# block 1

**Block 1: register map, names as in the netlist**

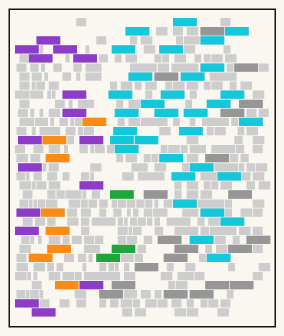
--- src/rtl/neuron_pkg.sv ---
// Shared types and helpers for the single-neuron MAC sequencer.
package neuron_pkg;

   typedef enum logic [2:0] {CLEAR, FEED, DRAIN1, DRAIN2, HOLD} state_t;

   localparam int W_DATA_DEF = 8;
   localparam int W_ACC_DEF  = 16;
   localparam int RELU_MAX   = 127;

   // Clamp a signed sum into the 0..RELU_MAX activation range.
   function automatic int relu_sat(input int s);
      if (s < 0)        return 0;
      if (s > RELU_MAX) return RELU_MAX;
      return s;
   endfunction

endpackage

--- src/rtl/neuron_seq_if.sv ---
// Bundles weight-write, input stream, MAC drive and result port of neuron_seq.
interface neuron_seq_if #(
   parameter int N_INPUTS = 4,
   parameter int W_DATA   = neuron_pkg::W_DATA_DEF,
   parameter int W_ACC    = neuron_pkg::W_ACC_DEF
);
   localparam int W_ADDR = $clog2(N_INPUTS);

   logic              w_wr_en;
   logic [W_ADDR-1:0] w_wr_addr;
   logic [W_DATA-1:0] w_wr_data;
   logic              in_valid;
   logic              in_ready;
   logic [W_DATA-1:0] in_data;
   logic              mac_rst_n;
   logic [W_DATA-1:0] mac_weight;
   logic [W_DATA-1:0] mac_x;
   logic [W_ACC-1:0]  mac_out;
   logic              res_valid;
   logic              res_ready;
   logic [W_ACC-1:0]  res_raw;
   logic [W_DATA-1:0] res_data;

   modport master (
      output w_wr_en, w_wr_addr, w_wr_data, in_valid, in_data, mac_out, res_ready,
      input  in_ready, mac_rst_n, mac_weight, mac_x, res_valid, res_raw, res_data
   );

   modport slave (
      input  w_wr_en, w_wr_addr, w_wr_data, in_valid, in_data, mac_out, res_ready,
      output in_ready, mac_rst_n, mac_weight, mac_x, res_valid, res_raw, res_data
   );

endinterface

--- src/rtl/neuron_wbuf.sv ---
// Weight register file: synchronous write and clear, combinational read.
module neuron_wbuf #(
   parameter int N_INPUTS = 4,
   parameter int W_DATA   = 8,
   parameter int W_ADDR   = $clog2(N_INPUTS)
) (
   input  logic              clk,
   input  logic              rst_n,
   input  logic              wr_en,
   input  logic [W_ADDR-1:0] wr_addr,
   input  logic [W_DATA-1:0] wr_data,
   input  logic [W_ADDR-1:0] rd_addr,
   output logic [W_DATA-1:0] rd_data
);

   logic [N_INPUTS-1:0][W_DATA-1:0] mem;

   always_ff @(posedge clk) begin
      if (!rst_n) begin
         mem <= '0;
      end else begin
         for (int i = 0; i < N_INPUTS; i++) begin
            if (wr_en && wr_addr == W_ADDR'(i)) mem[i] <= wr_data;
         end
      end
   end

   // Read sees pre-edge contents, so a same-cycle write does not affect the beat.
   assign rd_data = mem[rd_addr];

endmodule

--- src/rtl/neuron_seq.sv ---
// Feeds one vector through an external MAC, clears it between vectors, returns raw and ReLU result.
module neuron_seq
   import neuron_pkg::*;
#(
   parameter int N_INPUTS = 4,
   parameter int W_DATA   = W_DATA_DEF,
   parameter int W_ACC    = W_ACC_DEF
) (
   input logic         clk,
   input logic         rst_n,
   neuron_seq_if.slave bus
);

   localparam int W_ADDR = $clog2(N_INPUTS);
   localparam logic [W_ADDR-1:0] LAST = W_ADDR'(N_INPUTS - 1);

   state_t             state, state_nx;
   logic [W_ADDR-1:0]  idx, idx_nx;
   logic [W_DATA-1:0]  w_rd, weight_nx, x_nx;
   logic               beat, mac_rst_n_nx, res_valid_nx, capture;
   logic signed [W_ACC-1:0] acc_s;

   neuron_wbuf #(.N_INPUTS(N_INPUTS), .W_DATA(W_DATA), .W_ADDR(W_ADDR)) u_wbuf (
      .clk     (clk),
      .rst_n   (rst_n),
      .wr_en   (bus.w_wr_en),
      .wr_addr (bus.w_wr_addr),
      .wr_data (bus.w_wr_data),
      .rd_addr (idx),
      .rd_data (w_rd)
   );

   assign bus.in_ready = (state == FEED);
   assign beat         = bus.in_valid && (state == FEED);
   assign acc_s        = bus.mac_out;

   always_ff @(posedge clk) begin
      if (!rst_n) begin
         state <= CLEAR;
         idx   <= '0;
      end else begin
         state <= state_nx;
         idx   <= idx_nx;
      end
   end

   always_comb begin
      state_nx = state;
      idx_nx   = idx;
      case (state)
         CLEAR: begin
            state_nx = FEED;
            idx_nx   = '0;
         end
         FEED: begin
            if (beat) begin
               if (idx == LAST) begin
                  state_nx = DRAIN1;
                  idx_nx   = '0;
               end else begin
                  idx_nx = idx + 1'b1;
               end
            end
         end
         DRAIN1:  state_nx = DRAIN2;
         DRAIN2:  state_nx = HOLD;
         HOLD:    if (bus.res_ready) state_nx = CLEAR;
         default: state_nx = CLEAR;
      endcase
   end

   // Registered outputs are decoded from the next state, so mac_rst_n is low exactly while in CLEAR.
   always_comb begin
      mac_rst_n_nx = (state_nx != CLEAR);
      weight_nx    = beat ? w_rd : '0;
      x_nx         = beat ? bus.in_data : '0;
      res_valid_nx = (state_nx == HOLD);
      capture      = (state == DRAIN2);
   end

   always_ff @(posedge clk) begin
      if (!rst_n) begin
         bus.mac_rst_n  <= 1'b0;
         bus.mac_weight <= '0;
         bus.mac_x      <= '0;
         bus.res_valid  <= 1'b0;
         bus.res_raw    <= '0;
         bus.res_data   <= '0;
      end else begin
         bus.mac_rst_n  <= mac_rst_n_nx;
         bus.mac_weight <= weight_nx;
         bus.mac_x      <= x_nx;
         bus.res_valid  <= res_valid_nx;
         if (capture) begin
            bus.res_raw  <= bus.mac_out;
            bus.res_data <= W_DATA'(relu_sat(int'(acc_s)));
         end
      end
   end

endmodule

--- src/flat_wrapper.sv ---
// flat-port wrapper written by rule: the top's interface ports become plain ports
module neuron_seq_flat import neuron_pkg::*;
#(
   parameter int N_INPUTS = 4,
   parameter int W_DATA   = W_DATA_DEF,
   parameter int W_ACC    = W_ACC_DEF
)
  (clk, rst_n, bus_w_wr_en, bus_w_wr_addr, bus_w_wr_data, bus_in_valid, bus_in_data, bus_mac_out, bus_res_ready, bus_in_ready, bus_mac_rst_n, bus_mac_weight, bus_mac_x, bus_res_valid, bus_res_raw, bus_res_data);
  neuron_seq_if #(.N_INPUTS(N_INPUTS), .W_DATA(W_DATA), .W_ACC(W_ACC)) bus_i ();
  input logic clk;
  input logic rst_n;
  input wire logic [$bits(bus_i.w_wr_en)-1:0] bus_w_wr_en;
  input wire logic [$bits(bus_i.w_wr_addr)-1:0] bus_w_wr_addr;
  input wire logic [$bits(bus_i.w_wr_data)-1:0] bus_w_wr_data;
  input wire logic [$bits(bus_i.in_valid)-1:0] bus_in_valid;
  input wire logic [$bits(bus_i.in_data)-1:0] bus_in_data;
  input wire logic [$bits(bus_i.mac_out)-1:0] bus_mac_out;
  input wire logic [$bits(bus_i.res_ready)-1:0] bus_res_ready;
  output wire logic [$bits(bus_i.in_ready)-1:0] bus_in_ready;
  output wire logic [$bits(bus_i.mac_rst_n)-1:0] bus_mac_rst_n;
  output wire logic [$bits(bus_i.mac_weight)-1:0] bus_mac_weight;
  output wire logic [$bits(bus_i.mac_x)-1:0] bus_mac_x;
  output wire logic [$bits(bus_i.res_valid)-1:0] bus_res_valid;
  output wire logic [$bits(bus_i.res_raw)-1:0] bus_res_raw;
  output wire logic [$bits(bus_i.res_data)-1:0] bus_res_data;
  assign bus_i.w_wr_en = bus_w_wr_en;
  assign bus_i.w_wr_addr = bus_w_wr_addr;
  assign bus_i.w_wr_data = bus_w_wr_data;
  assign bus_i.in_valid = bus_in_valid;
  assign bus_i.in_data = bus_in_data;
  assign bus_i.mac_out = bus_mac_out;
  assign bus_i.res_ready = bus_res_ready;
  assign bus_in_ready = bus_i.in_ready;
  assign bus_mac_rst_n = bus_i.mac_rst_n;
  assign bus_mac_weight = bus_i.mac_weight;
  assign bus_mac_x = bus_i.mac_x;
  assign bus_res_valid = bus_i.res_valid;
  assign bus_res_raw = bus_i.res_raw;
  assign bus_res_data = bus_i.res_data;
  neuron_seq #(.N_INPUTS(N_INPUTS), .W_DATA(W_DATA), .W_ACC(W_ACC)) u_core (.clk(clk), .rst_n(rst_n), .bus(bus_i));
endmodule
--- config.mk ---
export PLATFORM = sky130hd
export DESIGN_NAME = neuron_seq_flat
export DESIGN_NICKNAME = d
export VERILOG_FILES = /design/src/rtl/neuron_pkg.sv /design/src/rtl/neuron_seq_if.sv /design/src/rtl/neuron_wbuf.sv /design/src/rtl/neuron_seq.sv /design/src/flat_wrapper.sv
export SDC_FILE = /design/constraint.sdc
export NUM_CORES = 1
export LEC_CHECK = 0
export CORE_ASPECT_RATIO = 1.2
export CORE_MARGIN = 1
export CORE_UTILIZATION = 43
export DETAILED_ROUTE_END_ITERATION = 8
export PLACE_DENSITY_LB_ADDON = 0.2
export SYNTH_ARGS = -nofsm -noshare
export SYNTH_HDL_FRONTEND = slang
export SYNTH_SLANG_ARGS = --single-unit
--- constraint.sdc ---
create_clock -name clk -period 1.65 [get_ports clk]
set_clock_uncertainty 0.1 [all_clocks]
set_input_delay 0.33 -clock clk [delete_from_list [all_inputs] [get_ports clk]]
set_output_delay 0.33 -clock clk [all_outputs]
set_load 0.02 [all_outputs]
==> qor.yml <==
status:
  result_of_the_run: "complete, no violations"
yosys:
  syn-instance-count: 287
  synth_area_mm2: 0.00308
  synth.area.mux_share_pct: 16.2
  synth_compound_gate_area_share_pct: 8.52
  post_synth_main_logic_family: "simple AND/OR/NAND/NOR gates"
  yosysMostFrequentCell: "sky130_fd_sc_hd__dfxtp_1"
  flop_cell: "sky130_fd_sc_hd__dfxtp_1"
  syn-num-nets: 327
  post_synth_num_cell_types: 32
  synthArstFlopShare_pct: 0
setup_path:
  cpPeakStageDelay_ns: 0.54
  startpoint_type: "input pin"
  critical_path_cell_count: 4
  r2r_end: "u_core.idx[0]$_SDFFE_PN0P_"
final_timing:
  final_critical_path_setup_slack_ns: 0.0424
  final_setup_violations: 0
  final-hold-violation-count: 0
grt:
  met3_track_demand_over_resource_in_global_routing_pct: 7.54
  antenna_found_initial: 0
  global_route.usage.met1_pct: 21.7
cells_and_area:
  final-seq-area_mm2: 0.00158
  final_cell_mix: "sky130_fd_sc_hd__dfxtp_1 (79), sky130_fd_sc_hd__dlygate4sd2_1 (48), sky130_fd_sc_hd__nor2b_1 (36)"
  logic_gates: 185
  ff_count: 79
detailed_routing:
  via_count: 2341
  drc: 0
clocking:
  tritoncts: "done"
  post_cts.resized_instances: 54
  cts_inserted_buffers: 9
run:
  maxCapViolations: 0
pwr:
  switching_share_pct: 22.3
  p_int_uw: 2920
hold_path:
  min_to: "u_core.bus.res_raw[7]$_SDFFE_PN0N_"
## Picture notes: 'register map, names as in the netlist' of block 1
- orange: u_core.bus.res_data (flops 8)
- green: u_core.state (flops 3)
- purple: u_core.bus.res_raw (flops 16)
- cyan: u_core.u_wbuf.mem (flops 32)


# block 2

**Block 2: M3 wires**

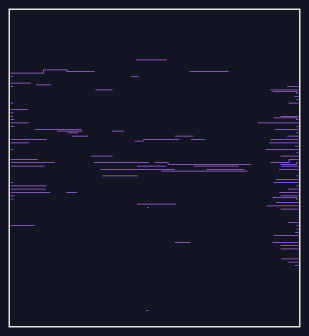
[src/rtl/cond_route_pkg.sv]
// Shared definitions for cond_route_sink.
//   sel_width  : control select width for M channels (channels 0..M-1 plus one drop code)
//   drop_sel   : the select value that means "discard this token" (always M)
//   sel_kind   : classifies a select value as route / drop / illegal
//   sat_inc    : saturating increment for a counter of a given width
package cond_route_pkg;

  typedef enum logic [1:0] {
    SEL_ROUTE   = 2'd0,
    SEL_DROP    = 2'd1,
    SEL_ILLEGAL = 2'd2
  } sel_kind_e;

  function automatic int unsigned sel_width(input int unsigned m);
    return $clog2(m + 1);
  endfunction

  function automatic int unsigned drop_sel(input int unsigned m);
    return m;
  endfunction

  function automatic sel_kind_e sel_kind(input int unsigned sel, input int unsigned m);
    if (sel < m)                 return SEL_ROUTE;
    else if (sel == drop_sel(m)) return SEL_DROP;
    else                         return SEL_ILLEGAL;
  endfunction

  // Counter value carried in 64 bits; caller truncates to its own width.
  function automatic logic [63:0] sat_inc(input logic [63:0] v, input int unsigned w);
    logic [63:0] max;
    max = (w >= 64) ? '1 : ((64'd1 << w) - 64'd1);
    return (v >= max) ? max : v + 64'd1;
  endfunction

endpackage

[src/rtl/tok_fifo.sv]
// Per-channel token buffer.
//   clk, rst      : clock, asynchronous active-high reset (empties the buffer)
//   push_i, d_i   : write d_i when push_i and not full
//   pop_i         : discard the head entry when pop_i and not empty
//   full_o/empty_o: registered occupancy flags (no same-cycle bypass)
//   head_o        : oldest entry
module tok_fifo #(
  parameter int unsigned N     = 32,
  parameter int unsigned DEPTH = 2
) (
  input  logic         clk,
  input  logic         rst,
  input  logic         push_i,
  input  logic         pop_i,
  input  logic [N-1:0] d_i,
  output logic         full_o,
  output logic         empty_o,
  output logic [N-1:0] head_o
);

  localparam int unsigned AW = $clog2(DEPTH);

  logic [N-1:0] mem_q [DEPTH];
  // Pointers carry one extension bit above the address so full/empty differ.
  logic [AW:0]  wr_q, wr_d;
  logic [AW:0]  rd_q, rd_d;
  logic         push_ok, pop_ok;

  assign empty_o = (wr_q == rd_q);
  assign full_o  = (wr_q[AW] != rd_q[AW]) && (wr_q[AW-1:0] == rd_q[AW-1:0]);
  assign head_o  = mem_q[rd_q[AW-1:0]];

  always_comb begin
    push_ok = push_i & ~full_o;
    pop_ok  = pop_i & ~empty_o;
    wr_d    = wr_q + (AW+1)'(push_ok);
    rd_d    = rd_q + (AW+1)'(pop_ok);
  end

  always_ff @(posedge clk or posedge rst) begin
    if (rst) begin
      wr_q <= '0;
      rd_q <= '0;
    end else begin
      wr_q <= wr_d;
      rd_q <= rd_d;
    end
  end

  // Storage needs no reset: stale contents are unreachable once the pointers clear.
  always_ff @(posedge clk) begin
    if (push_ok) mem_q[wr_q[AW-1:0]] <= d_i;
  end

endmodule

[src/rtl/cond_route_sink.sv]
// Conditional demux with sink: each data token is consumed jointly with one
// control token that routes it to one of M buffered channels or discards it.
//   clk, rst        : clock, asynchronous active-high reset
//   r_i, a_i, d_i   : input token request / acknowledge / data
//   ctl_r, actl_i   : control request / acknowledge (a_i == actl_i)
//   ctl_sel         : 0..M-1 route, M drop, >M illegal (dropped, sets sel_err)
//   r_o, a_o, d_o   : per-channel output request / acknowledge / head data
//   clr_cnt         : synchronous clear of drop_cnt
//   drop_cnt        : saturating count of dropped tokens
//   sel_err         : sticky illegal-select flag
module cond_route_sink
  import cond_route_pkg::*;
#(
  parameter  int unsigned N     = 32,
  parameter  int unsigned M     = 2,
  parameter  int unsigned DEPTH = 2,
  parameter  int unsigned CNT_W = 16,
  localparam int unsigned SW    = sel_width(M)
) (
  input  logic             clk,
  input  logic             rst,
  input  logic             r_i,
  output logic             a_i,
  input  logic [N-1:0]     d_i,
  input  logic             ctl_r,
  input  logic [SW-1:0]    ctl_sel,
  output logic             actl_i,
  output logic [M-1:0]     r_o,
  input  logic [M-1:0]     a_o,
  output logic [M*N-1:0]   d_o,
  input  logic             clr_cnt,
  output logic [CNT_W-1:0] drop_cnt,
  output logic             sel_err
);

  logic [M-1:0]     full, empty, push;
  sel_kind_e        kind;
  logic             dest_full;
  logic             acc, drop;
  logic [CNT_W-1:0] drop_cnt_q, drop_cnt_d;
  logic             sel_err_q, sel_err_d;

  always_comb begin
    kind      = sel_kind(32'(ctl_sel), M);
    dest_full = 1'b0;
    for (int unsigned k = 0; k < M; k++) begin
      if (ctl_sel == SW'(k)) dest_full = full[k];
    end
    acc  = r_i & ctl_r & ~rst & ((kind != SEL_ROUTE) | ~dest_full);
    drop = acc & (kind != SEL_ROUTE);
    push = '0;
    for (int unsigned k = 0; k < M; k++) begin
      push[k] = acc & (kind == SEL_ROUTE) & (ctl_sel == SW'(k));
    end
  end

  assign a_i    = acc;
  assign actl_i = acc;

  // Clear takes priority but still counts a drop landing in the same cycle.
  always_comb begin
    if (clr_cnt)   drop_cnt_d = drop ? CNT_W'(1) : '0;
    else if (drop) drop_cnt_d = CNT_W'(sat_inc(64'(drop_cnt_q), CNT_W));
    else           drop_cnt_d = drop_cnt_q;
    sel_err_d = sel_err_q | (acc & (kind == SEL_ILLEGAL));
  end

  always_ff @(posedge clk or posedge rst) begin
    if (rst) begin
      drop_cnt_q <= '0;
      sel_err_q  <= 1'b0;
    end else begin
      drop_cnt_q <= drop_cnt_d;
      sel_err_q  <= sel_err_d;
    end
  end

  assign drop_cnt = drop_cnt_q;
  assign sel_err  = sel_err_q;

  for (genvar k = 0; k < M; k++) begin : g_ch
    tok_fifo #(
      .N    (N),
      .DEPTH(DEPTH)
    ) u_fifo (
      .clk    (clk),
      .rst    (rst),
      .push_i (push[k]),
      .pop_i  (a_o[k]),
      .d_i    (d_i),
      .full_o (full[k]),
      .empty_o(empty[k]),
      .head_o (d_o[k*N +: N])
    );
    assign r_o[k] = ~empty[k];
  end

endmodule

[config.mk]
export PLATFORM = sky130hd
export DESIGN_NAME = cond_route_sink
export DESIGN_NICKNAME = d
export VERILOG_FILES = /design/src/rtl/cond_route_pkg.sv /design/src/rtl/tok_fifo.sv /design/src/rtl/cond_route_sink.sv
export SDC_FILE = /design/constraint.sdc
export NUM_CORES = 1
export LEC_CHECK = 0
export CAP_MARGIN = 20
export CORE_ASPECT_RATIO = 1.1
export CORE_MARGIN = 4
export CORE_UTILIZATION = 45
export DETAILED_ROUTE_END_ITERATION = 12
export PLACE_DENSITY = 0.72
export SYNTH_ARGS = -nofsm -noshare
export SYNTH_HDL_FRONTEND = slang
export SYNTH_SLANG_ARGS = --single-unit
[constraint.sdc]
create_clock -name clk -period 7.2 [get_ports clk]
set_input_delay 1.44 -clock clk [delete_from_list [all_inputs] [get_ports clk]]
set_output_delay 1.44 -clock clk [all_outputs]
set_load 0.02 [all_outputs]
==> qor.yml <==
setup_path:
  startpoint_type: "input pin"
  cp_cell_sequence: "clkdlybuf4s50_1 -> inv_1 -> buf_4 -> nand3_1 -> a21oi_1 -> clkdlybuf4s50_1"
  r2r_end: "g_ch[0].u_fifo.mem_q[1][24]$_DFFE_PP_"
  reg2reg_setup_slack_ns: 4.31
  crit_required_ns: 5.76
grt:
  grt.busiest_layer: "met2"
  groute.usage.overall_pct: 16.7
hold_path:
  min_to: "sel_err$_DFF_PP0_"
die:
  floorplan.die_area_mm2: 0.0154
  rows: 44
pwr:
  power_sequential_uw: 1110
  pwr-share-comb_pct: 26.1
  power_clock_uw: 799
detailed_routing:
  drc: 0
final_timing:
  slew_viol_final: 0
  setup-tns-final_ns: 0
  fmax_mhz: 211
cells_and_area:
  nNonClkBuffers: 126
  ff_count: 153
yosys:
  post_synth_main_area_contributors: "sky130_fd_sc_hd__edfxtp_1 (64%), sky130_fd_sc_hd__mux2_2 (12%), sky130_fd_sc_hd__dfrtp_1 (10%), sky130_fd_sc_hd__ha_1 (1.4%), sky130_fd_sc_hd__nor3_1 (0.91%)"
  syn-instance-count: 343
status:
  result_of_the_run: "complete, no violations"
## Picture notes: 'M3 wires' of block 2
- wire length on this layer: 818 um
- share of all routed wire: 6.7%
- longest straight run: 35.0 um
met3 track demand over resource in global routing: 5.72%
total number of vias: 3428
wirelength, routed: 12300 um


# block 3

$ cat config.mk
export PLATFORM = sky130hd
export DESIGN_NAME = fp16_mul_scheduler
export DESIGN_NICKNAME = d
export VERILOG_FILES = /design/src/rtl/fp16_mul_scheduler.sv
export SDC_FILE = /design/constraint.sdc
export NUM_CORES = 1
export LEC_CHECK = 0
export ABC_AREA = 1
export CORE_MARGIN = 4
export CORE_UTILIZATION = 37
export DETAILED_ROUTE_END_ITERATION = 12
export PLACE_DENSITY = 0.72
export SLEW_MARGIN = 15
export SYNTH_ARGS = -nofsm -noshare
export SYNTH_HDL_FRONTEND = slang
export SYNTH_SLANG_ARGS = --single-unit
export TNS_END_PERCENT = 1
$ cat constraint.sdc
create_clock -name clk -period 2.9 [get_ports clk]
set_clock_uncertainty 0.05 [all_clocks]
set_input_delay 0.725 -clock clk [delete_from_list [all_inputs] [get_ports clk]]
set_output_delay 0.725 -clock clk [all_outputs]
set_load 0.05 [all_outputs]
$ cat src/rtl/fp16_mul_scheduler.sv
// Round-robin issue scheduler sharing one FP16 multiplier core between NREQ requesters.
// An in-order owner-ID FIFO routes each core result to that requester's held response register.
module fp16_mul_scheduler #(
  parameter int unsigned NREQ = 4,
  parameter int unsigned IDW  = $clog2(NREQ)
) (
  input  logic                 clk,
  input  logic                 rst_n,
  input  logic                 ena,
  input  logic [NREQ-1:0]      req_valid,
  output logic [NREQ-1:0]      req_ready,
  input  logic [16*NREQ-1:0]   req_a,
  input  logic [16*NREQ-1:0]   req_b,
  output logic [NREQ-1:0]      rsp_valid,
  input  logic [NREQ-1:0]      rsp_ready,
  output logic [16*NREQ-1:0]   rsp_data,
  input  logic                 mul_ready,
  output logic                 mul_start,
  output logic [15:0]          mul_a,
  output logic [15:0]          mul_b,
  input  logic                 mul_done,
  input  logic [15:0]          mul_result,
  output logic [IDW:0]         inflight,
  output logic                 err_orphan
);

  localparam logic [IDW:0]   FifoDepth = (IDW + 1)'(NREQ);
  localparam logic [IDW-1:0] LastId    = IDW'(NREQ - 1);

  // Wrap-around increment; NREQ need not be a power of two.
  function automatic logic [IDW-1:0] ptr_inc(input logic [IDW-1:0] p);
    return (p == LastId) ? '0 : p + 1'b1;
  endfunction

  logic [NREQ-1:0]     busy_q, busy_d;
  logic [IDW-1:0]      rr_q, rr_d;
  logic [IDW-1:0]      fifo_q [NREQ];
  logic [IDW-1:0]      wr_ptr_q, rd_ptr_q;
  logic [IDW:0]        count_q, count_d;
  logic [NREQ-1:0]     rsp_valid_q, rsp_valid_d;
  logic [16*NREQ-1:0]  rsp_data_q;
  logic                mul_start_q;
  logic [15:0]         mul_a_q, mul_b_q;
  logic                err_q;

  logic [NREQ-1:0]     elig, grant;
  logic [IDW-1:0]      grant_id, cand, pop_id;
  logic                found, do_pop;

  // Round-robin search starting at rr; first eligible requester wins.
  always_comb begin
    elig     = req_valid & ~busy_q;
    grant    = '0;
    grant_id = '0;
    found    = 1'b0;
    cand     = '0;
    if (rst_n && ena && mul_ready && (count_q < FifoDepth)) begin
      for (int unsigned k = 0; k < NREQ; k++) begin
        cand = IDW'((32'(rr_q) + k) % NREQ);
        if (!found && elig[cand]) begin
          found    = 1'b1;
          grant_id = cand;
        end
      end
    end
    if (found) grant[grant_id] = 1'b1;
  end

  assign pop_id = fifo_q[rd_ptr_q];
  assign do_pop = mul_done && (count_q != '0);

  always_comb begin
    busy_d      = busy_q & ~(rsp_valid_q & rsp_ready);
    rsp_valid_d = rsp_valid_q & ~(rsp_valid_q & rsp_ready);
    if (do_pop) rsp_valid_d[pop_id] = 1'b1;
    busy_d = busy_d | grant;
    rr_d   = found ? ptr_inc(grant_id) : rr_q;
    count_d = count_q;
    case ({found, do_pop})
      2'b10:   count_d = count_q + 1'b1;
      2'b01:   count_d = count_q - 1'b1;
      default: ;
    endcase
  end

  always_ff @(posedge clk) begin
    if (!rst_n) begin
      busy_q      <= '0;
      rr_q        <= '0;
      wr_ptr_q    <= '0;
      rd_ptr_q    <= '0;
      count_q     <= '0;
      rsp_valid_q <= '0;
      rsp_data_q  <= '0;
      mul_start_q <= 1'b0;
      mul_a_q     <= '0;
      mul_b_q     <= '0;
      err_q       <= 1'b0;
    end else begin
      busy_q      <= busy_d;
      rr_q        <= rr_d;
      rsp_valid_q <= rsp_valid_d;
      count_q     <= count_d;
      mul_start_q <= found;
      if (found) begin
        wr_ptr_q <= ptr_inc(wr_ptr_q);
        mul_a_q  <= req_a[{grant_id, 4'b0000} +: 16];
        mul_b_q  <= req_b[{grant_id, 4'b0000} +: 16];
      end
      if (do_pop) begin
        rd_ptr_q                             <= ptr_inc(rd_ptr_q);
        rsp_data_q[{pop_id, 4'b0000} +: 16] <= mul_result;
      end
      // A result with no recorded owner cannot be routed; flag it permanently.
      if (mul_done && !do_pop) err_q <= 1'b1;
    end
  end

  // Storage only: stale entries are never read because count_q gates every pop.
  always_ff @(posedge clk) begin
    if (found) fifo_q[wr_ptr_q] <= grant_id;
  end

  assign req_ready  = grant;
  assign rsp_valid  = rsp_valid_q;
  assign rsp_data   = rsp_data_q;
  assign mul_start  = mul_start_q;
  assign mul_a      = mul_a_q;
  assign mul_b      = mul_b_q;
  assign inflight   = count_q;
  assign err_orphan = err_q;

endmodule

==> qor.yml <==
final_timing:
  final_setup_violations: 4
  final_critical_path_setup_slack_ns: -0.109
  setup-tns-final_ns: -0.388
  final-hold-violation-count: 0
yosys:
  synthesis.yosys.warnings: 0
  synthTopCellsByCount: "sky130_fd_sc_hd__nand2_1 (198), sky130_fd_sc_hd__inv_1 (161), sky130_fd_sc_hd__nand3_1 (161)"
  synth_adder_area_share_pct: 3.38
  xor_area_share_pct: 0.127
  synthArstFlopShare_pct: 0
setup_path:
  crit_required_ns: 2.12
cells_and_area:
  clock_buffers: 19
  ff_count: 125
  layout.area.top_class: "multi-input combinational cells"
  filler_cells_inserted: 1656
die:
  tap_cells: 229
status:
  result_of_the_run: "finished, violations left"
  violated_checks: "setup timing"
detailed_routing:
  drc: 0
  wire_per_inst_um: 14.6
  routed-wl-met2_um: 11000
grt:
  met3_track_demand_over_resource_in_global_routing_pct: 7.18
  grt.busiest_layer: "met2"
run:
  tool_warning_count: 43
pwr:
  power.sequential.fraction_pct: 33.9
  pwr-share-comb_pct: 30.4
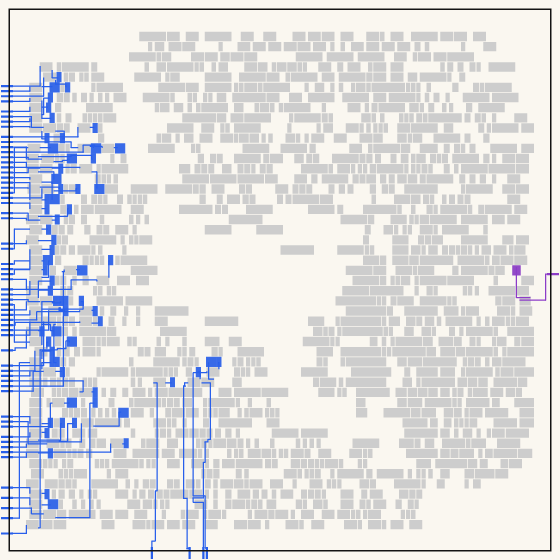
**Above:** block 3 (wires at chosen ports, followed through buffers).
- blue: req_b (bits 64; direction input; edge 60 west, 4 south; end cells 64; buffers 64; wire 1300 um)
- purple: ena (bits 1; direction input; edge east; end cells 1; buffers 1; wire 26.4 um)
count of boundary I/O pins: 266
Port-buffer cells: 265


# block 4

==> src/rtl/fifo_wr_arb.sv <==
// Round-robin arbiter sharing one FIFO write port between NREQ requesters.
// Each grant is a burst of at most BURST words; one ARB bubble separates bursts.
module fifo_wr_arb #(
  parameter int DSIZE = 16,
  parameter int NREQ  = 4,
  parameter int BURST = 4,
  localparam int OW   = $clog2(NREQ)
) (
  input  logic                  wclk,
  input  logic                  wrst,
  input  logic [NREQ-1:0]       req,
  input  logic [NREQ*DSIZE-1:0] req_data,
  output logic [NREQ-1:0]       gnt,
  input  logic                  wfull,
  output logic                  winc,
  output logic [DSIZE-1:0]      wdata,
  output logic [OW-1:0]         owner,
  output logic                  busy,
  output logic [15:0]           wr_count
);

  typedef enum logic {ARB, OWN} state_t;

  state_t           state, state_next;
  logic [OW-1:0]    owner_next, last_owner, last_owner_next;
  logic [7:0]       cnt, cnt_next;
  logic             accept, found;
  logic [OW-1:0]    pick, idx;
  logic [DSIZE-1:0] sel_data;

  // Cyclic search for the first requester strictly after last_owner.
  always_comb begin
    found = 1'b0;
    pick  = '0;
    idx   = '0;
    for (int k = 1; k <= NREQ; k++) begin
      idx = OW'((int'(last_owner) + k) % NREQ);
      if (!found && req[idx]) begin
        found = 1'b1;
        pick  = idx;
      end
    end
  end

  always_comb begin
    sel_data = '0;
    for (int i = 0; i < NREQ; i++) begin
      if (OW'(i) == owner) sel_data = req_data[i*DSIZE +: DSIZE];
    end
  end

  always_comb begin
    accept = 1'b0;
    winc   = 1'b0;
    gnt    = '0;
    wdata  = '0;
    if (state == OWN) begin
      accept = req[owner] & ~wfull;
      winc   = accept;
      wdata  = sel_data;
      for (int i = 0; i < NREQ; i++) begin
        gnt[i] = accept && (OW'(i) == owner);
      end
    end
  end

  always_comb begin
    state_next      = state;
    owner_next      = owner;
    last_owner_next = last_owner;
    cnt_next        = cnt;
    case (state)
      ARB: begin
        if (found) begin
          state_next      = OWN;
          owner_next      = pick;
          last_owner_next = pick;
          cnt_next        = '0;
        end
      end
      OWN: begin
        // An early release wins over everything; a full FIFO simply stalls the burst.
        if (!req[owner]) begin
          state_next = ARB;
        end else if (accept) begin
          cnt_next = cnt + 8'd1;
          if (cnt == 8'(BURST - 1)) state_next = ARB;
        end
      end
      default: state_next = ARB;
    endcase
  end

  always_ff @(posedge wclk) begin
    if (wrst) begin
      state      <= ARB;
      owner      <= '0;
      last_owner <= OW'(NREQ - 1);
      cnt        <= '0;
      wr_count   <= '0;
    end else begin
      state      <= state_next;
      owner      <= owner_next;
      last_owner <= last_owner_next;
      cnt        <= cnt_next;
      if (winc && wr_count != 16'hFFFF) wr_count <= wr_count + 16'd1;
    end
  end

  assign busy = (state == OWN);

endmodule

==> config.mk <==
export PLATFORM = sky130hd
export DESIGN_NAME = fifo_wr_arb
export DESIGN_NICKNAME = d
export VERILOG_FILES = /design/src/rtl/fifo_wr_arb.sv
export SDC_FILE = /design/constraint.sdc
export NUM_CORES = 1
export LEC_CHECK = 0
export CORE_ASPECT_RATIO = 1.25
export CORE_MARGIN = 1
export CORE_UTILIZATION = 36
export DETAILED_ROUTE_END_ITERATION = 10
export GPL_ROUTABILITY_DRIVEN = 0
export PLACE_DENSITY = 0.77
export SYNTH_ARGS = -nofsm -noshare
export SYNTH_HDL_FRONTEND = slang
export SYNTH_SLANG_ARGS = --single-unit
export TNS_END_PERCENT = 5
==> constraint.sdc <==
create_clock -name wclk -period 1.7 [get_ports wclk]
set_input_delay 0.34 -clock wclk [delete_from_list [all_inputs] [get_ports wclk]]
set_output_delay 0.34 -clock wclk [all_outputs]
set_load 0.02 [all_outputs]
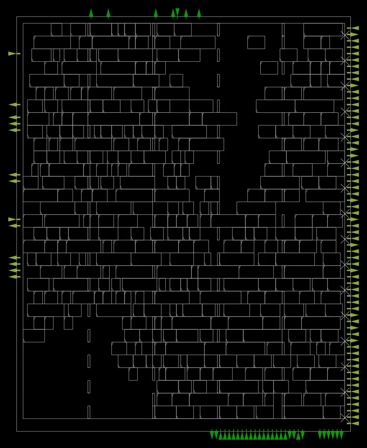
**Above:** block 4 (placement view).
placeable core area: 0.00578 mm2
Filler Cells Inserted: 442
num tapcells: 66
count of non-filler cells in the finished layout: 442
sequential cell count: 29

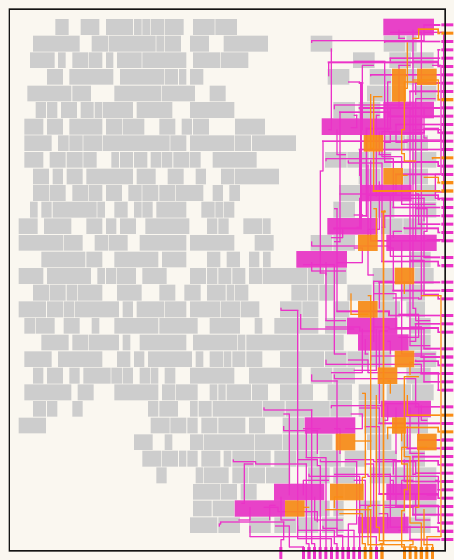
**Above:** block 4 (wires at chosen ports, followed through buffers).
- magenta: req_data (bits 64; direction input; edge 51 east, 13 south; end cells 16; buffers 64; wire 1930 um)
- orange: wdata (bits 16; direction output; edge 9 south, 7 east; end cells 16; buffers 16; wire 428 um)
Port-buffer cells: 110
count of boundary I/O pins: 111

==> qor.yml <==
yosys:
  syn-num-nets: 312
  yosysMostFrequentCell: "sky130_fd_sc_hd__dfxtp_1"
  edf_count: 0
  numSynthFlops: 29
  synth_compound_gate_area_share_pct: 14.4
  synthTopCellsByCount: "sky130_fd_sc_hd__dfxtp_1 (29), sky130_fd_sc_hd__a21oi_1 (20), sky130_fd_sc_hd__and2_1 (18)"
final_timing:
  min_period_ns: 1.98
  final_setup_violations: 37
  final_critical_path_setup_slack_ns: -0.285
  grt_setup_unrepaired: "yes"
status:
  result_of_the_run: "finished, violations left"
  violated_checks: "DRC, setup timing"
setup_path:
  critPathCapture: "wdata[15]"
  crit_family: "multiplexers"
  launching_instance_or_port_of_the_critical_path: "owner[0]$_SDFFE_PP0P_"
pwr:
  worst_ir_drop_vdd_v: 0.000581
die:
  die.size.x_um: 71.2
grt:
  global_route.usage.met1_pct: 25.2
  grt.busiest_layer: "met2"
  groute.usage.overall_pct: 23.8
  met3_track_demand_over_resource_in_global_routing_pct: 6.26
  met2_usage_pct: 46.1
detailed_routing:
  via_count: 2513
  post_drt_via_cell_ratio: 5.69
  drc: 16
cells_and_area:
  final_cell_mix: "sky130_fd_sc_hd__clkdlybuf4s50_1 (67), sky130_fd_sc_hd__buf_4 (29), sky130_fd_sc_hd__dfxtp_1 (24)"
  biggestRegsByFlops: "wr_count (16), cnt (8)"
clocking:
  post_cts.resized_instances: 150

# block 5

===== config.mk =====
export PLATFORM = sky130hd
export DESIGN_NAME = pwconv_result_packer
export DESIGN_NICKNAME = d
export VERILOG_FILES = /design/src/rtl/pwconv_result_packer.sv
export SDC_FILE = /design/constraint.sdc
export NUM_CORES = 2
export LEC_CHECK = 0
export CORE_MARGIN = 8
export CORE_UTILIZATION = 35
export DETAILED_ROUTE_END_ITERATION = 10
export PLACE_DENSITY = 0.57
export SYNTH_ARGS = -nofsm -noshare
export SYNTH_HDL_FRONTEND = slang
export SYNTH_SLANG_ARGS = --single-unit
export TNS_END_PERCENT = 20

===== constraint.sdc =====
create_clock -name clk -period 3.2 [get_ports clk]
set_input_delay 0.8 -clock clk [delete_from_list [all_inputs] [get_ports clk]]
set_output_delay 0.8 -clock clk [all_outputs]
set_load 0.01 [all_outputs]

===== src/rtl/pwconv_result_packer.sv =====
// Packs per-channel conv-array results into four CH*DW-bit words per position and
// presents them to the output feature buffer through a single-entry valid/ready holding stage.
module pwconv_result_packer #(
  parameter int unsigned CH       = 32,
  parameter int unsigned DW       = 8,
  parameter int unsigned POS_W    = 4,
  parameter int unsigned LAST_POS = 15
) (
  input  logic               clk,
  input  logic               rst_b,
  input  logic               clear,
  input  logic               en,
  input  logic [4:0]         cnt_in,
  input  logic [POS_W-1:0]   pos_in,
  input  logic [DW-1:0]      res_in0,
  input  logic [DW-1:0]      res_in1,
  input  logic [DW-1:0]      res_in2,
  input  logic [DW-1:0]      res_in3,
  output logic               wr_valid,
  input  logic               wr_ready,
  output logic [POS_W-1:0]   wr_pos,
  output logic [0:CH*DW-1]   wr_data0,
  output logic [0:CH*DW-1]   wr_data1,
  output logic [0:CH*DW-1]   wr_data2,
  output logic [0:CH*DW-1]   wr_data3,
  output logic               frame_done,
  output logic               overflow,
  output logic               seq_err
);

  localparam int unsigned WW = CH * DW;

  typedef enum logic [0:0] {StEmpty, StFull} state_e;

  state_e             state_q, state_d;
  logic [DW-1:0]      res [4];
  logic [0:WW-1]      pack_q [4];
  logic [0:WW-1]      pack_d [4];
  logic [0:WW-1]      hold_q [4];
  logic [POS_W-1:0]   wr_pos_q;
  logic [4:0]         exp_cnt_q;
  logic               frame_done_q, overflow_q, seq_err_q;
  logic               complete, load, drop, handshake;

  assign res[0] = res_in0;
  assign res[1] = res_in1;
  assign res[2] = res_in2;
  assign res[3] = res_in3;

  assign complete = en && (cnt_in == 5'(CH - 1));

  // Merge this cycle's bytes so a completing word includes its last channel.
  always_comb begin
    for (int k = 0; k < 4; k++) begin
      pack_d[k] = pack_q[k];
      if (en) begin
        for (int unsigned c = 0; c < CH; c++) begin
          if (cnt_in == 5'(c)) pack_d[k][c*DW +: DW] = res[k];
        end
      end
    end
  end

  // Holding FSM: state register.
  always_ff @(posedge clk or negedge rst_b) begin
    if (!rst_b) begin
      state_q <= StEmpty;
    end else if (clear) begin
      state_q <= StEmpty;
    end else begin
      state_q <= state_d;
    end
  end

  // Holding FSM: next state.
  always_comb begin
    state_d = state_q;
    unique case (state_q)
      StEmpty: if (complete) state_d = StFull;
      StFull:  if (wr_ready && !complete) state_d = StEmpty;
    endcase
  end

  // Holding FSM: outputs.
  always_comb begin
    wr_valid  = (state_q == StFull);
    handshake = wr_valid && wr_ready;
    load      = complete && (!wr_valid || wr_ready);
    drop      = complete && wr_valid && !wr_ready;
  end

  always_ff @(posedge clk or negedge rst_b) begin
    if (!rst_b) begin
      for (int k = 0; k < 4; k++) begin
        pack_q[k] <= '0;
        hold_q[k] <= '0;
      end
      wr_pos_q     <= '0;
      exp_cnt_q    <= '0;
      frame_done_q <= 1'b0;
      overflow_q   <= 1'b0;
      seq_err_q    <= 1'b0;
    end else if (clear) begin
      for (int k = 0; k < 4; k++) begin
        pack_q[k] <= '0;
        hold_q[k] <= '0;
      end
      wr_pos_q     <= '0;
      exp_cnt_q    <= '0;
      frame_done_q <= 1'b0;
      overflow_q   <= 1'b0;
      seq_err_q    <= 1'b0;
    end else begin
      for (int k = 0; k < 4; k++) begin
        pack_q[k] <= pack_d[k];
        if (load) hold_q[k] <= pack_d[k];
      end
      if (load) wr_pos_q <= pos_in;
      frame_done_q <= handshake && (wr_pos_q == POS_W'(LAST_POS));
      if (drop) overflow_q <= 1'b1;
      // Resync to the observed count so one skip flags once, not every byte after.
      if (en) begin
        if (cnt_in != exp_cnt_q) seq_err_q <= 1'b1;
        exp_cnt_q <= complete ? 5'd0 : cnt_in + 5'd1;
      end
    end
  end

  assign wr_pos     = wr_pos_q;
  assign wr_data0   = hold_q[0];
  assign wr_data1   = hold_q[1];
  assign wr_data2   = hold_q[2];
  assign wr_data3   = hold_q[3];
  assign frame_done = frame_done_q;
  assign overflow   = overflow_q;
  assign seq_err    = seq_err_q;

endmodule


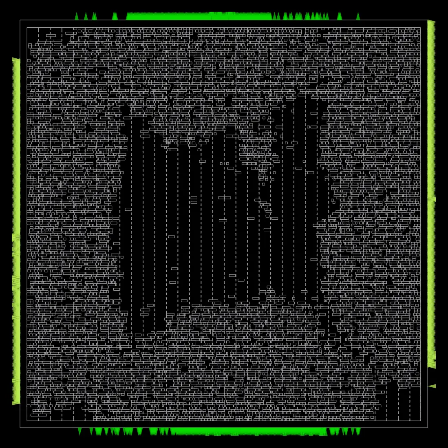
**Above:** block 5 (placement view).
placeable core area: 0.219 mm2
sequential cell count: 2036
num tapcells: 2871
Filler Cells Inserted: 19600

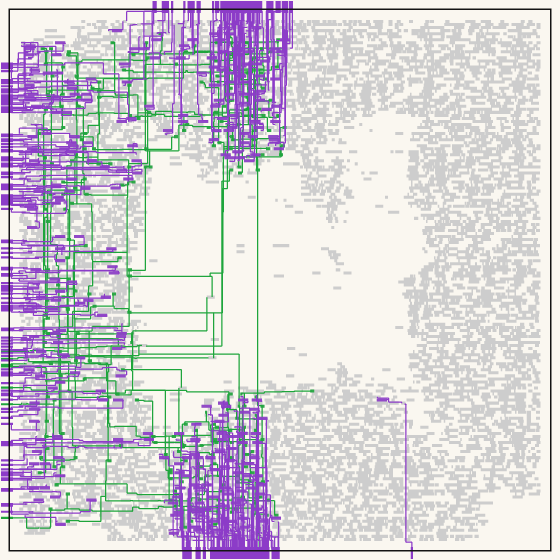
**Above:** block 5 (wires at chosen ports, followed through buffers).
- green: res_in2 (bits 8; direction input; edge 7 west, 1 south; end cells 256; buffers 16; wire 11800 um)
- purple: wr_data2 (bits 256; direction output; edge 112 west, 73 south, 71 north; end cells 256; buffers 256; wire 21.0 mm)

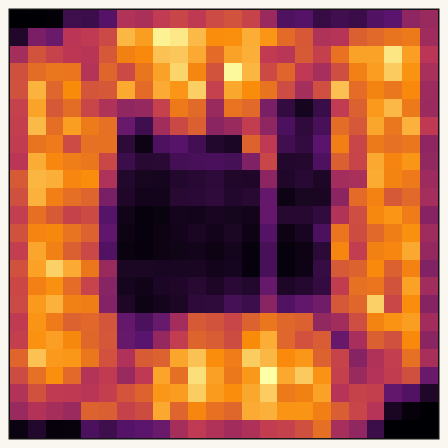
**Above:** block 5 (wiring heat map).
24 x 24 tiles, from black (low) to pale yellow (high), scaled to the fullest tile. Values are wire area over tile area, all layers added.
- emptiest ninth of the die: center
- tiles over half the peak: 57%
- mean over tiles: 0.19
- fullest tile: 0.39
- nearly empty tiles: 3.0%
total number of vias: 52600
wirelength, routed: 274000 um
detail-routed net length per standard cell: 27.7 um

==> qor.yml <==
status:
  result_of_the_run: "complete, no violations"
clocking:
  clockBufferDepth: 3
  tritoncts: "done"
  cts_inserted_buffers: 207
grt:
  antenna_found_initial: 2
  met3_track_demand_over_resource_in_global_routing_pct: 5.13
  grt-ovfl-total: 0
  global_route.usage.met1_pct: 32.0
final_timing:
  fin_skew_ns: 0.0480
  min_period_ns: 2.77
  final_critical_path_setup_slack_ns: 0.428
  slew_viol_final: 0
yosys:
  postSynthAreaPerCell_um2: 13.3
  synthesis.yosys.warnings: 0
  post_synth_main_logic_family: "multiplexers"
  synth.cellmix.simpleShare_pct: 5.70
  edf_count: 0
setup_path:
  worst-path-max-fanout: 2
  startpoint_type: "register"
  critical_path.slowest_cell: "sky130_fd_sc_hd__clkdlybuf4s50_1"
  worstReg2RegStart: "wr_valid$_DFF_PN0_"
  reg2reg_depth: 6
placed_design:
  pre_cts_ws_ns: -0.235
  port_buffers: 1077
  hpwl_um: 178000
cells_and_area:
  largest_register_ff_count: 999
  fin_util_pct: 45.8
  largest_register_by_flop_count: "pack_q"
  final-seq-area_mm2: 0.0509
  comb_area_mm2: 0.0237
  antenna_cells_inserted: 2
  area_share_nonclk_buffers_pct: 15.2
  layout-drive-gt1-share_pct: 10.8
  comb-cell-share_pct: 23.6
  layout.area.top_class: "flip-flops and latches"
  inverters: 4
detailed_routing:
  detailed_route_wirelength_on_metal3_um: 18500
  met1Wirelength_um: 124000
  drc: 0
pwr:
  top_power_group: "sequential cells"
  worst_ir_drop_vdd_v: 0.000515
run:
  maxCapViolations: 0
die:
  pin_count: 1078

# block 6

`src/rtl/l1_cache_control.sv`:
```
// Sequencing FSM for the 2-way, 8-set write-back L1: hit service, dirty-victim
// writeback and line fill, plus saturating hit/miss event counters.
module l1_cache_control (
    input  logic        clk,
    input  logic        rst_n,
    input  logic        mem_read,
    input  logic        mem_write,
    output logic        mem_resp,
    input  logic        hit0,
    input  logic        hit1,
    input  logic        v_out0,
    input  logic        v_out1,
    input  logic        d_out0,
    input  logic        d_out1,
    input  logic        lru_out,
    output logic        load_lru,
    output logic        lru_in,
    output logic        l2wdata_sel,
    output logic        load_d0,
    output logic        load_v0,
    output logic        load_TD0,
    output logic        d_in0,
    output logic        v_in0,
    output logic        load_d1,
    output logic        load_v1,
    output logic        load_TD1,
    output logic        d_in1,
    output logic        v_in1,
    output logic [1:0]  l2addr_sel,
    output logic        l2_read,
    output logic        l2_write,
    input  logic        l2_resp,
    output logic [15:0] hit_count,
    output logic [15:0] miss_count
);

    typedef enum logic [1:0] {
        IDLE      = 2'b00,
        WRITEBACK = 2'b01,
        FILL      = 2'b10
    } state_t;

    state_t      state_r, state_s;
    logic        victim_r, victim_s;
    logic [15:0] hit_count_r, miss_count_r;

    logic        req_s, hit_s, victim_dirty_s, hit_evt_s, miss_evt_s;
    logic        mem_resp_s, load_lru_s, lru_in_s, l2wdata_sel_s;
    logic        load_d0_s, load_v0_s, load_TD0_s, d_in0_s, v_in0_s;
    logic        load_d1_s, load_v1_s, load_TD1_s, d_in1_s, v_in1_s;
    logic [1:0]  l2addr_sel_s;
    logic        l2_read_s, l2_write_s;

    function automatic logic [15:0] sat_inc(input logic [15:0] val);
        if (val == 16'hFFFF) begin
            sat_inc = val;
        end else begin
            sat_inc = val + 16'd1;
        end
    endfunction

    assign req_s          = mem_read | mem_write;
    assign hit_s          = hit0 | hit1;
    assign victim_dirty_s = lru_out ? (v_out1 & d_out1) : (v_out0 & d_out0);
    assign hit_evt_s      = (state_r == IDLE) & req_s & hit_s;
    assign miss_evt_s     = (state_r == IDLE) & req_s & ~hit_s;

    // Next-state and Mealy control decode
    always_comb begin
        state_s       = state_r;
        victim_s      = victim_r;
        mem_resp_s    = 1'b0;
        load_lru_s    = 1'b0;
        lru_in_s      = 1'b0;
        l2wdata_sel_s = 1'b0;
        load_d0_s     = 1'b0;
        load_v0_s     = 1'b0;
        load_TD0_s    = 1'b0;
        d_in0_s       = 1'b0;
        v_in0_s       = 1'b0;
        load_d1_s     = 1'b0;
        load_v1_s     = 1'b0;
        load_TD1_s    = 1'b0;
        d_in1_s       = 1'b0;
        v_in1_s       = 1'b0;
        l2addr_sel_s  = 2'b00;
        l2_read_s     = 1'b0;
        l2_write_s    = 1'b0;
        case (state_r)
            IDLE: begin
                if (req_s && hit_s) begin
                    mem_resp_s    = 1'b1;
                    l2wdata_sel_s = hit1;
                    load_lru_s    = 1'b1;
                    lru_in_s      = ~hit1;
                    // a simultaneous read+write is served as a write
                    if (mem_write) begin
                        load_TD0_s = ~hit1;
                        load_d0_s  = ~hit1;
                        d_in0_s    = ~hit1;
                        load_TD1_s = hit1;
                        load_d1_s  = hit1;
                        d_in1_s    = hit1;
                    end else begin
                        load_TD0_s = 1'b0;
                    end
                end else if (req_s) begin
                    victim_s = lru_out;
                    state_s  = victim_dirty_s ? WRITEBACK : FILL;
                end else begin
                    state_s = IDLE;
                end
            end
            WRITEBACK: begin
                l2_write_s    = 1'b1;
                l2wdata_sel_s = victim_r;
                l2addr_sel_s  = victim_r ? 2'b10 : 2'b01;
                if (l2_resp) begin
                    state_s = FILL;
                end else begin
                    state_s = WRITEBACK;
                end
            end
            FILL: begin
                l2_read_s = 1'b1;
                // fill installs a clean, valid line; the re-evaluated hit sets dirty on writes
                if (l2_resp) begin
                    load_TD0_s = ~victim_r;
                    load_v0_s  = ~victim_r;
                    v_in0_s    = ~victim_r;
                    load_d0_s  = ~victim_r;
                    load_TD1_s = victim_r;
                    load_v1_s  = victim_r;
                    v_in1_s    = victim_r;
                    load_d1_s  = victim_r;
                    state_s    = IDLE;
                end else begin
                    state_s = FILL;
                end
            end
            default: begin
                state_s = IDLE;
            end
        endcase
    end

    // State, victim way and event counter registers
    always_ff @(posedge clk or negedge rst_n) begin
        if (!rst_n) begin
            state_r      <= IDLE;
            victim_r     <= 1'b0;
            hit_count_r  <= 16'h0000;
            miss_count_r <= 16'h0000;
        end else begin
            state_r  <= state_s;
            victim_r <= victim_s;
            if (hit_evt_s) begin
                hit_count_r <= sat_inc(hit_count_r);
            end else begin
                hit_count_r <= hit_count_r;
            end
            if (miss_evt_s) begin
                miss_count_r <= sat_inc(miss_count_r);
            end else begin
                miss_count_r <= miss_count_r;
            end
        end
    end

    // Controls are forced low for as long as reset is held
    assign mem_resp    = rst_n & mem_resp_s;
    assign load_lru    = rst_n & load_lru_s;
    assign lru_in      = rst_n & lru_in_s;
    assign l2wdata_sel = rst_n & l2wdata_sel_s;
    assign load_d0     = rst_n & load_d0_s;
    assign load_v0     = rst_n & load_v0_s;
    assign load_TD0    = rst_n & load_TD0_s;
    assign d_in0       = rst_n & d_in0_s;
    assign v_in0       = rst_n & v_in0_s;
    assign load_d1     = rst_n & load_d1_s;
    assign load_v1     = rst_n & load_v1_s;
    assign load_TD1    = rst_n & load_TD1_s;
    assign d_in1       = rst_n & d_in1_s;
    assign v_in1       = rst_n & v_in1_s;
    assign l2addr_sel  = rst_n ? l2addr_sel_s : 2'b00;
    assign l2_read     = rst_n & l2_read_s;
    assign l2_write    = rst_n & l2_write_s;
    assign hit_count   = hit_count_r;
    assign miss_count  = miss_count_r;

endmodule

```
`config.mk`:
```
export PLATFORM = sky130hd
export DESIGN_NAME = l1_cache_control
export DESIGN_NICKNAME = d
export VERILOG_FILES = /design/src/rtl/l1_cache_control.sv
export SDC_FILE = /design/constraint.sdc
export NUM_CORES = 1
export LEC_CHECK = 0
export ABC_CLOCK_PERIOD_IN_PS = 1600
export CORE_ASPECT_RATIO = 1.5
export CORE_MARGIN = 4
export CORE_UTILIZATION = 42
export CTS_CLUSTER_SIZE = 25
export DETAILED_ROUTE_END_ITERATION = 10
export GPL_TIMING_DRIVEN = 0
export PLACE_DENSITY = 0.74
export SLEW_MARGIN = 0
export SYNTH_ARGS = -nofsm -noshare
export SYNTH_HDL_FRONTEND = slang
export SYNTH_SLANG_ARGS = --single-unit
```
`constraint.sdc`:
```
create_clock -name clk -period 1.6 [get_ports clk]
set_input_delay 0.24 -clock clk [delete_from_list [all_inputs] [get_ports clk]]
set_output_delay 0.24 -clock clk [all_outputs]
set_load 0.01 [all_outputs]
```
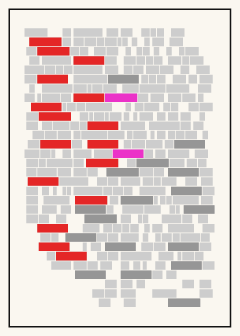
**Above:** block 6 (register map, names as in the netlist).
- red: miss_count (flops 16)
- magenta: state_r (flops 2)
- not colored: 17
Seq. cell area: 890 um2
flip-flop and latch share of the layout cell area: 25.2%
power dissipated in sequential cells: 1300 uW
final core occ: 77.8%

==> qor.yml <==
setup_path:
  crit_required_ns: 1.36
  startpoint_type: "register"
  critPathCapture: "load_d0"
  launching_instance_or_port_of_the_critical_path: "state_r[0]$_DFFE_PN0P_"
  worstSetupEndpointType: "output pin"
detailed_routing:
  via_count: 1995
  drt_first_iter_violations: 116
yosys:
  ys_cells: 190
  post-synth-top-area-cell: "sky130_fd_sc_hd__dfrtp_1"
  synth.area.mux_share_pct: 1.70
  synth.cellmix.simpleShare_pct: 31.0
clocking:
  post-cts-setup-buffer-count: 24
  h-tree-depth: 2
final_timing:
  final_critical_path_setup_slack_ns: -0.320
  tightest_slew_ns: 0.369
  fin_skew_ns: 0.00648
  final_setup_violations: 37
grt:
  grt-ovfl-total: 0
status:
  violated_checks: "setup timing"
  result_of_the_run: "finished, violations left"
hold_path:
  worst_hold_path.num_cells: 1
cells_and_area:
  inverters: 1

# block 7

**config.mk**
```make
export PLATFORM = sky130hd
export DESIGN_NAME = mem_arbiter
export DESIGN_NICKNAME = d
export VERILOG_FILES = /design/src/rtl/mem_pkg.sv /design/src/rtl/mem_arbiter_rr_arb2.sv /design/src/rtl/mem_arbiter.sv
export SDC_FILE = /design/constraint.sdc
export NUM_CORES = 1
export LEC_CHECK = 0
export ABC_CLOCK_PERIOD_IN_PS = 2330
export CAP_MARGIN = 20
export CORE_AREA = 2 2 104 106
export DETAILED_ROUTE_END_ITERATION = 8
export DIE_AREA = 0 0 106 108
export GPL_ROUTABILITY_DRIVEN = 0
export PLACE_DENSITY = 0.7
export SYNTH_ARGS = -nofsm -noshare
export SYNTH_HDL_FRONTEND = slang
export SYNTH_SLANG_ARGS = --single-unit
```
**constraint.sdc**
```tcl
create_clock -name i_clk -period 2.33 [get_ports i_clk]
set_input_delay 0.233 -clock i_clk [delete_from_list [all_inputs] [get_ports i_clk]]
set_output_delay 0.233 -clock i_clk [all_outputs]
set_load 0.01 [all_outputs]
```
**src/rtl/mem_pkg.sv**
```systemverilog
// Shared types and sizing helpers for the backing-memory arbiter.
package mem_pkg;

  typedef enum logic [1:0] {IDLE, BURST, DONE} arb_state_e;
  typedef enum logic {OWN_I, OWN_D} owner_e;

  localparam int LINE_WORDS = 4;
  localparam int DATA_W_DEF = 32;

  function automatic int beat_w(input int line_words);
    return $clog2(line_words);
  endfunction

  function automatic int offset_w(input int line_words, input int data_w);
    return $clog2(line_words * data_w / 8);
  endfunction

  localparam int BEAT_W   = beat_w(LINE_WORDS);
  localparam int OFFSET_W = offset_w(LINE_WORDS, DATA_W_DEF);

endpackage

```
**src/rtl/mem_arbiter_rr_arb2.sv**
```systemverilog
// Two-requester round-robin picker; a tie goes to the side that was not served last.
module rr_arb2
  import mem_pkg::*;
(
  input  logic   i_clk,
  input  logic   i_reset,
  input  logic   en,
  input  logic   req_i,
  input  logic   req_d,
  input  logic   upd,
  input  owner_e upd_owner,
  output logic   gnt,
  output owner_e gnt_owner
);

  owner_e last_grant;

  always_ff @(posedge i_clk) begin
    if (i_reset)  last_grant <= OWN_I;
    else if (upd) last_grant <= upd_owner;
  end

  always_comb begin
    gnt = en && (req_i || req_d);
    if (req_i && req_d) gnt_owner = (last_grant == OWN_I) ? OWN_D : OWN_I;
    else if (req_d)     gnt_owner = OWN_D;
    else                gnt_owner = OWN_I;
  end

endmodule

```
**src/rtl/mem_arbiter.sv**
```systemverilog
// Shares one memory port between I-cache refill and D-cache refill/writeback,
// running fixed-length line bursts with round-robin arbitration on ties.
module mem_arbiter
  import mem_pkg::*;
#(
  parameter int ADDR_W     = 32,
  parameter int DATA_W     = DATA_W_DEF,
  parameter int LINE_WORDS = mem_pkg::LINE_WORDS
) (
  input  logic                            i_clk,
  input  logic                            i_reset,
  input  logic                            i_ic_req,
  input  logic [ADDR_W-1:0]               i_ic_addr,
  output logic                            o_ic_rvalid,
  output logic [DATA_W-1:0]               o_ic_rdata,
  output logic                            o_ic_done,
  input  logic                            i_dc_req,
  input  logic                            i_dc_we,
  input  logic [ADDR_W-1:0]               i_dc_addr,
  input  logic [DATA_W-1:0]               i_dc_wdata,
  output logic [beat_w(LINE_WORDS)-1:0]   o_dc_beat,
  output logic                            o_dc_rvalid,
  output logic [DATA_W-1:0]               o_dc_rdata,
  output logic                            o_dc_done,
  output logic                            o_mem_req,
  output logic                            o_mem_we,
  output logic [ADDR_W-1:0]               o_mem_addr,
  output logic [DATA_W-1:0]               o_mem_wdata,
  input  logic                            i_mem_ack,
  input  logic [DATA_W-1:0]               i_mem_rdata
);

  localparam int BW   = beat_w(LINE_WORDS);
  localparam int OW   = offset_w(LINE_WORDS, DATA_W);
  localparam int BYTE = $clog2(DATA_W / 8);
  localparam logic [BW-1:0]     LAST_BEAT = BW'(LINE_WORDS - 1);
  localparam logic [ADDR_W-1:0] LINE_MASK = {{(ADDR_W-OW){1'b1}}, {OW{1'b0}}};

  arb_state_e        state_q, state_d;
  owner_e            owner_q;
  logic              we_q;
  logic [ADDR_W-1:0] base_q;
  logic [BW-1:0]     beat_q;
  logic              gnt;
  owner_e            gnt_owner;

  rr_arb2 u_rr (
    .i_clk     (i_clk),
    .i_reset   (i_reset),
    .en        (state_q == IDLE),
    .req_i     (i_ic_req),
    .req_d     (i_dc_req),
    .upd       (state_q == DONE),
    .upd_owner (owner_q),
    .gnt       (gnt),
    .gnt_owner (gnt_owner)
  );

  always_comb begin
    state_d = state_q;
    case (state_q)
      IDLE:    if (gnt) state_d = BURST;
      BURST:   if (i_mem_ack && beat_q == LAST_BEAT) state_d = DONE;
      DONE:    state_d = IDLE;
      default: state_d = IDLE;
    endcase
  end

  always_ff @(posedge i_clk) begin
    if (i_reset) begin
      state_q <= IDLE;
      owner_q <= OWN_I;
      we_q    <= 1'b0;
      base_q  <= '0;
      beat_q  <= '0;
    end else begin
      state_q <= state_d;
      if (state_q == IDLE && gnt) begin
        owner_q <= gnt_owner;
        // I-cache only ever refills, so its bursts are reads regardless of i_dc_we
        we_q    <= (gnt_owner == OWN_D) && i_dc_we;
        base_q  <= ((gnt_owner == OWN_D) ? i_dc_addr : i_ic_addr) & LINE_MASK;
        beat_q  <= '0;
      end else if (state_q == BURST && i_mem_ack) begin
        beat_q  <= beat_q + 1'b1;
      end
    end
  end

  always_comb begin
    o_mem_req   = 1'b0;
    o_mem_we    = 1'b0;
    o_mem_addr  = '0;
    o_mem_wdata = '0;
    o_ic_rvalid = 1'b0;
    o_ic_rdata  = '0;
    o_ic_done   = 1'b0;
    o_dc_rvalid = 1'b0;
    o_dc_rdata  = '0;
    o_dc_done   = 1'b0;
    o_dc_beat   = '0;
    if (state_q == BURST) begin
      o_mem_req   = 1'b1;
      o_mem_we    = we_q;
      o_mem_addr  = base_q | (ADDR_W'(beat_q) << BYTE);
      o_mem_wdata = i_dc_wdata;
      if (i_mem_ack && !we_q) begin
        if (owner_q == OWN_D) begin
          o_dc_rvalid = 1'b1;
          o_dc_rdata  = i_mem_rdata;
        end else begin
          o_ic_rvalid = 1'b1;
          o_ic_rdata  = i_mem_rdata;
        end
      end
    end
    if (state_q == DONE) begin
      o_ic_done = (owner_q == OWN_I);
      o_dc_done = (owner_q == OWN_D);
    end
    if (state_q != IDLE && owner_q == OWN_D) o_dc_beat = beat_q;
  end

endmodule

```
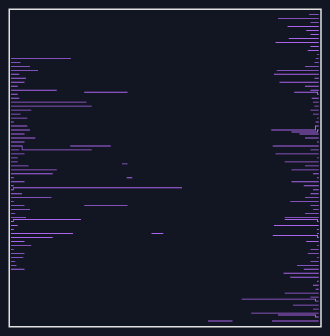
**Above:** block 7 (M3 wires).
- nets with wire on the layer: 134
- wire length on this layer: 975 um
- main direction: horizontal
total number of vias: 2830
wirelength, routed: 9440 um
met3 track demand over resource in global routing: 6.09%

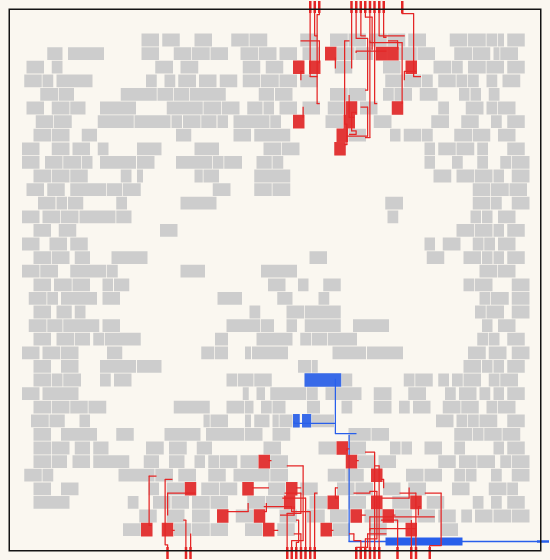
**Above:** block 7 (wires at chosen ports, followed through buffers).
- blue: i_mem_ack (bits 1; direction input; edge east; end cells 3; buffers 1; wire 82.4 um)
- red: o_mem_wdata (bits 32; direction output; edge 20 south, 12 north; end cells 32; buffers 32; wire 577 um)
count of boundary I/O pins: 270
Port-buffer cells: 259

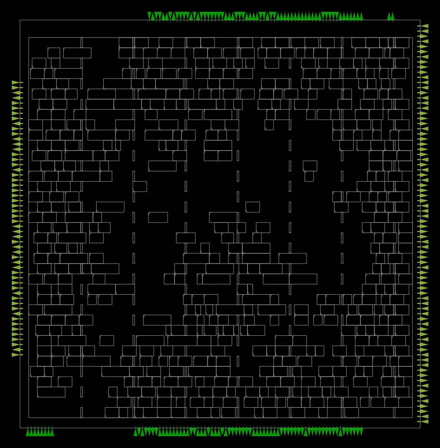
**Above:** block 7 (placement view).
count of non-filler cells in the finished layout: 661
num tapcells: 136
number of core rows: 37
Filler Cells Inserted: 956
final core occ: 51.2%

==> qor.yml <==
grt:
  global_route.usage.met1_pct: 16.0
  grt.busiest_layer: "met2"
  grt-ovfl-total: 0
hold_path:
  worst_hold_path.num_cells: 3
  hold_class: "input pin to register"
yosys:
  xor_area_share_pct: 0.365
  post-synth-top-area-cell: "sky130_fd_sc_hd__and2_1"
  yosysMostFrequentCell: "sky130_fd_sc_hd__and2_1"
  synth.area.mux_share_pct: 11.7
cells_and_area:
  antenna_cells_inserted: 0
  clkCellAreaFrac_pct: 1.62
  comb-cell-share_pct: 30.0
  final_layout_top_logic_cell: "sky130_fd_sc_hd__clkdlybuf4s50_1"
  area_share_nonclk_buffers_pct: 51.7
  ff_count: 35
final_timing:
  final-hold-violation-count: 0
  grt_setup_unrepaired: "no"
  fin_skew_ns: 0.00556
setup_path:
  critPathCapture: "o_dc_rdata[21]"
  cpPeakStageDelay_ns: 0.55
  critical_path_cell_count: 5
  critical_path_class: "register to output pin"
  worstSetupEndpointType: "output pin"
  r2r_end: "base_q[30]$_SDFFE_PP0P_"
  startpoint_type: "register"
pwr:
  worst_ir_drop_vdd_v: 0.000201
  top_power_group: "combinational cells"
  p_per_area_mw_per_mm2: 382
die:
  floorplan.die_area_mm2: 0.0114
  placeable_core_area_mm2: 0.0102
  core_util_floorplan_pct: 23.4
run:
  tool_warning_count: 34
detailed_routing:
  met1Wirelength_um: 3400
  drt-pass1-iter-count: 4
status:
  result_of_the_run: "complete, no violations"

# block 8

**Block 8: register map, names as in the netlist**

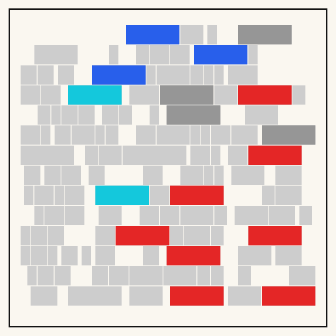
**Block 8: M3 wires**

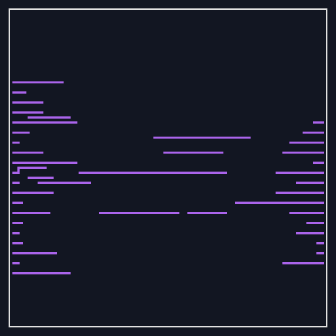
**Block 8: wires at chosen ports, followed through buffers**

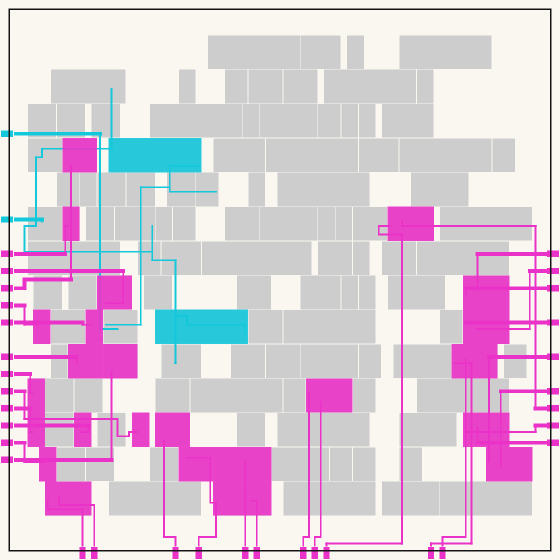
**src/rtl/uart_tx_arbiter.sv**
```systemverilog
// Arbitrates NUM_REQ byte requesters onto one uart transmitter, with a watchdog on tx_busy.
// Define UART_ARB_FIXED_PRIO_EN for fixed lowest-index-wins priority instead of round-robin.
module uart_tx_arbiter #(
    parameter int unsigned NUM_REQ      = 4,
    parameter int unsigned DATA_BITS    = 8,
    parameter int unsigned BUSY_TIMEOUT = 4
) (
    input  logic                         clock,
    input  logic                         reset_n,
    input  logic [NUM_REQ-1:0]           req_valid,
    input  logic [NUM_REQ*DATA_BITS-1:0] req_data,
    output logic [NUM_REQ-1:0]           req_ready,
    output logic [DATA_BITS-1:0]         tx_data,
    output logic                         tx_send,
    input  logic                         tx_busy,
    output logic [$clog2(NUM_REQ)-1:0]   grant_id,
    output logic                         active,
    output logic                         tx_timeout
);
    localparam int unsigned GW = $clog2(NUM_REQ);
    localparam int unsigned CW = $clog2(BUSY_TIMEOUT + 1);

    typedef enum logic [1:0] {IDLE, SEND, WAIT_BUSY, WAIT_DONE} state_t;

    state_t                 state_q;
    logic                   tx_send_q;
    logic                   tx_timeout_q;
    logic [DATA_BITS-1:0]   tx_data_q;
    logic [GW-1:0]          grant_id_q;
    logic [CW-1:0]          cnt_q;
    logic [CW-1:0]          cnt_d;

    logic                   found;
    logic                   grant;
    logic [GW-1:0]          win_idx;
    logic [GW-1:0]          cand;
    int unsigned            rr_idx;

    always_comb begin
        found   = 1'b0;
        win_idx = '0;
        cand    = '0;
        rr_idx  = 0;
`ifdef UART_ARB_FIXED_PRIO_EN
        for (int unsigned i = 0; i < NUM_REQ; i++) begin
            cand = GW'(i);
            if (!found && req_valid[cand]) begin
                found   = 1'b1;
                win_idx = cand;
            end
        end
`else
        // Search starts one past the last winner and wraps back to 0.
        for (int unsigned i = 1; i <= NUM_REQ; i++) begin
            rr_idx = 32'(grant_id_q) + i;
            if (rr_idx >= NUM_REQ) begin
                rr_idx = rr_idx - NUM_REQ;
            end
            cand = GW'(rr_idx);
            if (!found && req_valid[cand]) begin
                found   = 1'b1;
                win_idx = cand;
            end
        end
`endif
    end

    assign grant = reset_n && (state_q == IDLE) && !tx_busy && found;

    always_comb begin
        req_ready = '0;
        for (int unsigned i = 0; i < NUM_REQ; i++) begin
            req_ready[i] = grant && (win_idx == GW'(i));
        end
    end

    assign cnt_d = cnt_q + CW'(1);

    always_ff @(posedge clock) begin
        if (!reset_n) begin
            state_q      <= IDLE;
            tx_send_q    <= 1'b0;
            tx_timeout_q <= 1'b0;
            tx_data_q    <= '0;
            grant_id_q   <= GW'(NUM_REQ - 1);
            cnt_q        <= '0;
        end else begin
            tx_send_q    <= 1'b0;
            tx_timeout_q <= 1'b0;
            case (state_q)
                IDLE: begin
                    if (grant) begin
                        tx_data_q  <= req_data[win_idx*DATA_BITS +: DATA_BITS];
                        grant_id_q <= win_idx;
                        tx_send_q  <= 1'b1;
                        state_q    <= SEND;
                    end
                end
                SEND: begin
                    cnt_q   <= '0;
                    state_q <= WAIT_BUSY;
                end
                WAIT_BUSY: begin
                    if (tx_busy) begin
                        state_q <= WAIT_DONE;
                    end else if (cnt_d == CW'(BUSY_TIMEOUT)) begin
                        tx_timeout_q <= 1'b1;
                        state_q      <= IDLE;
                    end else begin
                        cnt_q <= cnt_d;
                    end
                end
                WAIT_DONE: begin
                    if (!tx_busy) begin
                        state_q <= IDLE;
                    end
                end
                default: state_q <= IDLE;
            endcase
        end
    end

    assign tx_send    = tx_send_q;
    assign tx_timeout = tx_timeout_q;
    assign tx_data    = tx_data_q;
    assign grant_id   = grant_id_q;
    assign active     = reset_n && (state_q != IDLE);
endmodule

```
**config.mk**
```make
export PLATFORM = sky130hd
export DESIGN_NAME = uart_tx_arbiter
export DESIGN_NICKNAME = d
export VERILOG_FILES = /design/src/rtl/uart_tx_arbiter.sv
export SDC_FILE = /design/constraint.sdc
export NUM_CORES = 1
export LEC_CHECK = 0
export CORE_UTILIZATION = 65
export CTS_CLUSTER_SIZE = 14
export DETAILED_ROUTE_END_ITERATION = 10
export DONT_BUFFER_PORTS = 1
export PLACE_DENSITY = 0.9
export SLEW_MARGIN = 20
export SYNTH_ARGS = -nofsm -noshare
export SYNTH_HDL_FRONTEND = slang
export SYNTH_SLANG_ARGS = --single-unit
```
**constraint.sdc**
```tcl
create_clock -name clock -period 2.5 [get_ports clock]
set_input_delay 0.25 -clock clock [delete_from_list [all_inputs] [get_ports clock]]
set_output_delay 0.25 -clock clock [all_outputs]
set_load 0.05 [all_outputs]
```
==> qor.yml <==
cells_and_area:
  clkCellAreaFrac_pct: 2.36
  layout.area.top_class: "multi-input combinational cells"
  area_growth_pct: 7.75
  clock_buffers: 3
  filler_cells_inserted: 109
  logic_gates: 85
  ff_count: 17
hold_path:
  min_to: "state_q[1]$_SDFFE_PN0P_"
  worst_hold_path.num_cells: 1
yosys:
  post_synth_num_cell_types: 37
  postSynthAreaPerCell_um2: 9.08
  syn-instance-count: 119
  ys_cells: 119
  ys_seq_share_pct: 31.5
  synth.area.mux_share_pct: 9.49
  yosysMostFrequentCell: "sky130_fd_sc_hd__dfxtp_1"
  synthesis.yosys.warnings: 0
final_timing:
  maxSlewHeadroom_pct: 61.4
  min_period_ns: 2.35
  finalHoldWorstSlack_ns: 0.0981
  fin_skew_ns: 0.00724
  final_setup_violations: 0
  slew_viol_final: 0
clocking:
  h-tree-depth: 1
  post_cts.resized_instances: 1
  cts_inserted_buffers: 3
setup_path:
  cp_cell_sequence: "nand2b_1 -> a21o_1 -> and3_1 -> buf_4 -> nor2b_1 -> buf_4"
  reg2reg_depth: 6
  critical-path-top-cell-by-count: "sky130_fd_sc_hd__buf_4"
  worstReg2RegStart: "grant_id[0]$_SDFFE_PN1P_"
  launching_instance_or_port_of_the_critical_path: "grant_id[0]$_SDFFE_PN1P_"
pwr:
  total_leakage_power_uw: 0.000464
  clock_power_share_pct: 20.6
  switching_share_pct: 38.6
  power.sequential.fraction_pct: 50.6
die:
  pin_count: 56
  floorplan.die_area_mm2: 0.00183
grt:
  grt-ovfl-total: 0
  grt_first_pass_wirelength_um: 3960
  largest_net_degree_at_the_start_of_global_routing: 16
status:
  result_of_the_run: "complete, no violations"
detailed_routing:
  wire_per_inst_um: 17.2
placed_design:
  dpl_cell_area_mm2: 0.00113
## Picture notes: 'register map, names as in the netlist' of block 8
- red: tx_data (flops 8)
- blue: cnt_q (flops 3)
- cyan: grant_id (flops 2)

## Picture notes: 'M3 wires' of block 8
- main direction: horizontal
- wire length on this layer: 205 um
met3 track demand over resource in global routing: 6.81%
total number of vias: 921
wirelength, routed: 2420 um

## Picture notes: 'wires at chosen ports, followed through buffers' of block 8
- cyan: grant_id (bits 2; direction output; edge west; end cells 2; buffers 2; wire 99.3 um)
- magenta: req_data (bits 32; direction input; edge 12 west, 11 south, 9 east; end cells 24; buffers 0; wire 323 um)


# block 9

**Block 9: register map, names as in the netlist**

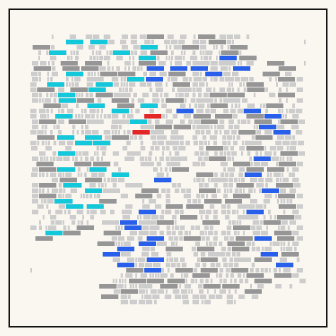
**Block 9: wiring heat map**

32 x 32 tiles, from black (low) to pale yellow (high), scaled to the fullest tile. Values are wire area over tile area, all layers added.
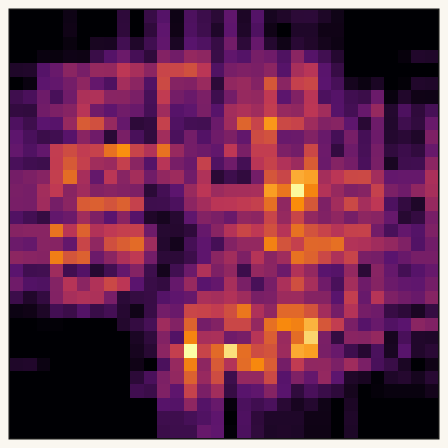
==> src/rtl/instruction_fetch_unit.sv <==
// Purpose : instruction fetch stage; drives the instruction memory and registers
//           fetched words into IF_* for the IF/ID stage.
// Latency : one cycle from memory response to IF_* (registered); one instr/cycle sustained.
// Backpressure: stall holds IF_*; a response taken during stall is parked in a one-word
//           buffer (HOLD, no memory read). imem_busywait freezes the request address.
// Ports   : clk, rst_n (async, active-low); stall, branch_taken, branch_target from the
//           pipeline; imem_address/imem_read/imem_readdata/imem_busywait to memory;
//           if_pc, if_instruction, if_pc_plus4, if_valid to IF/ID.
// Option  : FETCH_ALIGN_CHECK_EN adds fetch_misaligned; a misaligned branch target
//           halts fetching until reset. Without it target bits [1:0] are dropped.
module instruction_fetch_unit #(
    parameter logic [31:0] RESET_PC = 32'h00000000
) (
    input  logic        clk,
    input  logic        rst_n,
    input  logic        stall,
    input  logic        branch_taken,
    input  logic [31:0] branch_target,
    output logic [31:0] imem_address,
    output logic        imem_read,
    input  logic [31:0] imem_readdata,
    input  logic        imem_busywait,
    output logic [31:0] if_pc,
    output logic [31:0] if_instruction,
    output logic [31:0] if_pc_plus4,
    output logic        if_valid
`ifdef FETCH_ALIGN_CHECK_EN
    ,
    output logic        fetch_misaligned
`endif
);

    localparam logic [31:0] NOP = 32'h00000013;

    typedef enum logic [1:0] {
        FETCH = 2'd0,
        HOLD  = 2'd1,
        DRAIN = 2'd2
    } state_t;

    state_t      state, state_nxt;
    logic [31:0] pc, pc_nxt;
    logic [31:0] drain_addr, drain_addr_nxt;   // address of the abandoned in-flight request
    logic [31:0] hold_buf, hold_buf_nxt;       // word captured while decode was stalled
    logic [31:0] if_pc_nxt, if_instr_nxt, if_plus4_nxt;
    logic        if_valid_nxt;
    logic [31:0] pc_plus4;
    logic [31:0] target_aligned;
    logic        halted;
    logic        bad_target;

    assign pc_plus4       = pc + 32'd4;    // natural modulo-2^32 wrap
    assign target_aligned = {branch_target[31:2], 2'b00};

`ifdef FETCH_ALIGN_CHECK_EN
    logic misaligned;

    always_ff @(posedge clk or negedge rst_n) begin
        if (!rst_n)
            misaligned <= 1'b0;
        else if (branch_taken && (branch_target[1:0] != 2'b00))
            misaligned <= 1'b1;
    end

    assign fetch_misaligned = misaligned;
    assign halted           = misaligned;
    assign bad_target       = (branch_target[1:0] != 2'b00);
`else
    logic unused_target_lsbs;
    assign unused_target_lsbs = ^branch_target[1:0];
    assign halted             = 1'b0;
    assign bad_target         = 1'b0;
`endif

    // HOLD already owns its word, so no new request is issued there.
    assign imem_read    = (state != HOLD) && !halted;
    assign imem_address = (state == DRAIN) ? drain_addr : pc;

    always_ff @(posedge clk or negedge rst_n) begin
        if (!rst_n)
            state <= FETCH;
        else
            state <= state_nxt;
    end

    always_ff @(posedge clk or negedge rst_n) begin
        if (!rst_n) begin
            pc             <= RESET_PC;
            drain_addr     <= 32'h00000000;
            hold_buf       <= 32'h00000000;
            if_pc          <= 32'h00000000;
            if_instruction <= NOP;
            if_pc_plus4    <= 32'h00000000;
            if_valid       <= 1'b0;
        end else begin
            pc             <= pc_nxt;
            drain_addr     <= drain_addr_nxt;
            hold_buf       <= hold_buf_nxt;
            if_pc          <= if_pc_nxt;
            if_instruction <= if_instr_nxt;
            if_pc_plus4    <= if_plus4_nxt;
            if_valid       <= if_valid_nxt;
        end
    end

    always_comb begin
        state_nxt      = state;
        pc_nxt         = pc;
        drain_addr_nxt = drain_addr;
        hold_buf_nxt   = hold_buf;
        if_pc_nxt      = if_pc;
        if_instr_nxt   = if_instruction;
        if_plus4_nxt   = if_pc_plus4;
        if_valid_nxt   = if_valid;

        if (halted) begin
            // frozen until reset
        end else if (branch_taken) begin
            // Redirect beats stall and any response arriving this cycle.
            pc_nxt       = target_aligned;
            if_valid_nxt = 1'b0;
            if_instr_nxt = NOP;
            hold_buf_nxt = 32'h00000000;
            state_nxt    = FETCH;
            if (!bad_target && (state != HOLD) && imem_busywait) begin
                // A request is still outstanding at the old address: let it finish.
                state_nxt = DRAIN;
                if (state == FETCH)
                    drain_addr_nxt = pc;
            end
        end else begin
            unique case (state)
                FETCH: begin
                    if (!imem_busywait) begin
                        if (!stall) begin
                            if_pc_nxt    = pc;
                            if_instr_nxt = imem_readdata;
                            if_plus4_nxt = pc_plus4;
                            if_valid_nxt = 1'b1;
                            pc_nxt       = pc_plus4;
                        end else begin
                            hold_buf_nxt = imem_readdata;
                            state_nxt    = HOLD;
                        end
                    end else if (!stall) begin
                        if_valid_nxt = 1'b0;
                        if_instr_nxt = NOP;
                    end
                end
                HOLD: begin
                    if (!stall) begin
                        // pc is unchanged while holding, so it is the buffered word's address
                        if_pc_nxt    = pc;
                        if_instr_nxt = hold_buf;
                        if_plus4_nxt = pc_plus4;
                        if_valid_nxt = 1'b1;
                        pc_nxt       = pc_plus4;
                        state_nxt    = FETCH;
                    end
                end
                DRAIN: begin
                    // The stale response is dropped; IF_* already show a bubble.
                    if (!imem_busywait)
                        state_nxt = FETCH;
                end
                default: state_nxt = FETCH;
            endcase
        end
    end

endmodule

==> config.mk <==
export PLATFORM = sky130hd
export DESIGN_NAME = instruction_fetch_unit
export DESIGN_NICKNAME = d
export VERILOG_FILES = /design/src/rtl/instruction_fetch_unit.sv
export SDC_FILE = /design/constraint.sdc
export NUM_CORES = 1
export LEC_CHECK = 0
export CAP_MARGIN = 5
export CORE_MARGIN = 10
export CORE_UTILIZATION = 45
export DETAILED_ROUTE_END_ITERATION = 10
export PLACE_DENSITY = 0.73
export RECOVER_POWER = 25
export SLEW_MARGIN = 15
export SYNTH_ARGS = -nofsm -noshare
export SYNTH_HDL_FRONTEND = slang
export SYNTH_SLANG_ARGS = --single-unit
==> constraint.sdc <==
create_clock -name clk -period 2.35 [get_ports clk]
set_clock_uncertainty 0.1 [all_clocks]
set_input_delay 0.3525 -clock clk [delete_from_list [all_inputs] [get_ports clk]]
set_output_delay 0.3525 -clock clk [all_outputs]
set_load 0.01 [all_outputs]
==> qor.yml <==
status:
  result_of_the_run: "finished, violations left"
  violated_checks: "capacitance limit, slew limit, setup timing"
final_timing:
  final_setup_violations: 8
  tightest_slew_ns: 1.64
  slew_viol_final: 63
  final_critical_path_setup_slack_ns: -0.0646
pwr:
  pwr-share-comb_pct: 25.3
  power_switching_uw: 2770
  switching_share_pct: 30.0
  power_clock_uw: 2910
die:
  rows: 51
clocking:
  clk_root_buffer_cell: "sky130_fd_sc_hd__clkbuf_16"
run:
  maxCapViolations: 1
cells_and_area:
  fin_util_pct: 62.7
yosys:
  synth_compound_gate_area_share_pct: 13.9
  ys_cells: 955
  yosys.stat.chipArea_mm2: 0.00907
grt:
  largest_net_degree_at_the_start_of_global_routing: 63
setup_path:
  r2r_end: "pc[24]$_DFFE_PN0P_"
  worstSetupEndpointType: "output pin"
hold_path:
  min_to: "pc[15]$_DFFE_PN0P_"
placed_design:
  pre_cts_ws_ns: -0.321
detailed_routing:
  detailed_route_wirelength_on_metal3_um: 2330
  drt_first_iter_violations: 594
About 'register map, names as in the netlist' of block 9:
- cyan: if_instruction (flops 32)
- blue: drain_addr (flops 30)
- red: state (flops 2)
flip-flop and latch share of the layout cell area: 38.0%
power dissipated in sequential cells: 3980 uW
Seq. cell area: 0.00468 mm2

About 'wiring heat map' of block 9:
- fullest tile: 0.64
- nearly empty tiles: 17%
- tiles over half the peak: 14%
- emptiest ninth of the die: south-west


# block 10

**Block 10: register map, names as in the netlist**

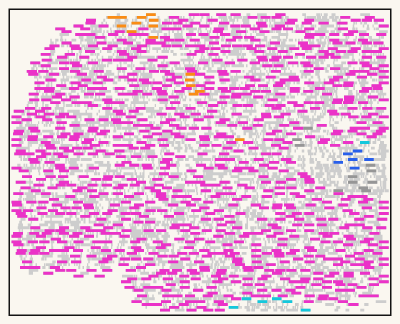
===== config.mk =====
export PLATFORM = sky130hd
export DESIGN_NAME = pm_spm_ctrl
export DESIGN_NICKNAME = d
export VERILOG_FILES = /design/src/rtl/pm_spm_ctrl_pkg.sv /design/src/rtl/pm_spm_ctrl_page_buf.sv /design/src/rtl/pm_spm_ctrl.sv
export SDC_FILE = /design/constraint.sdc
export NUM_CORES = 2
export LEC_CHECK = 0
export CORE_ASPECT_RATIO = 0.8
export CORE_UTILIZATION = 50
export CTS_CLUSTER_SIZE = 20
export DETAILED_ROUTE_END_ITERATION = 10
export GPL_TIMING_DRIVEN = 0
export PLACE_DENSITY = 0.62
export SYNTH_ARGS = -nofsm -noshare
export SYNTH_HDL_FRONTEND = slang
export SYNTH_SLANG_ARGS = --single-unit

===== constraint.sdc =====
create_clock -name clk_i -period 40.7 [get_ports clk_i]
set_input_delay 6.105 -clock clk_i [delete_from_list [all_inputs] [get_ports clk_i]]
set_output_delay 6.105 -clock clk_i [all_outputs]
set_load 0.01 [all_outputs]

===== src/rtl/pm_spm_ctrl_pkg.sv =====
// Shared definitions for the program-memory SPM sequencer.
// Holds SPM op codes, the FSM state encoding and the erased PM word value.
package pm_spm_ctrl_pkg;

    localparam logic [1:0] SPM_OP_FILL  = 2'b00;
    localparam logic [1:0] SPM_OP_ERASE = 2'b01;
    localparam logic [1:0] SPM_OP_WRITE = 2'b10;
    localparam logic [1:0] SPM_OP_CLEAR = 2'b11;

    typedef enum logic [2:0] {
        ST_IDLE    = 3'd0,
        ST_FILL    = 3'd1,
        ST_ERASE   = 3'd2,
        ST_WRITE   = 3'd3,
        ST_CLEAR   = 3'd4,
        ST_RECOVER = 3'd5
    } spm_state_e;

    // Erased flash/PM word; modules slice the low WORD_SIZE bits.
    localparam logic [63:0] PM_ERASED = '1;

endpackage


===== src/rtl/pm_spm_ctrl_page_buf.sv =====
// Temporary SPM page buffer: 2^PAGE_W words, async reset to erased value.
// Ports: we_i/waddr_i/wdata_i write, raddr_i/rdata_o comb read, clear_i.
module spm_page_buf
    import pm_spm_ctrl_pkg::*;
#(
    parameter int WORD_SIZE = 16,
    parameter int PAGE_W    = 6
) (
    input  logic                 clk_i,
    input  logic                 rst_i,
    input  logic                 we_i,
    input  logic [PAGE_W-1:0]    waddr_i,
    input  logic [WORD_SIZE-1:0] wdata_i,
    input  logic                 clear_i,
    input  logic [PAGE_W-1:0]    raddr_i,
    output logic [WORD_SIZE-1:0] rdata_o
);

    localparam int DEPTH = 1 << PAGE_W;
    localparam logic [WORD_SIZE-1:0] ERASED = PM_ERASED[WORD_SIZE-1:0];

    logic [WORD_SIZE-1:0] r_mem [DEPTH];

    // Clear wins over a same-cycle write; the FSM never issues both.
    always_ff @(posedge clk_i or posedge rst_i) begin
        if (rst_i) begin
            for (int i = 0; i < DEPTH; i++) r_mem[i] <= ERASED;
        end else if (clear_i) begin
            for (int i = 0; i < DEPTH; i++) r_mem[i] <= ERASED;
        end else if (we_i) begin
            r_mem[waddr_i] <= wdata_i;
        end
    end

    assign rdata_o = r_mem[raddr_i];

endmodule


===== src/rtl/pm_spm_ctrl.sv =====
// SPM sequencer and PM port arbiter between CPU fetch and page engine.
// Ports: clk_i/rst_i, cpu_* fetch side, spm_* command side, pm_* to BRAM.
module pm_spm_ctrl
    import pm_spm_ctrl_pkg::*;
#(
    parameter int WORD_SIZE = 16,
    parameter int ADDR_W    = 13,
    parameter int PAGE_W    = 6
) (
    input  logic                 clk_i,
    input  logic                 rst_i,
    input  logic [ADDR_W-1:0]    cpu_addr_i,
    output logic                 cpu_stall_o,
    input  logic                 spm_req_i,
    input  logic [1:0]           spm_op_i,
    input  logic [ADDR_W-1:0]    spm_addr_i,
    input  logic [WORD_SIZE-1:0] spm_data_i,
    output logic                 spm_busy_o,
    output logic                 spm_done_o,
    output logic [ADDR_W-1:0]    pm_addr_o,
    output logic                 pm_we_o,
    output logic [WORD_SIZE-1:0] pm_data_o
);

    localparam int BASE_W = ADDR_W - PAGE_W;
    localparam logic [WORD_SIZE-1:0] ERASED = PM_ERASED[WORD_SIZE-1:0];

    spm_state_e           r_state;
    logic [PAGE_W-1:0]    r_cnt;
    logic [BASE_W-1:0]    r_base;
    logic [PAGE_W-1:0]    r_slot;
    logic [WORD_SIZE-1:0] r_data;
    logic                 r_stall;
    logic                 r_done;

    logic                 w_last;
    logic                 w_buf_we;
    logic                 w_buf_clr;
    logic [WORD_SIZE-1:0] w_buf_rd;

    assign w_last    = (r_cnt == {PAGE_W{1'b1}});
    assign w_buf_we  = (r_state == ST_FILL);
    // Buffer auto-clears as the last page word is written.
    assign w_buf_clr = (r_state == ST_CLEAR) ||
                       ((r_state == ST_WRITE) && w_last);

    spm_page_buf #(
        .WORD_SIZE (WORD_SIZE),
        .PAGE_W    (PAGE_W)
    ) u_buf (
        .clk_i   (clk_i),
        .rst_i   (rst_i),
        .we_i    (w_buf_we),
        .waddr_i (r_slot),
        .wdata_i (r_data),
        .clear_i (w_buf_clr),
        .raddr_i (r_cnt),
        .rdata_o (w_buf_rd)
    );

    // stall/done are registered from the next state so they never
    // depend combinationally on the request strobe.
    always_ff @(posedge clk_i or posedge rst_i) begin
        if (rst_i) begin
            r_state <= ST_IDLE;
            r_cnt   <= '0;
            r_base  <= '0;
            r_slot  <= '0;
            r_data  <= '0;
            r_stall <= 1'b0;
            r_done  <= 1'b0;
        end else begin
            case (r_state)
                ST_IDLE: begin
                    r_done  <= 1'b0;
                    r_stall <= 1'b0;
                    if (spm_req_i) begin
                        r_base <= spm_addr_i[ADDR_W-1:PAGE_W];
                        r_slot <= spm_addr_i[PAGE_W-1:0];
                        r_data <= spm_data_i;
                        r_cnt  <= '0;
                        case (spm_op_i)
                            SPM_OP_FILL: begin
                                r_state <= ST_FILL;
                                r_done  <= 1'b1;
                            end
                            SPM_OP_ERASE: begin
                                r_state <= ST_ERASE;
                                r_stall <= 1'b1;
                            end
                            SPM_OP_WRITE: begin
                                r_state <= ST_WRITE;
                                r_stall <= 1'b1;
                            end
                            default: begin
                                r_state <= ST_CLEAR;
                                r_done  <= 1'b1;
                            end
                        endcase
                    end
                end
                ST_FILL, ST_CLEAR: begin
                    r_state <= ST_IDLE;
                    r_done  <= 1'b0;
                end
                ST_ERASE, ST_WRITE: begin
                    r_cnt <= r_cnt + 1'b1;
                    if (w_last) begin
                        r_state <= ST_RECOVER;
                        r_done  <= 1'b1;
                    end
                end
                ST_RECOVER: begin
                    r_state <= ST_IDLE;
                    r_stall <= 1'b0;
                    r_done  <= 1'b0;
                end
                default: begin
                    r_state <= ST_IDLE;
                    r_stall <= 1'b0;
                    r_done  <= 1'b0;
                end
            endcase
        end
    end

    // PM port mux: page engine owns the port only in ERASE/WRITE.
    always_comb begin
        pm_addr_o = cpu_addr_i;
        pm_we_o   = 1'b0;
        pm_data_o = ERASED;
        case (r_state)
            ST_ERASE: begin
                pm_addr_o = {r_base, r_cnt};
                pm_we_o   = 1'b1;
            end
            ST_WRITE: begin
                pm_addr_o = {r_base, r_cnt};
                pm_we_o   = 1'b1;
                pm_data_o = w_buf_rd;
            end
            default: ;
        endcase
    end

    assign cpu_stall_o = r_stall;
    assign spm_done_o  = r_done;
    assign spm_busy_o  = (r_state != ST_IDLE);

endmodule

==> qor.yml <==
final_timing:
  slew_viol_final: 43
status:
  result_of_the_run: "finished, violations left"
  violated_checks: "capacitance limit, slew limit"
detailed_routing:
  drt_first_iter_violations: 6765
  drc: 0
  detail_route.wirelength_um: 217000
die:
  core_util_floorplan_pct: 50.7
  rows: 105
run:
  maxCapViolations: 4
cells_and_area:
  design_area_mm2: 0.0589
setup_path:
  reg2reg_depth: 9
  worst-path-max-fanout: 1
clocking:
  tritoncts: "done"
  h-tree-depth: 3
grt:
  largest_net_degree_at_the_start_of_global_routing: 131
  grt_first_pass_wirelength_um: 308000
pwr:
  worst_ir_drop_vdd_v: 0.0000477
  clock_power_share_pct: 24.5
  power_clock_uw: 1050
  p_per_area_mw_per_mm2: 72.8
yosys:
  synthesis.yosys.warnings: 0
Notes on 'register map, names as in the netlist' of block 10 above:
- orange: r_data (flops 16)
- cyan: r_base (flops 7)
- blue: r_cnt (flops 6; where east)
- magenta: u_buf.r_mem (flops 1024; where spread over the die)
- not colored: 11
Seq. cell area: 0.0279 mm2
power dissipated in sequential cells: 1690 uW
flip-flop and latch share of the layout cell area: 47.4%


# block 11

File: src/rtl/mem_ctrl_pkg.sv
// Shared types and helpers for the burst memory controller.
//   mode_t   : request mode, encoded exactly as the Ctrl input.
//   state_t  : controller FSM states.
//   cnt_width: width of the per-burst cycle/lane counters.
package mem_ctrl_pkg;

    typedef enum logic [1:0] {
        MODE_WR_H = 2'b00,
        MODE_RD_V = 2'b01,
        MODE_RD_S = 2'b10,
        MODE_RD_H = 2'b11
    } mode_t;

    typedef enum logic [1:0] {
        IDLE  = 2'b00,
        ISSUE = 2'b01,
        DRAIN = 2'b10,
        DONE  = 2'b11
    } state_t;

    // Counters must reach lanes+read_lat, the last cycle index of a burst.
    function automatic int cnt_width(input int lanes, input int read_lat);
        return $clog2(lanes + read_lat + 1);
    endfunction

endpackage

File: src/rtl/mem_burst_controller_addr_gen.sv
// Burst address generator.
//   clk_i, rst_ni : clock and asynchronous active-low reset
//   load_i        : latch base_i as the current address and inc_i as the step
//   step_i        : advance the address by the latched increment (mod 2^ADDR_W)
//   base_i, inc_i : base address and per-lane increment (1 or STRIDE)
//   addr_o        : registered RAM address
module mem_addr_gen
    import mem_ctrl_pkg::*;
#(
    parameter int ADDR_W = 32
) (
    input  logic              clk_i,
    input  logic              rst_ni,
    input  logic              load_i,
    input  logic              step_i,
    input  logic [ADDR_W-1:0] base_i,
    input  logic [ADDR_W-1:0] inc_i,
    output logic [ADDR_W-1:0] addr_o
);

    logic [ADDR_W-1:0] addr_q, addr_d;
    logic [ADDR_W-1:0] inc_q, inc_d;

    // Next address: load wins over step; the add wraps silently.
    always_comb begin
        addr_d = addr_q;
        inc_d  = inc_q;
        if (load_i) begin
            addr_d = base_i;
            inc_d  = inc_i;
        end else if (step_i) begin
            addr_d = addr_q + inc_q;
        end else begin
            addr_d = addr_q;
        end
    end

    // Address and increment registers.
    always_ff @(posedge clk_i or negedge rst_ni) begin
        if (!rst_ni) begin
            addr_q <= {ADDR_W{1'b0}};
            inc_q  <= {ADDR_W{1'b0}};
        end else begin
            addr_q <= addr_d;
            inc_q  <= inc_d;
        end
    end

    assign addr_o = addr_q;

endmodule

File: src/rtl/mem_burst_controller.sv
// Burst memory controller: single, horizontal and vertical-strided reads and
// horizontal writes against a synchronous single-port RAM, packing LANES
// elements into one wide word.
//   CLK, RESET          : clock, asynchronous active-low reset
//   ENABLE, Ctrl        : request valid (sampled only in IDLE) and mode
//   ADDRESS, STRIDE     : base element address, vertical lane distance
//   WriteData           : write payload, lane i at [i*DATA_W +: DATA_W]
//   ReadMem             : RAM read data (READ_LAT cycles after the address)
//   AddressMem, WriteMem, WrEnMem : registered RAM interface
//   BUSY, HANDSHAKE     : busy window and one-cycle completion pulse
//   READ                : packed read result, lane 0 in the LSBs
module mem_burst_controller
    import mem_ctrl_pkg::*;
#(
    parameter int DATA_W   = 16,
    parameter int ADDR_W   = 32,
    parameter int LANES    = 3,
    parameter int READ_LAT = 1
) (
    input  logic                      CLK,
    input  logic                      RESET,
    input  logic                      ENABLE,
    input  logic [1:0]                Ctrl,
    input  logic [ADDR_W-1:0]         ADDRESS,
    input  logic [ADDR_W-1:0]         STRIDE,
    input  logic [LANES*DATA_W-1:0]   WriteData,
    input  logic [DATA_W-1:0]         ReadMem,
    output logic [ADDR_W-1:0]         AddressMem,
    output logic [DATA_W-1:0]         WriteMem,
    output logic                      WrEnMem,
    output logic                      BUSY,
    output logic                      HANDSHAKE,
    output logic [LANES*DATA_W-1:0]   READ
);

    localparam int CNT_W = cnt_width(LANES, READ_LAT);
    localparam int WORD_W = LANES * DATA_W;

    state_t             state_q, state_d;
    mode_t              mode_q, mode_d;
    logic [CNT_W-1:0]   n_q, n_d;        // elements in this burst
    logic [CNT_W-1:0]   cyc_q, cyc_d;    // cycles since ISSUE cycle 0
    logic [CNT_W-1:0]   cap_q, cap_d;    // next lane to capture
    logic [WORD_W-1:0]  wdata_q, wdata_d;
    logic [DATA_W-1:0]  wmem_q, wmem_d;
    logic               wren_q, wren_d;
    logic [WORD_W-1:0]  rdbuf_q, rdbuf_d;
    logic [WORD_W-1:0]  read_q, read_d;
    logic               busy_q, busy_d;
    logic               hs_q, hs_d;

    mode_t              ctrl_mode_s;
    logic [ADDR_W-1:0]  inc_s;
    logic [WORD_W-1:0]  wshift_s;
    logic               cap_en_s;
    logic               load_s;
    logic               step_s;

    assign ctrl_mode_s = mode_t'(Ctrl);
    assign inc_s       = (ctrl_mode_s == MODE_RD_V) ? STRIDE : ADDR_W'(1);
    assign wshift_s    = wdata_q >> DATA_W;

    // Lane i returns READ_LAT cycles after it was issued; the capture counter
    // runs independently of issue so the two overlap.
    assign cap_en_s = ((state_q == ISSUE) || (state_q == DRAIN)) &&
                      (mode_q != MODE_WR_H) &&
                      (cyc_q >= CNT_W'(READ_LAT)) &&
                      (cap_q < n_q);

    mem_addr_gen #(
        .ADDR_W (ADDR_W)
    ) u_addr_gen (
        .clk_i  (CLK),
        .rst_ni (RESET),
        .load_i (load_s),
        .step_i (step_s),
        .base_i (ADDRESS),
        .inc_i  (inc_s),
        .addr_o (AddressMem)
    );

    // Next-state, capture and RAM-control logic.
    always_comb begin
        state_d = state_q;
        mode_d  = mode_q;
        n_d     = n_q;
        cyc_d   = cyc_q;
        cap_d   = cap_q;
        wdata_d = wdata_q;
        wmem_d  = wmem_q;
        wren_d  = wren_q;
        rdbuf_d = rdbuf_q;
        read_d  = read_q;
        load_s  = 1'b0;
        step_s  = 1'b0;

        if (cap_en_s) begin
            for (int l = 0; l < LANES; l++) begin
                if (cap_q == CNT_W'(l)) begin
                    rdbuf_d[l*DATA_W +: DATA_W] = ReadMem;
                end else begin
                    rdbuf_d[l*DATA_W +: DATA_W] = rdbuf_q[l*DATA_W +: DATA_W];
                end
            end
            cap_d = cap_q + CNT_W'(1);
        end else begin
            cap_d = cap_q;
        end

        case (state_q)
            IDLE: begin
                if (ENABLE) begin
                    state_d = ISSUE;
                    mode_d  = ctrl_mode_s;
                    n_d     = (ctrl_mode_s == MODE_RD_S) ? CNT_W'(1) : CNT_W'(LANES);
                    cyc_d   = {CNT_W{1'b0}};
                    cap_d   = {CNT_W{1'b0}};
                    wdata_d = WriteData;
                    rdbuf_d = {WORD_W{1'b0}};   // unrequested lanes read as 0
                    load_s  = 1'b1;
                    if (ctrl_mode_s == MODE_WR_H) begin
                        wren_d = 1'b1;
                        wmem_d = WriteData[DATA_W-1:0];
                    end else begin
                        wren_d = 1'b0;
                        wmem_d = wmem_q;
                    end
                end else begin
                    state_d = IDLE;
                end
            end
            ISSUE: begin
                cyc_d = cyc_q + CNT_W'(1);
                if (cyc_q == n_q - CNT_W'(1)) begin
                    wren_d  = 1'b0;
                    state_d = (mode_q == MODE_WR_H) ? DONE : DRAIN;
                end else begin
                    // Present the next address and write lane for the next cycle.
                    step_s  = 1'b1;
                    wdata_d = wshift_s;
                    wmem_d  = wshift_s[DATA_W-1:0];
                    state_d = ISSUE;
                end
            end
            DRAIN: begin
                cyc_d = cyc_q + CNT_W'(1);
                if (cyc_q == n_q + CNT_W'(READ_LAT) - CNT_W'(1)) begin
                    // Last lane is captured on this same edge, so use the merged buffer.
                    state_d = DONE;
                    read_d  = rdbuf_d;
                end else begin
                    state_d = DRAIN;
                end
            end
            DONE: begin
                state_d = IDLE;
            end
            default: begin
                state_d = IDLE;
            end
        endcase

        busy_d = (state_d != IDLE);
        hs_d   = (state_d == DONE);
    end

    // State and datapath registers.
    always_ff @(posedge CLK or negedge RESET) begin
        if (!RESET) begin
            state_q <= IDLE;
            mode_q  <= MODE_WR_H;
            n_q     <= {CNT_W{1'b0}};
            cyc_q   <= {CNT_W{1'b0}};
            cap_q   <= {CNT_W{1'b0}};
            wdata_q <= {WORD_W{1'b0}};
            wmem_q  <= {DATA_W{1'b0}};
            wren_q  <= 1'b0;
            rdbuf_q <= {WORD_W{1'b0}};
            read_q  <= {WORD_W{1'b0}};
            busy_q  <= 1'b0;
            hs_q    <= 1'b0;
        end else begin
            state_q <= state_d;
            mode_q  <= mode_d;
            n_q     <= n_d;
            cyc_q   <= cyc_d;
            cap_q   <= cap_d;
            wdata_q <= wdata_d;
            wmem_q  <= wmem_d;
            wren_q  <= wren_d;
            rdbuf_q <= rdbuf_d;
            read_q  <= read_d;
            busy_q  <= busy_d;
            hs_q    <= hs_d;
        end
    end

    assign WriteMem  = wmem_q;
    assign WrEnMem   = wren_q;
    assign BUSY      = busy_q;
    assign HANDSHAKE = hs_q;
    assign READ      = read_q;

endmodule

File: config.mk
export PLATFORM = sky130hd
export DESIGN_NAME = mem_burst_controller
export DESIGN_NICKNAME = d
export VERILOG_FILES = /design/src/rtl/mem_ctrl_pkg.sv /design/src/rtl/mem_burst_controller_addr_gen.sv /design/src/rtl/mem_burst_controller.sv
export SDC_FILE = /design/constraint.sdc
export NUM_CORES = 1
export LEC_CHECK = 0
export CAP_MARGIN = 20
export CORE_ASPECT_RATIO = 0.9
export CORE_MARGIN = 3
export CORE_UTILIZATION = 51
export CTS_CLUSTER_DIAMETER = 30
export CTS_CLUSTER_SIZE = 16
export DETAILED_ROUTE_END_ITERATION = 8
export GPL_ROUTABILITY_DRIVEN = 1
export PLACE_DENSITY = 0.81
export SLEW_MARGIN = 30
export SYNTH_ARGS = -nofsm -noshare
export SYNTH_HDL_FRONTEND = slang
export SYNTH_SLANG_ARGS = --single-unit
File: constraint.sdc
create_clock -name CLK -period 3.4 [get_ports CLK]
set_clock_uncertainty 0.1 [all_clocks]
set_input_delay 0.51 -clock CLK [delete_from_list [all_inputs] [get_ports CLK]]
set_output_delay 0.51 -clock CLK [all_outputs]
set_load 0.02 [all_outputs]
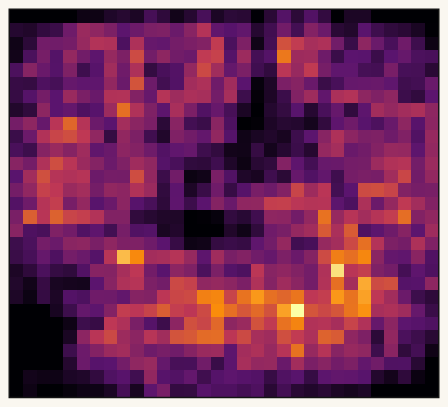
**Above:** block 11 (wiring heat map).
32 x 29 tiles, from black (low) to pale yellow (high), scaled to the fullest tile. Values are wire area over tile area, all layers added.
- tiles over half the peak: 11%
- emptiest ninth of the die: south-west
- nearly empty tiles: 5.7%
- fullest tile: 0.70
- mean over tiles: 0.21
wirelength, routed: 29500 um
total number of vias: 9069
detail-routed net length per standard cell: 18.2 um
aggregate global-route resource usage: 25.6%

==> qor.yml <==
status:
  result_of_the_run: "complete, no violations"
clocking:
  tritoncts: "done"
  cts_hold_buf: 1
  clock.latency.late_pin_ns: 0.52
  cts_inserted_buffers: 43
cells_and_area:
  area_growth_pct: 38.9
  area.share.sequential_pct: 37.4
  final_cell_mix: "sky130_fd_sc_hd__clkdlybuf4s50_1 (230), sky130_fd_sc_hd__dfrtp_1 (223), sky130_fd_sc_hd__nor2_1 (139)"
  logic_gates: 771
die:
  floorplan.die_area_mm2: 0.0229
  pin_count: 232
detailed_routing:
  drc: 0
  antenna_violating_nets_post_route: 0
  drt_first_iter_violations: 691
  drt-pass1-iter-count: 6
yosys:
  numSynthFlops: 223
  post_synth_main_area_contributors: "sky130_fd_sc_hd__dfrtp_1 (52%), sky130_fd_sc_hd__mux2i_1 (7.8%), sky130_fd_sc_hd__a21oi_1 (5.1%), sky130_fd_sc_hd__ha_1 (4.9%), sky130_fd_sc_hd__nor2_1 (4.9%)"
  synth_compound_gate_area_share_pct: 16.4
placed_design:
  pre_cts_ws_ns: 0.376
grt:
  grt.busiest_layer: "met2"
pwr:
  power.sequential.fraction_pct: 26.9
final_timing:
  fmax_mhz: 321
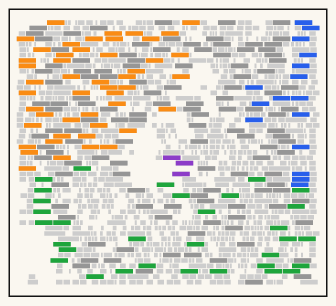
**Above:** block 11 (register map, names as in the netlist).
- orange: READ (flops 48)
- green: u_addr_gen.inc_q (flops 32)
- purple: cap_q (flops 3)
- blue: WriteMem (flops 16)


# block 12

**Block 12: M3 wires**

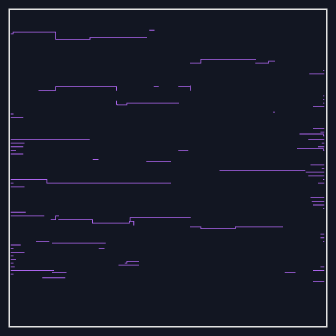
## src/rtl/fetch_prefetch_unit.sv

```systemverilog
// Instruction fetch front end: owns the PC, keeps one memory request in
// flight and buffers returned words in an in-order prefetch queue.
module fetch_prefetch_unit #(
    parameter int PC_W     = 8,
    parameter int INSTR_W  = 32,
    parameter int DEPTH    = 4,
    parameter int PC_STEP  = 4,
    parameter int RESET_PC = 0
) (
    input  logic               clk,
    input  logic               rst,
    output logic               imem_req,
    output logic [PC_W-1:0]    imem_addr,
    input  logic               imem_rvalid,
    input  logic [INSTR_W-1:0] imem_rdata,
    input  logic               redir_valid,
    input  logic [PC_W-1:0]    redir_pc,
    output logic               instr_valid,
    output logic [INSTR_W-1:0] instr,
    output logic [PC_W-1:0]    instr_pc,
    input  logic               instr_ready
);
    localparam int PTR_W = $clog2(DEPTH);
    localparam int CNT_W = PTR_W + 1;
    localparam logic [CNT_W-1:0] FULL   = CNT_W'(DEPTH);
    localparam logic [PC_W-1:0]  STEP   = PC_W'(PC_STEP);
    localparam logic [PC_W-1:0]  PC_RST = PC_W'(RESET_PC);

    logic [PC_W-1:0]    fetch_pc_q, fetch_pc_d;
    logic [PC_W-1:0]    req_pc_q, req_pc_d;
    logic               outstanding_q, outstanding_d;
    logic               discard_q, discard_d;
    logic [PTR_W-1:0]   rd_ptr_q, rd_ptr_d;
    logic [PTR_W-1:0]   wr_ptr_q, wr_ptr_d;
    logic [CNT_W-1:0]   count_q, count_d;
    logic [INSTR_W-1:0] data_q [DEPTH];
    logic [INSTR_W-1:0] data_d [DEPTH];
    logic [PC_W-1:0]    pc_q [DEPTH];
    logic [PC_W-1:0]    pc_d [DEPTH];

    logic resp;
    logic push;
    logic pop;

    assign imem_addr = fetch_pc_q;
    assign instr     = data_q[rd_ptr_q];
    assign instr_pc  = pc_q[rd_ptr_q];

    // Handshakes; a pop never frees a slot for a request in the same cycle
    always_comb begin
        resp        = imem_rvalid && outstanding_q;
        push        = resp && !discard_q && !redir_valid;
        instr_valid = (count_q != '0) && !redir_valid;
        pop         = instr_valid && instr_ready;
        imem_req    = rst && !redir_valid
                   && (!outstanding_q || imem_rvalid)
                   && ((count_q + CNT_W'(push)) < FULL);
    end

    // Next state: redirect flushes the queue and retargets the PC
    always_comb begin
        fetch_pc_d    = fetch_pc_q;
        req_pc_d      = req_pc_q;
        outstanding_d = outstanding_q;
        discard_d     = discard_q;
        rd_ptr_d      = rd_ptr_q;
        wr_ptr_d      = wr_ptr_q;
        count_d       = count_q;
        data_d        = data_q;
        pc_d          = pc_q;
        if (redir_valid) begin
            fetch_pc_d = redir_pc;
            rd_ptr_d   = '0;
            wr_ptr_d   = '0;
            count_d    = '0;
            if (outstanding_q) begin
                // a response arriving now is simply dropped,
                // otherwise the pending one is marked stale
                outstanding_d = !imem_rvalid;
                discard_d     = !imem_rvalid;
            end
        end else begin
            if (resp) begin
                outstanding_d = 1'b0;
                discard_d     = 1'b0;
            end
            if (push) begin
                data_d[wr_ptr_q] = imem_rdata;
                pc_d[wr_ptr_q]   = req_pc_q;
                wr_ptr_d         = wr_ptr_q + PTR_W'(1);
            end
            if (pop) begin
                rd_ptr_d = rd_ptr_q + PTR_W'(1);
            end
            count_d = count_q + CNT_W'(push) - CNT_W'(pop);
            if (imem_req) begin
                req_pc_d      = fetch_pc_q;
                fetch_pc_d    = fetch_pc_q + STEP;
                outstanding_d = 1'b1;
            end
        end
    end

    // State registers with asynchronous active-low reset
    always_ff @(posedge clk or negedge rst) begin
        if (!rst) begin
            fetch_pc_q    <= PC_RST;
            req_pc_q      <= '0;
            outstanding_q <= 1'b0;
            discard_q     <= 1'b0;
            rd_ptr_q      <= '0;
            wr_ptr_q      <= '0;
            count_q       <= '0;
            for (int i = 0; i < DEPTH; i++) begin
                data_q[i] <= '0;
                pc_q[i]   <= '0;
            end
        end else begin
            fetch_pc_q    <= fetch_pc_d;
            req_pc_q      <= req_pc_d;
            outstanding_q <= outstanding_d;
            discard_q     <= discard_d;
            rd_ptr_q      <= rd_ptr_d;
            wr_ptr_q      <= wr_ptr_d;
            count_q       <= count_d;
            data_q        <= data_d;
            pc_q          <= pc_d;
        end
    end

endmodule

```

## config.mk

```make
export PLATFORM = sky130hd
export DESIGN_NAME = fetch_prefetch_unit
export DESIGN_NICKNAME = d
export VERILOG_FILES = /design/src/rtl/fetch_prefetch_unit.sv
export SDC_FILE = /design/constraint.sdc
export NUM_CORES = 1
export LEC_CHECK = 0
export ABC_AREA = 0
export CAP_MARGIN = 20
export CORE_UTILIZATION = 60
export CTS_CLUSTER_DIAMETER = 50
export DETAILED_ROUTE_END_ITERATION = 12
export PLACE_DENSITY = 0.95
export SKIP_CTS_REPAIR_TIMING = 1
export SLEW_MARGIN = 10
export SYNTH_ARGS = -nofsm -noshare
export SYNTH_HDL_FRONTEND = slang
export SYNTH_SLANG_ARGS = --single-unit
```

## constraint.sdc

```tcl
create_clock -name clk -period 4.8 [get_ports clk]
set_input_delay 0.72 -clock clk [delete_from_list [all_inputs] [get_ports clk]]
set_output_delay 0.72 -clock clk [all_outputs]
set_load 0.01 [all_outputs]
```

==> qor.yml <==
yosys:
  yosysMostFrequentCell: "sky130_fd_sc_hd__dfrtp_1"
  syn-instance-count: 511
  synth.area.mux_share_pct: 34.1
  syn-num-nets: 565
  edf_count: 0
  post_synth_main_logic_family: "multiplexers"
status:
  result_of_the_run: "complete, no violations"
setup_path:
  worst_ep_arrival_time_ns: 3.46
  worstReg2RegStart: "discard_q$_DFFE_PN0P_"
  r2r_end: "imem_addr[6]$_DFFE_PN0P_"
  critPathCapture: "imem_req"
detailed_routing:
  drt_first_iter_violations: 241
  drt-pass1-iter-count: 4
  drc: 0
pwr:
  p_int_uw: 3460
cells_and_area:
  layout.area.top_class: "flip-flops and latches"
grt:
  largest_net_degree_at_the_start_of_global_routing: 78
  met2_usage_pct: 44.6
run:
  maxCapViolations: 0
clocking:
  clockBufferDepth: 2
  h-tree-depth: 4
placed_design:
  port_buffers: 94
About 'M3 wires' of block 12:
- nets with wire on the layer: 63
- wire length on this layer: 604 um
- longest straight run: 46.2 um
- share of all routed wire: 3.7%
total number of vias: 4649
met3 track demand over resource in global routing: 5.67%
wirelength, routed: 16200 um


# block 13

--- config.mk ---
export PLATFORM = sky130hd
export DESIGN_NAME = ddr4_ca_lane_tx_ctrl
export DESIGN_NICKNAME = d
export VERILOG_FILES = /design/src/rtl/ddr4_ca_lane_tx_ctrl.sv
export SDC_FILE = /design/constraint.sdc
export NUM_CORES = 1
export LEC_CHECK = 0
export ABC_AREA = 1
export CORE_MARGIN = 2
export CORE_UTILIZATION = 48
export CTS_CLUSTER_SIZE = 12
export DETAILED_ROUTE_END_ITERATION = 8
export HOLD_SLACK_MARGIN = 0.03
export PLACE_DENSITY = 0.76
export SLEW_MARGIN = 5
export SYNTH_ARGS = -nofsm -noshare
export SYNTH_HDL_FRONTEND = slang
export SYNTH_SLANG_ARGS = --single-unit
--- constraint.sdc ---
create_clock -name fab_clk -period 1.6 [get_ports fab_clk]
set_clock_uncertainty 0.05 [all_clocks]
set_input_delay 0.32 -clock fab_clk [delete_from_list [all_inputs] [get_ports fab_clk]]
set_output_delay 0.32 -clock fab_clk [all_outputs]
set_load 0.03 [all_outputs]
--- src/rtl/ddr4_ca_lane_tx_ctrl.sv ---
// ddr4_ca_lane_tx_ctrl
// Fabric-side driver for one DDR4 command/address output lane on a 4:1 IOD.
// It registers the four command phases into the IOD TX/OE data inputs. It also
// sequences the lane's dynamic output delay line (move/direction/load) for CA
// training, and keeps the lane idle while the delay line is changing.
//
// Ports
//   fab_clk, arst_n          fabric clock (same as IOD TX_CLK), async active-low reset
//   cmd_valid/cmd_ready      command handshake; accepted when both are high at a rising edge
//   cmd_data[3:0]            phase bits, bit 0 transmitted first
//   output_en                1 = drive pad, 0 = tristate
//   tx_data_0, oe_data_0     registered IOD data / output-enable phases
//   dly_req/dly_dir/dly_steps   relative delay move request (sampled only when idle)
//   dly_load_req             reload delay line to DEFAULT_TAP (wins over dly_req)
//   dly_busy/dly_done/dly_err   delay sequencer status
//   tap_count[7:0]           current tap estimate
//   delay_line_*_0           IOD delay-line controls and the out-of-range flag
module ddr4_ca_lane_tx_ctrl #(
   parameter logic        IDLE_LEVEL  = 1'b1,
   parameter int unsigned TAP_MAX     = 127,
   parameter int unsigned DEFAULT_TAP = 1,
   parameter int unsigned MOVE_GAP    = 3
) (
   input  logic       fab_clk,
   input  logic       arst_n,
   input  logic       cmd_valid,
   output logic       cmd_ready,
   input  logic [3:0] cmd_data,
   input  logic       output_en,
   output logic [3:0] tx_data_0,
   output logic [3:0] oe_data_0,
   input  logic       dly_req,
   input  logic       dly_dir,
   input  logic [7:0] dly_steps,
   input  logic       dly_load_req,
   output logic       dly_busy,
   output logic       dly_done,
   output logic       dly_err,
   output logic [7:0] tap_count,
   output logic       delay_line_move_0,
   output logic       delay_line_direction_0,
   output logic       delay_line_load_0,
   input  logic       delay_line_out_of_range_0
);

   localparam logic [7:0] TAP_MAX_C     = 8'(TAP_MAX);
   localparam logic [7:0] DEFAULT_TAP_C = 8'(DEFAULT_TAP);
   localparam logic [7:0] GAP_LAST_C    = 8'(MOVE_GAP - 1);
   localparam logic [3:0] IDLE_WORD_C   = {4{IDLE_LEVEL}};

   typedef enum logic [2:0] {
      ST_IDLE  = 3'd0,
      ST_DRAIN = 3'd1,
      ST_MOVE  = 3'd2,
      ST_GAP   = 3'd3,
      ST_LOAD  = 3'd4,
      ST_DONE  = 3'd5
   } state_t;

   state_t     state_r, state_s;
   logic       dir_r, dir_s;
   logic       err_r, err_s;
   logic [7:0] tap_r, tap_s;
   logic [7:0] remaining_r, remaining_s;
   logic [7:0] gap_cnt_r, gap_cnt_s;
   logic       at_limit_s;
   logic       cmd_accept_s;

   // Another tap in the latched direction would leave the legal range.
   assign at_limit_s   = dir_r ? (tap_r == TAP_MAX_C) : (tap_r == 8'd0);
   // A command is never taken on the same edge as a delay request. This keeps the
   // lane idle for the whole cycle before the delay line is touched.
   assign cmd_ready    = (state_r == ST_IDLE) & ~dly_req & ~dly_load_req;
   assign cmd_accept_s = cmd_valid & cmd_ready;

   // Delay sequencer next-state and next-register values.
   always_comb begin
      state_s     = state_r;
      dir_s       = dir_r;
      err_s       = err_r;
      tap_s       = tap_r;
      remaining_s = remaining_r;
      gap_cnt_s   = gap_cnt_r;
      case (state_r)
         ST_IDLE: begin
            if (dly_load_req) begin
               state_s = ST_LOAD;
            end else if (dly_req) begin
               if (dly_steps == 8'd0) begin
                  // A zero-step request completes at once and leaves the error flag unchanged.
                  state_s = ST_DONE;
               end else begin
                  state_s     = ST_DRAIN;
                  dir_s       = dly_dir;
                  remaining_s = dly_steps;
                  err_s       = 1'b0;
               end
            end else begin
               state_s = ST_IDLE;
            end
         end
         ST_DRAIN: begin
            state_s = ST_MOVE;
         end
         ST_MOVE: begin
            if (at_limit_s) begin
               err_s   = 1'b1;
               state_s = ST_DONE;
            end else begin
               tap_s       = dir_r ? (tap_r + 8'd1) : (tap_r - 8'd1);
               remaining_s = remaining_r - 8'd1;
               gap_cnt_s   = GAP_LAST_C;
               state_s     = ST_GAP;
            end
         end
         ST_GAP: begin
            if (delay_line_out_of_range_0) begin
               err_s   = 1'b1;
               state_s = ST_DONE;
            end else if (gap_cnt_r == 8'd0) begin
               state_s = (remaining_r == 8'd0) ? ST_DONE : ST_MOVE;
            end else begin
               gap_cnt_s = gap_cnt_r - 8'd1;
            end
         end
         ST_LOAD: begin
            tap_s       = DEFAULT_TAP_C;
            err_s       = 1'b0;
            remaining_s = 8'd0;
            gap_cnt_s   = GAP_LAST_C;
            state_s     = ST_GAP;
         end
         ST_DONE: begin
            state_s = ST_IDLE;
         end
         default: begin
            state_s = ST_IDLE;
         end
      endcase
   end

   // Delay sequencer state and bookkeeping registers.
   always_ff @(posedge fab_clk or negedge arst_n) begin
      if (!arst_n) begin
         state_r     <= ST_IDLE;
         dir_r       <= 1'b0;
         err_r       <= 1'b0;
         tap_r       <= DEFAULT_TAP_C;
         remaining_r <= 8'd0;
         gap_cnt_r   <= 8'd0;
      end else begin
         state_r     <= state_s;
         dir_r       <= dir_s;
         err_r       <= err_s;
         tap_r       <= tap_s;
         remaining_r <= remaining_s;
         gap_cnt_r   <= gap_cnt_s;
      end
   end

   // Single register stage feeding the IOD data and output-enable phases.
   always_ff @(posedge fab_clk or negedge arst_n) begin
      if (!arst_n) begin
         tx_data_0 <= IDLE_WORD_C;
         oe_data_0 <= 4'b0000;
      end else begin
         tx_data_0 <= cmd_accept_s ? cmd_data : IDLE_WORD_C;
         oe_data_0 <= output_en ? 4'b1111 : 4'b0000;
      end
   end

   // Status and delay-line controls are decoded only from registered state.
   assign delay_line_move_0      = (state_r == ST_MOVE) & ~at_limit_s;
   assign delay_line_load_0      = (state_r == ST_LOAD);
   assign delay_line_direction_0 = dir_r;
   assign dly_busy               = (state_r != ST_IDLE);
   assign dly_done               = (state_r == ST_DONE);
   assign dly_err                = err_r;
   assign tap_count              = tap_r;

endmodule

==> qor.yml <==
yosys:
  ys_seq_share_pct: 35.6
  synthTopCellsByCount: "sky130_fd_sc_hd__nand2_1 (118), sky130_fd_sc_hd__nor2_1 (51), sky130_fd_sc_hd__nand3_1 (47)"
  synth_adder_area_share_pct: 6.03
  synth_area_mm2: 0.00241
  synthesis.yosys.warnings: 0
grt:
  groute.usage.overall_pct: 24.6
  largest_net_degree_at_the_start_of_global_routing: 35
  grt_first_pass_wirelength_um: 10500
  met3_track_demand_over_resource_in_global_routing_pct: 5.09
cells_and_area:
  antenna_cells_inserted: 0
  layout.area.top_class: "multi-input combinational cells"
  instances_no_fill: 518
  clkCellAreaFrac_pct: 2.40
  area_share_nonclk_buffers_pct: 23.2
  area.share.sequential_pct: 22.8
  final_cell_mix: "sky130_fd_sc_hd__nand2_1 (101), sky130_fd_sc_hd__nor2_1 (41), sky130_fd_sc_hd__buf_4 (38)"
final_timing:
  final_setup_violations: 27
  min_period_ns: 1.79
  final_critical_path_setup_slack_ns: -0.193
detailed_routing:
  met1Wirelength_um: 3120
  antenna_violating_nets_post_route: 0
status:
  result_of_the_run: "finished, violations left"
  violated_checks: "setup timing"
pwr:
  pwr.group.combinational_uw: 6260
  top_power_group: "combinational cells"
setup_path:
  worstReg2RegStart: "tap_count[1]$_DFFE_PN0P_"
  cp_cell_sequence: "nand2_2 -> nor2_4 -> nand3_1 -> nand3_2 -> inv_2 -> buf_6"
  launching_instance_or_port_of_the_critical_path: "tap_count[0]$_DFFE_PN1P_"
  r2r_end: "tap_count[4]$_DFFE_PN0P_"
die:
  pin_count: 43
clocking:
  clk_root_buffer_cell: "sky130_fd_sc_hd__clkbuf_8"
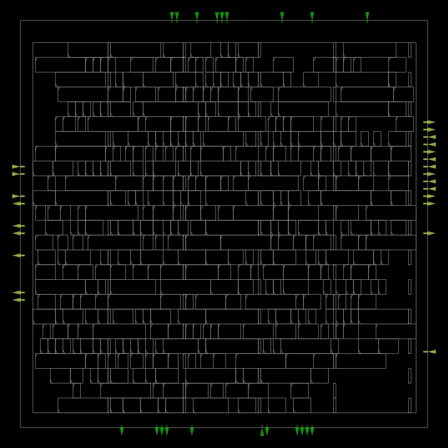
**Above:** block 13 (placement view).
final core occ: 79.6%
Filler Cells Inserted: 310
placeable core area: 0.00479 mm2

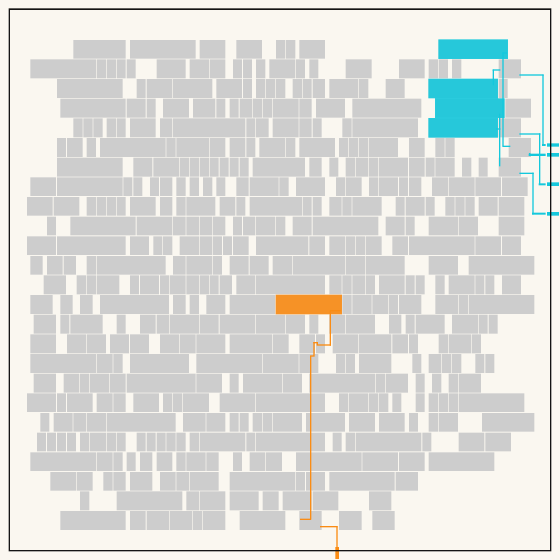
**Above:** block 13 (wires at chosen ports, followed through buffers).
- orange: dly_err (bits 1; direction output; edge south; end cells 1; buffers 1; wire 40.3 um)
- cyan: tx_data_0 (bits 4; direction output; edge east; end cells 4; buffers 4; wire 59.7 um)



==> screenshots <==
Register map, names as in the netlist.
image #1
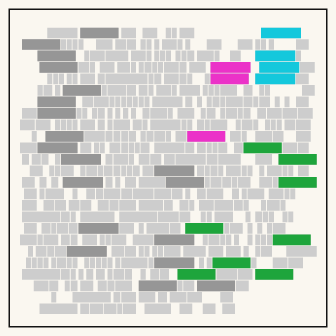
image #2
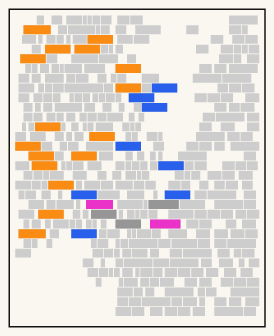
image #3
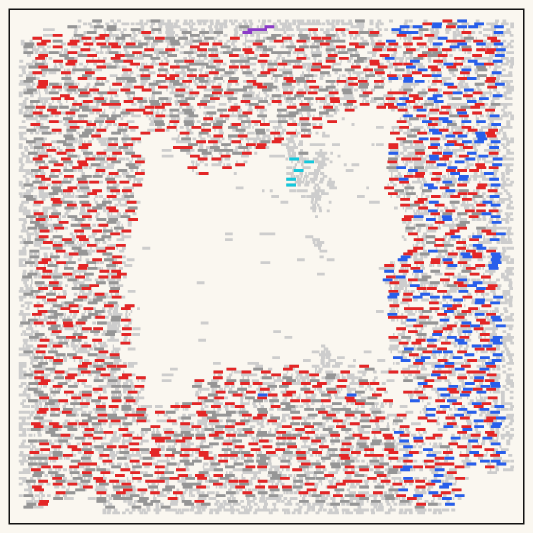
image #4
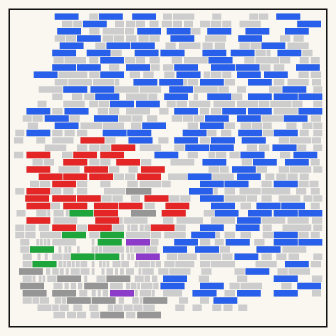
image #5
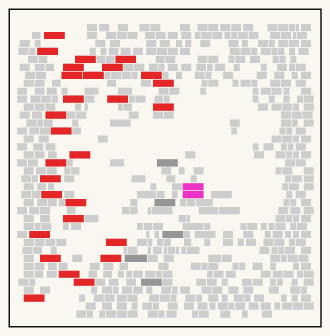
image #6
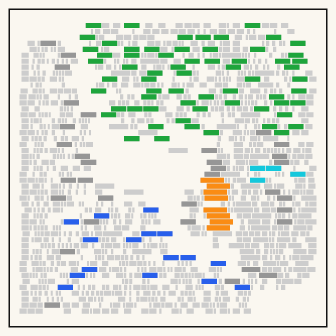
Of these, most sequential cells: image #3
- block 5 = image #3
- block 12 = image #4
- block 7 = image #5
- block 4 = image #2
- block 3 = image #6
- block 13 = image #1


==> screenshots <==
Wiring heat map.
Plate I
29 x 29 tiles, from black (low) to pale yellow (high), scaled to the fullest tile. Values are wire area over tile area, all layers added.
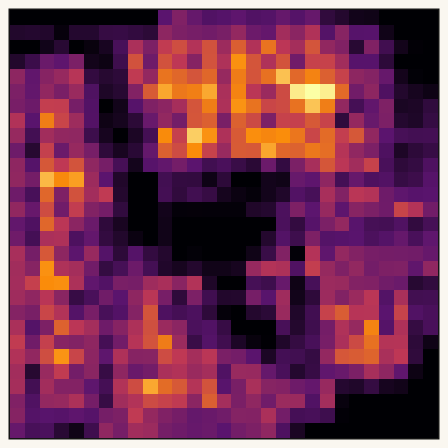
Plate II
15 x 15 tiles, from black (low) to pale yellow (high), scaled to the fullest tile. Values are wire area over tile area, all layers added.
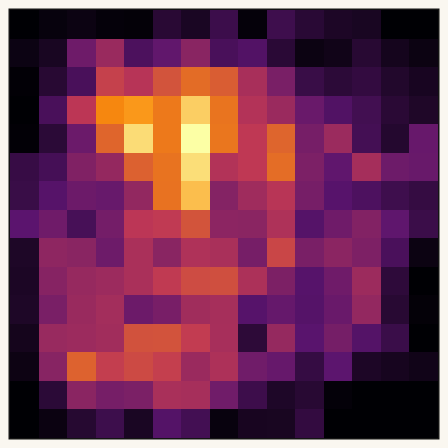
Plate III
24 x 26 tiles, from black (low) to pale yellow (high), scaled to the fullest tile. Values are wire area over tile area, all layers added.
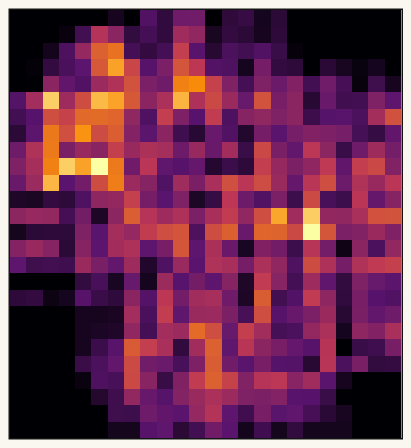
Plate IV
16 x 19 tiles, from black (low) to pale yellow (high), scaled to the fullest tile. Values are wire area over tile area, all layers added.
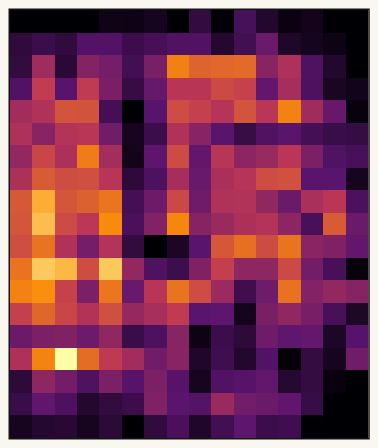
Plate V
13 x 18 tiles, from black (low) to pale yellow (high), scaled to the fullest tile. Values are wire area over tile area, all layers added.
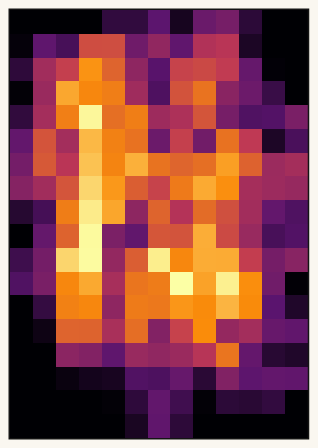
Plate VI
9 x 9 tiles, from black (low) to pale yellow (high), scaled to the fullest tile. Values are wire area over tile area, all layers added.
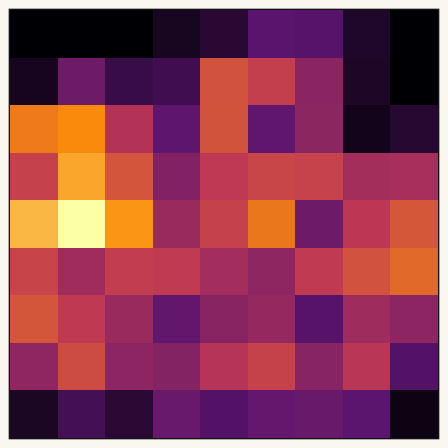
| picture | from |
|---|---|
| Plate III | block 2 |
| Plate VI | block 8 |
| Plate I | block 3 |
| Plate II | block 13 |
| Plate V | block 6 |
| Plate IV | block 1 |

Power is estimated from default activity; no workload was simulated.
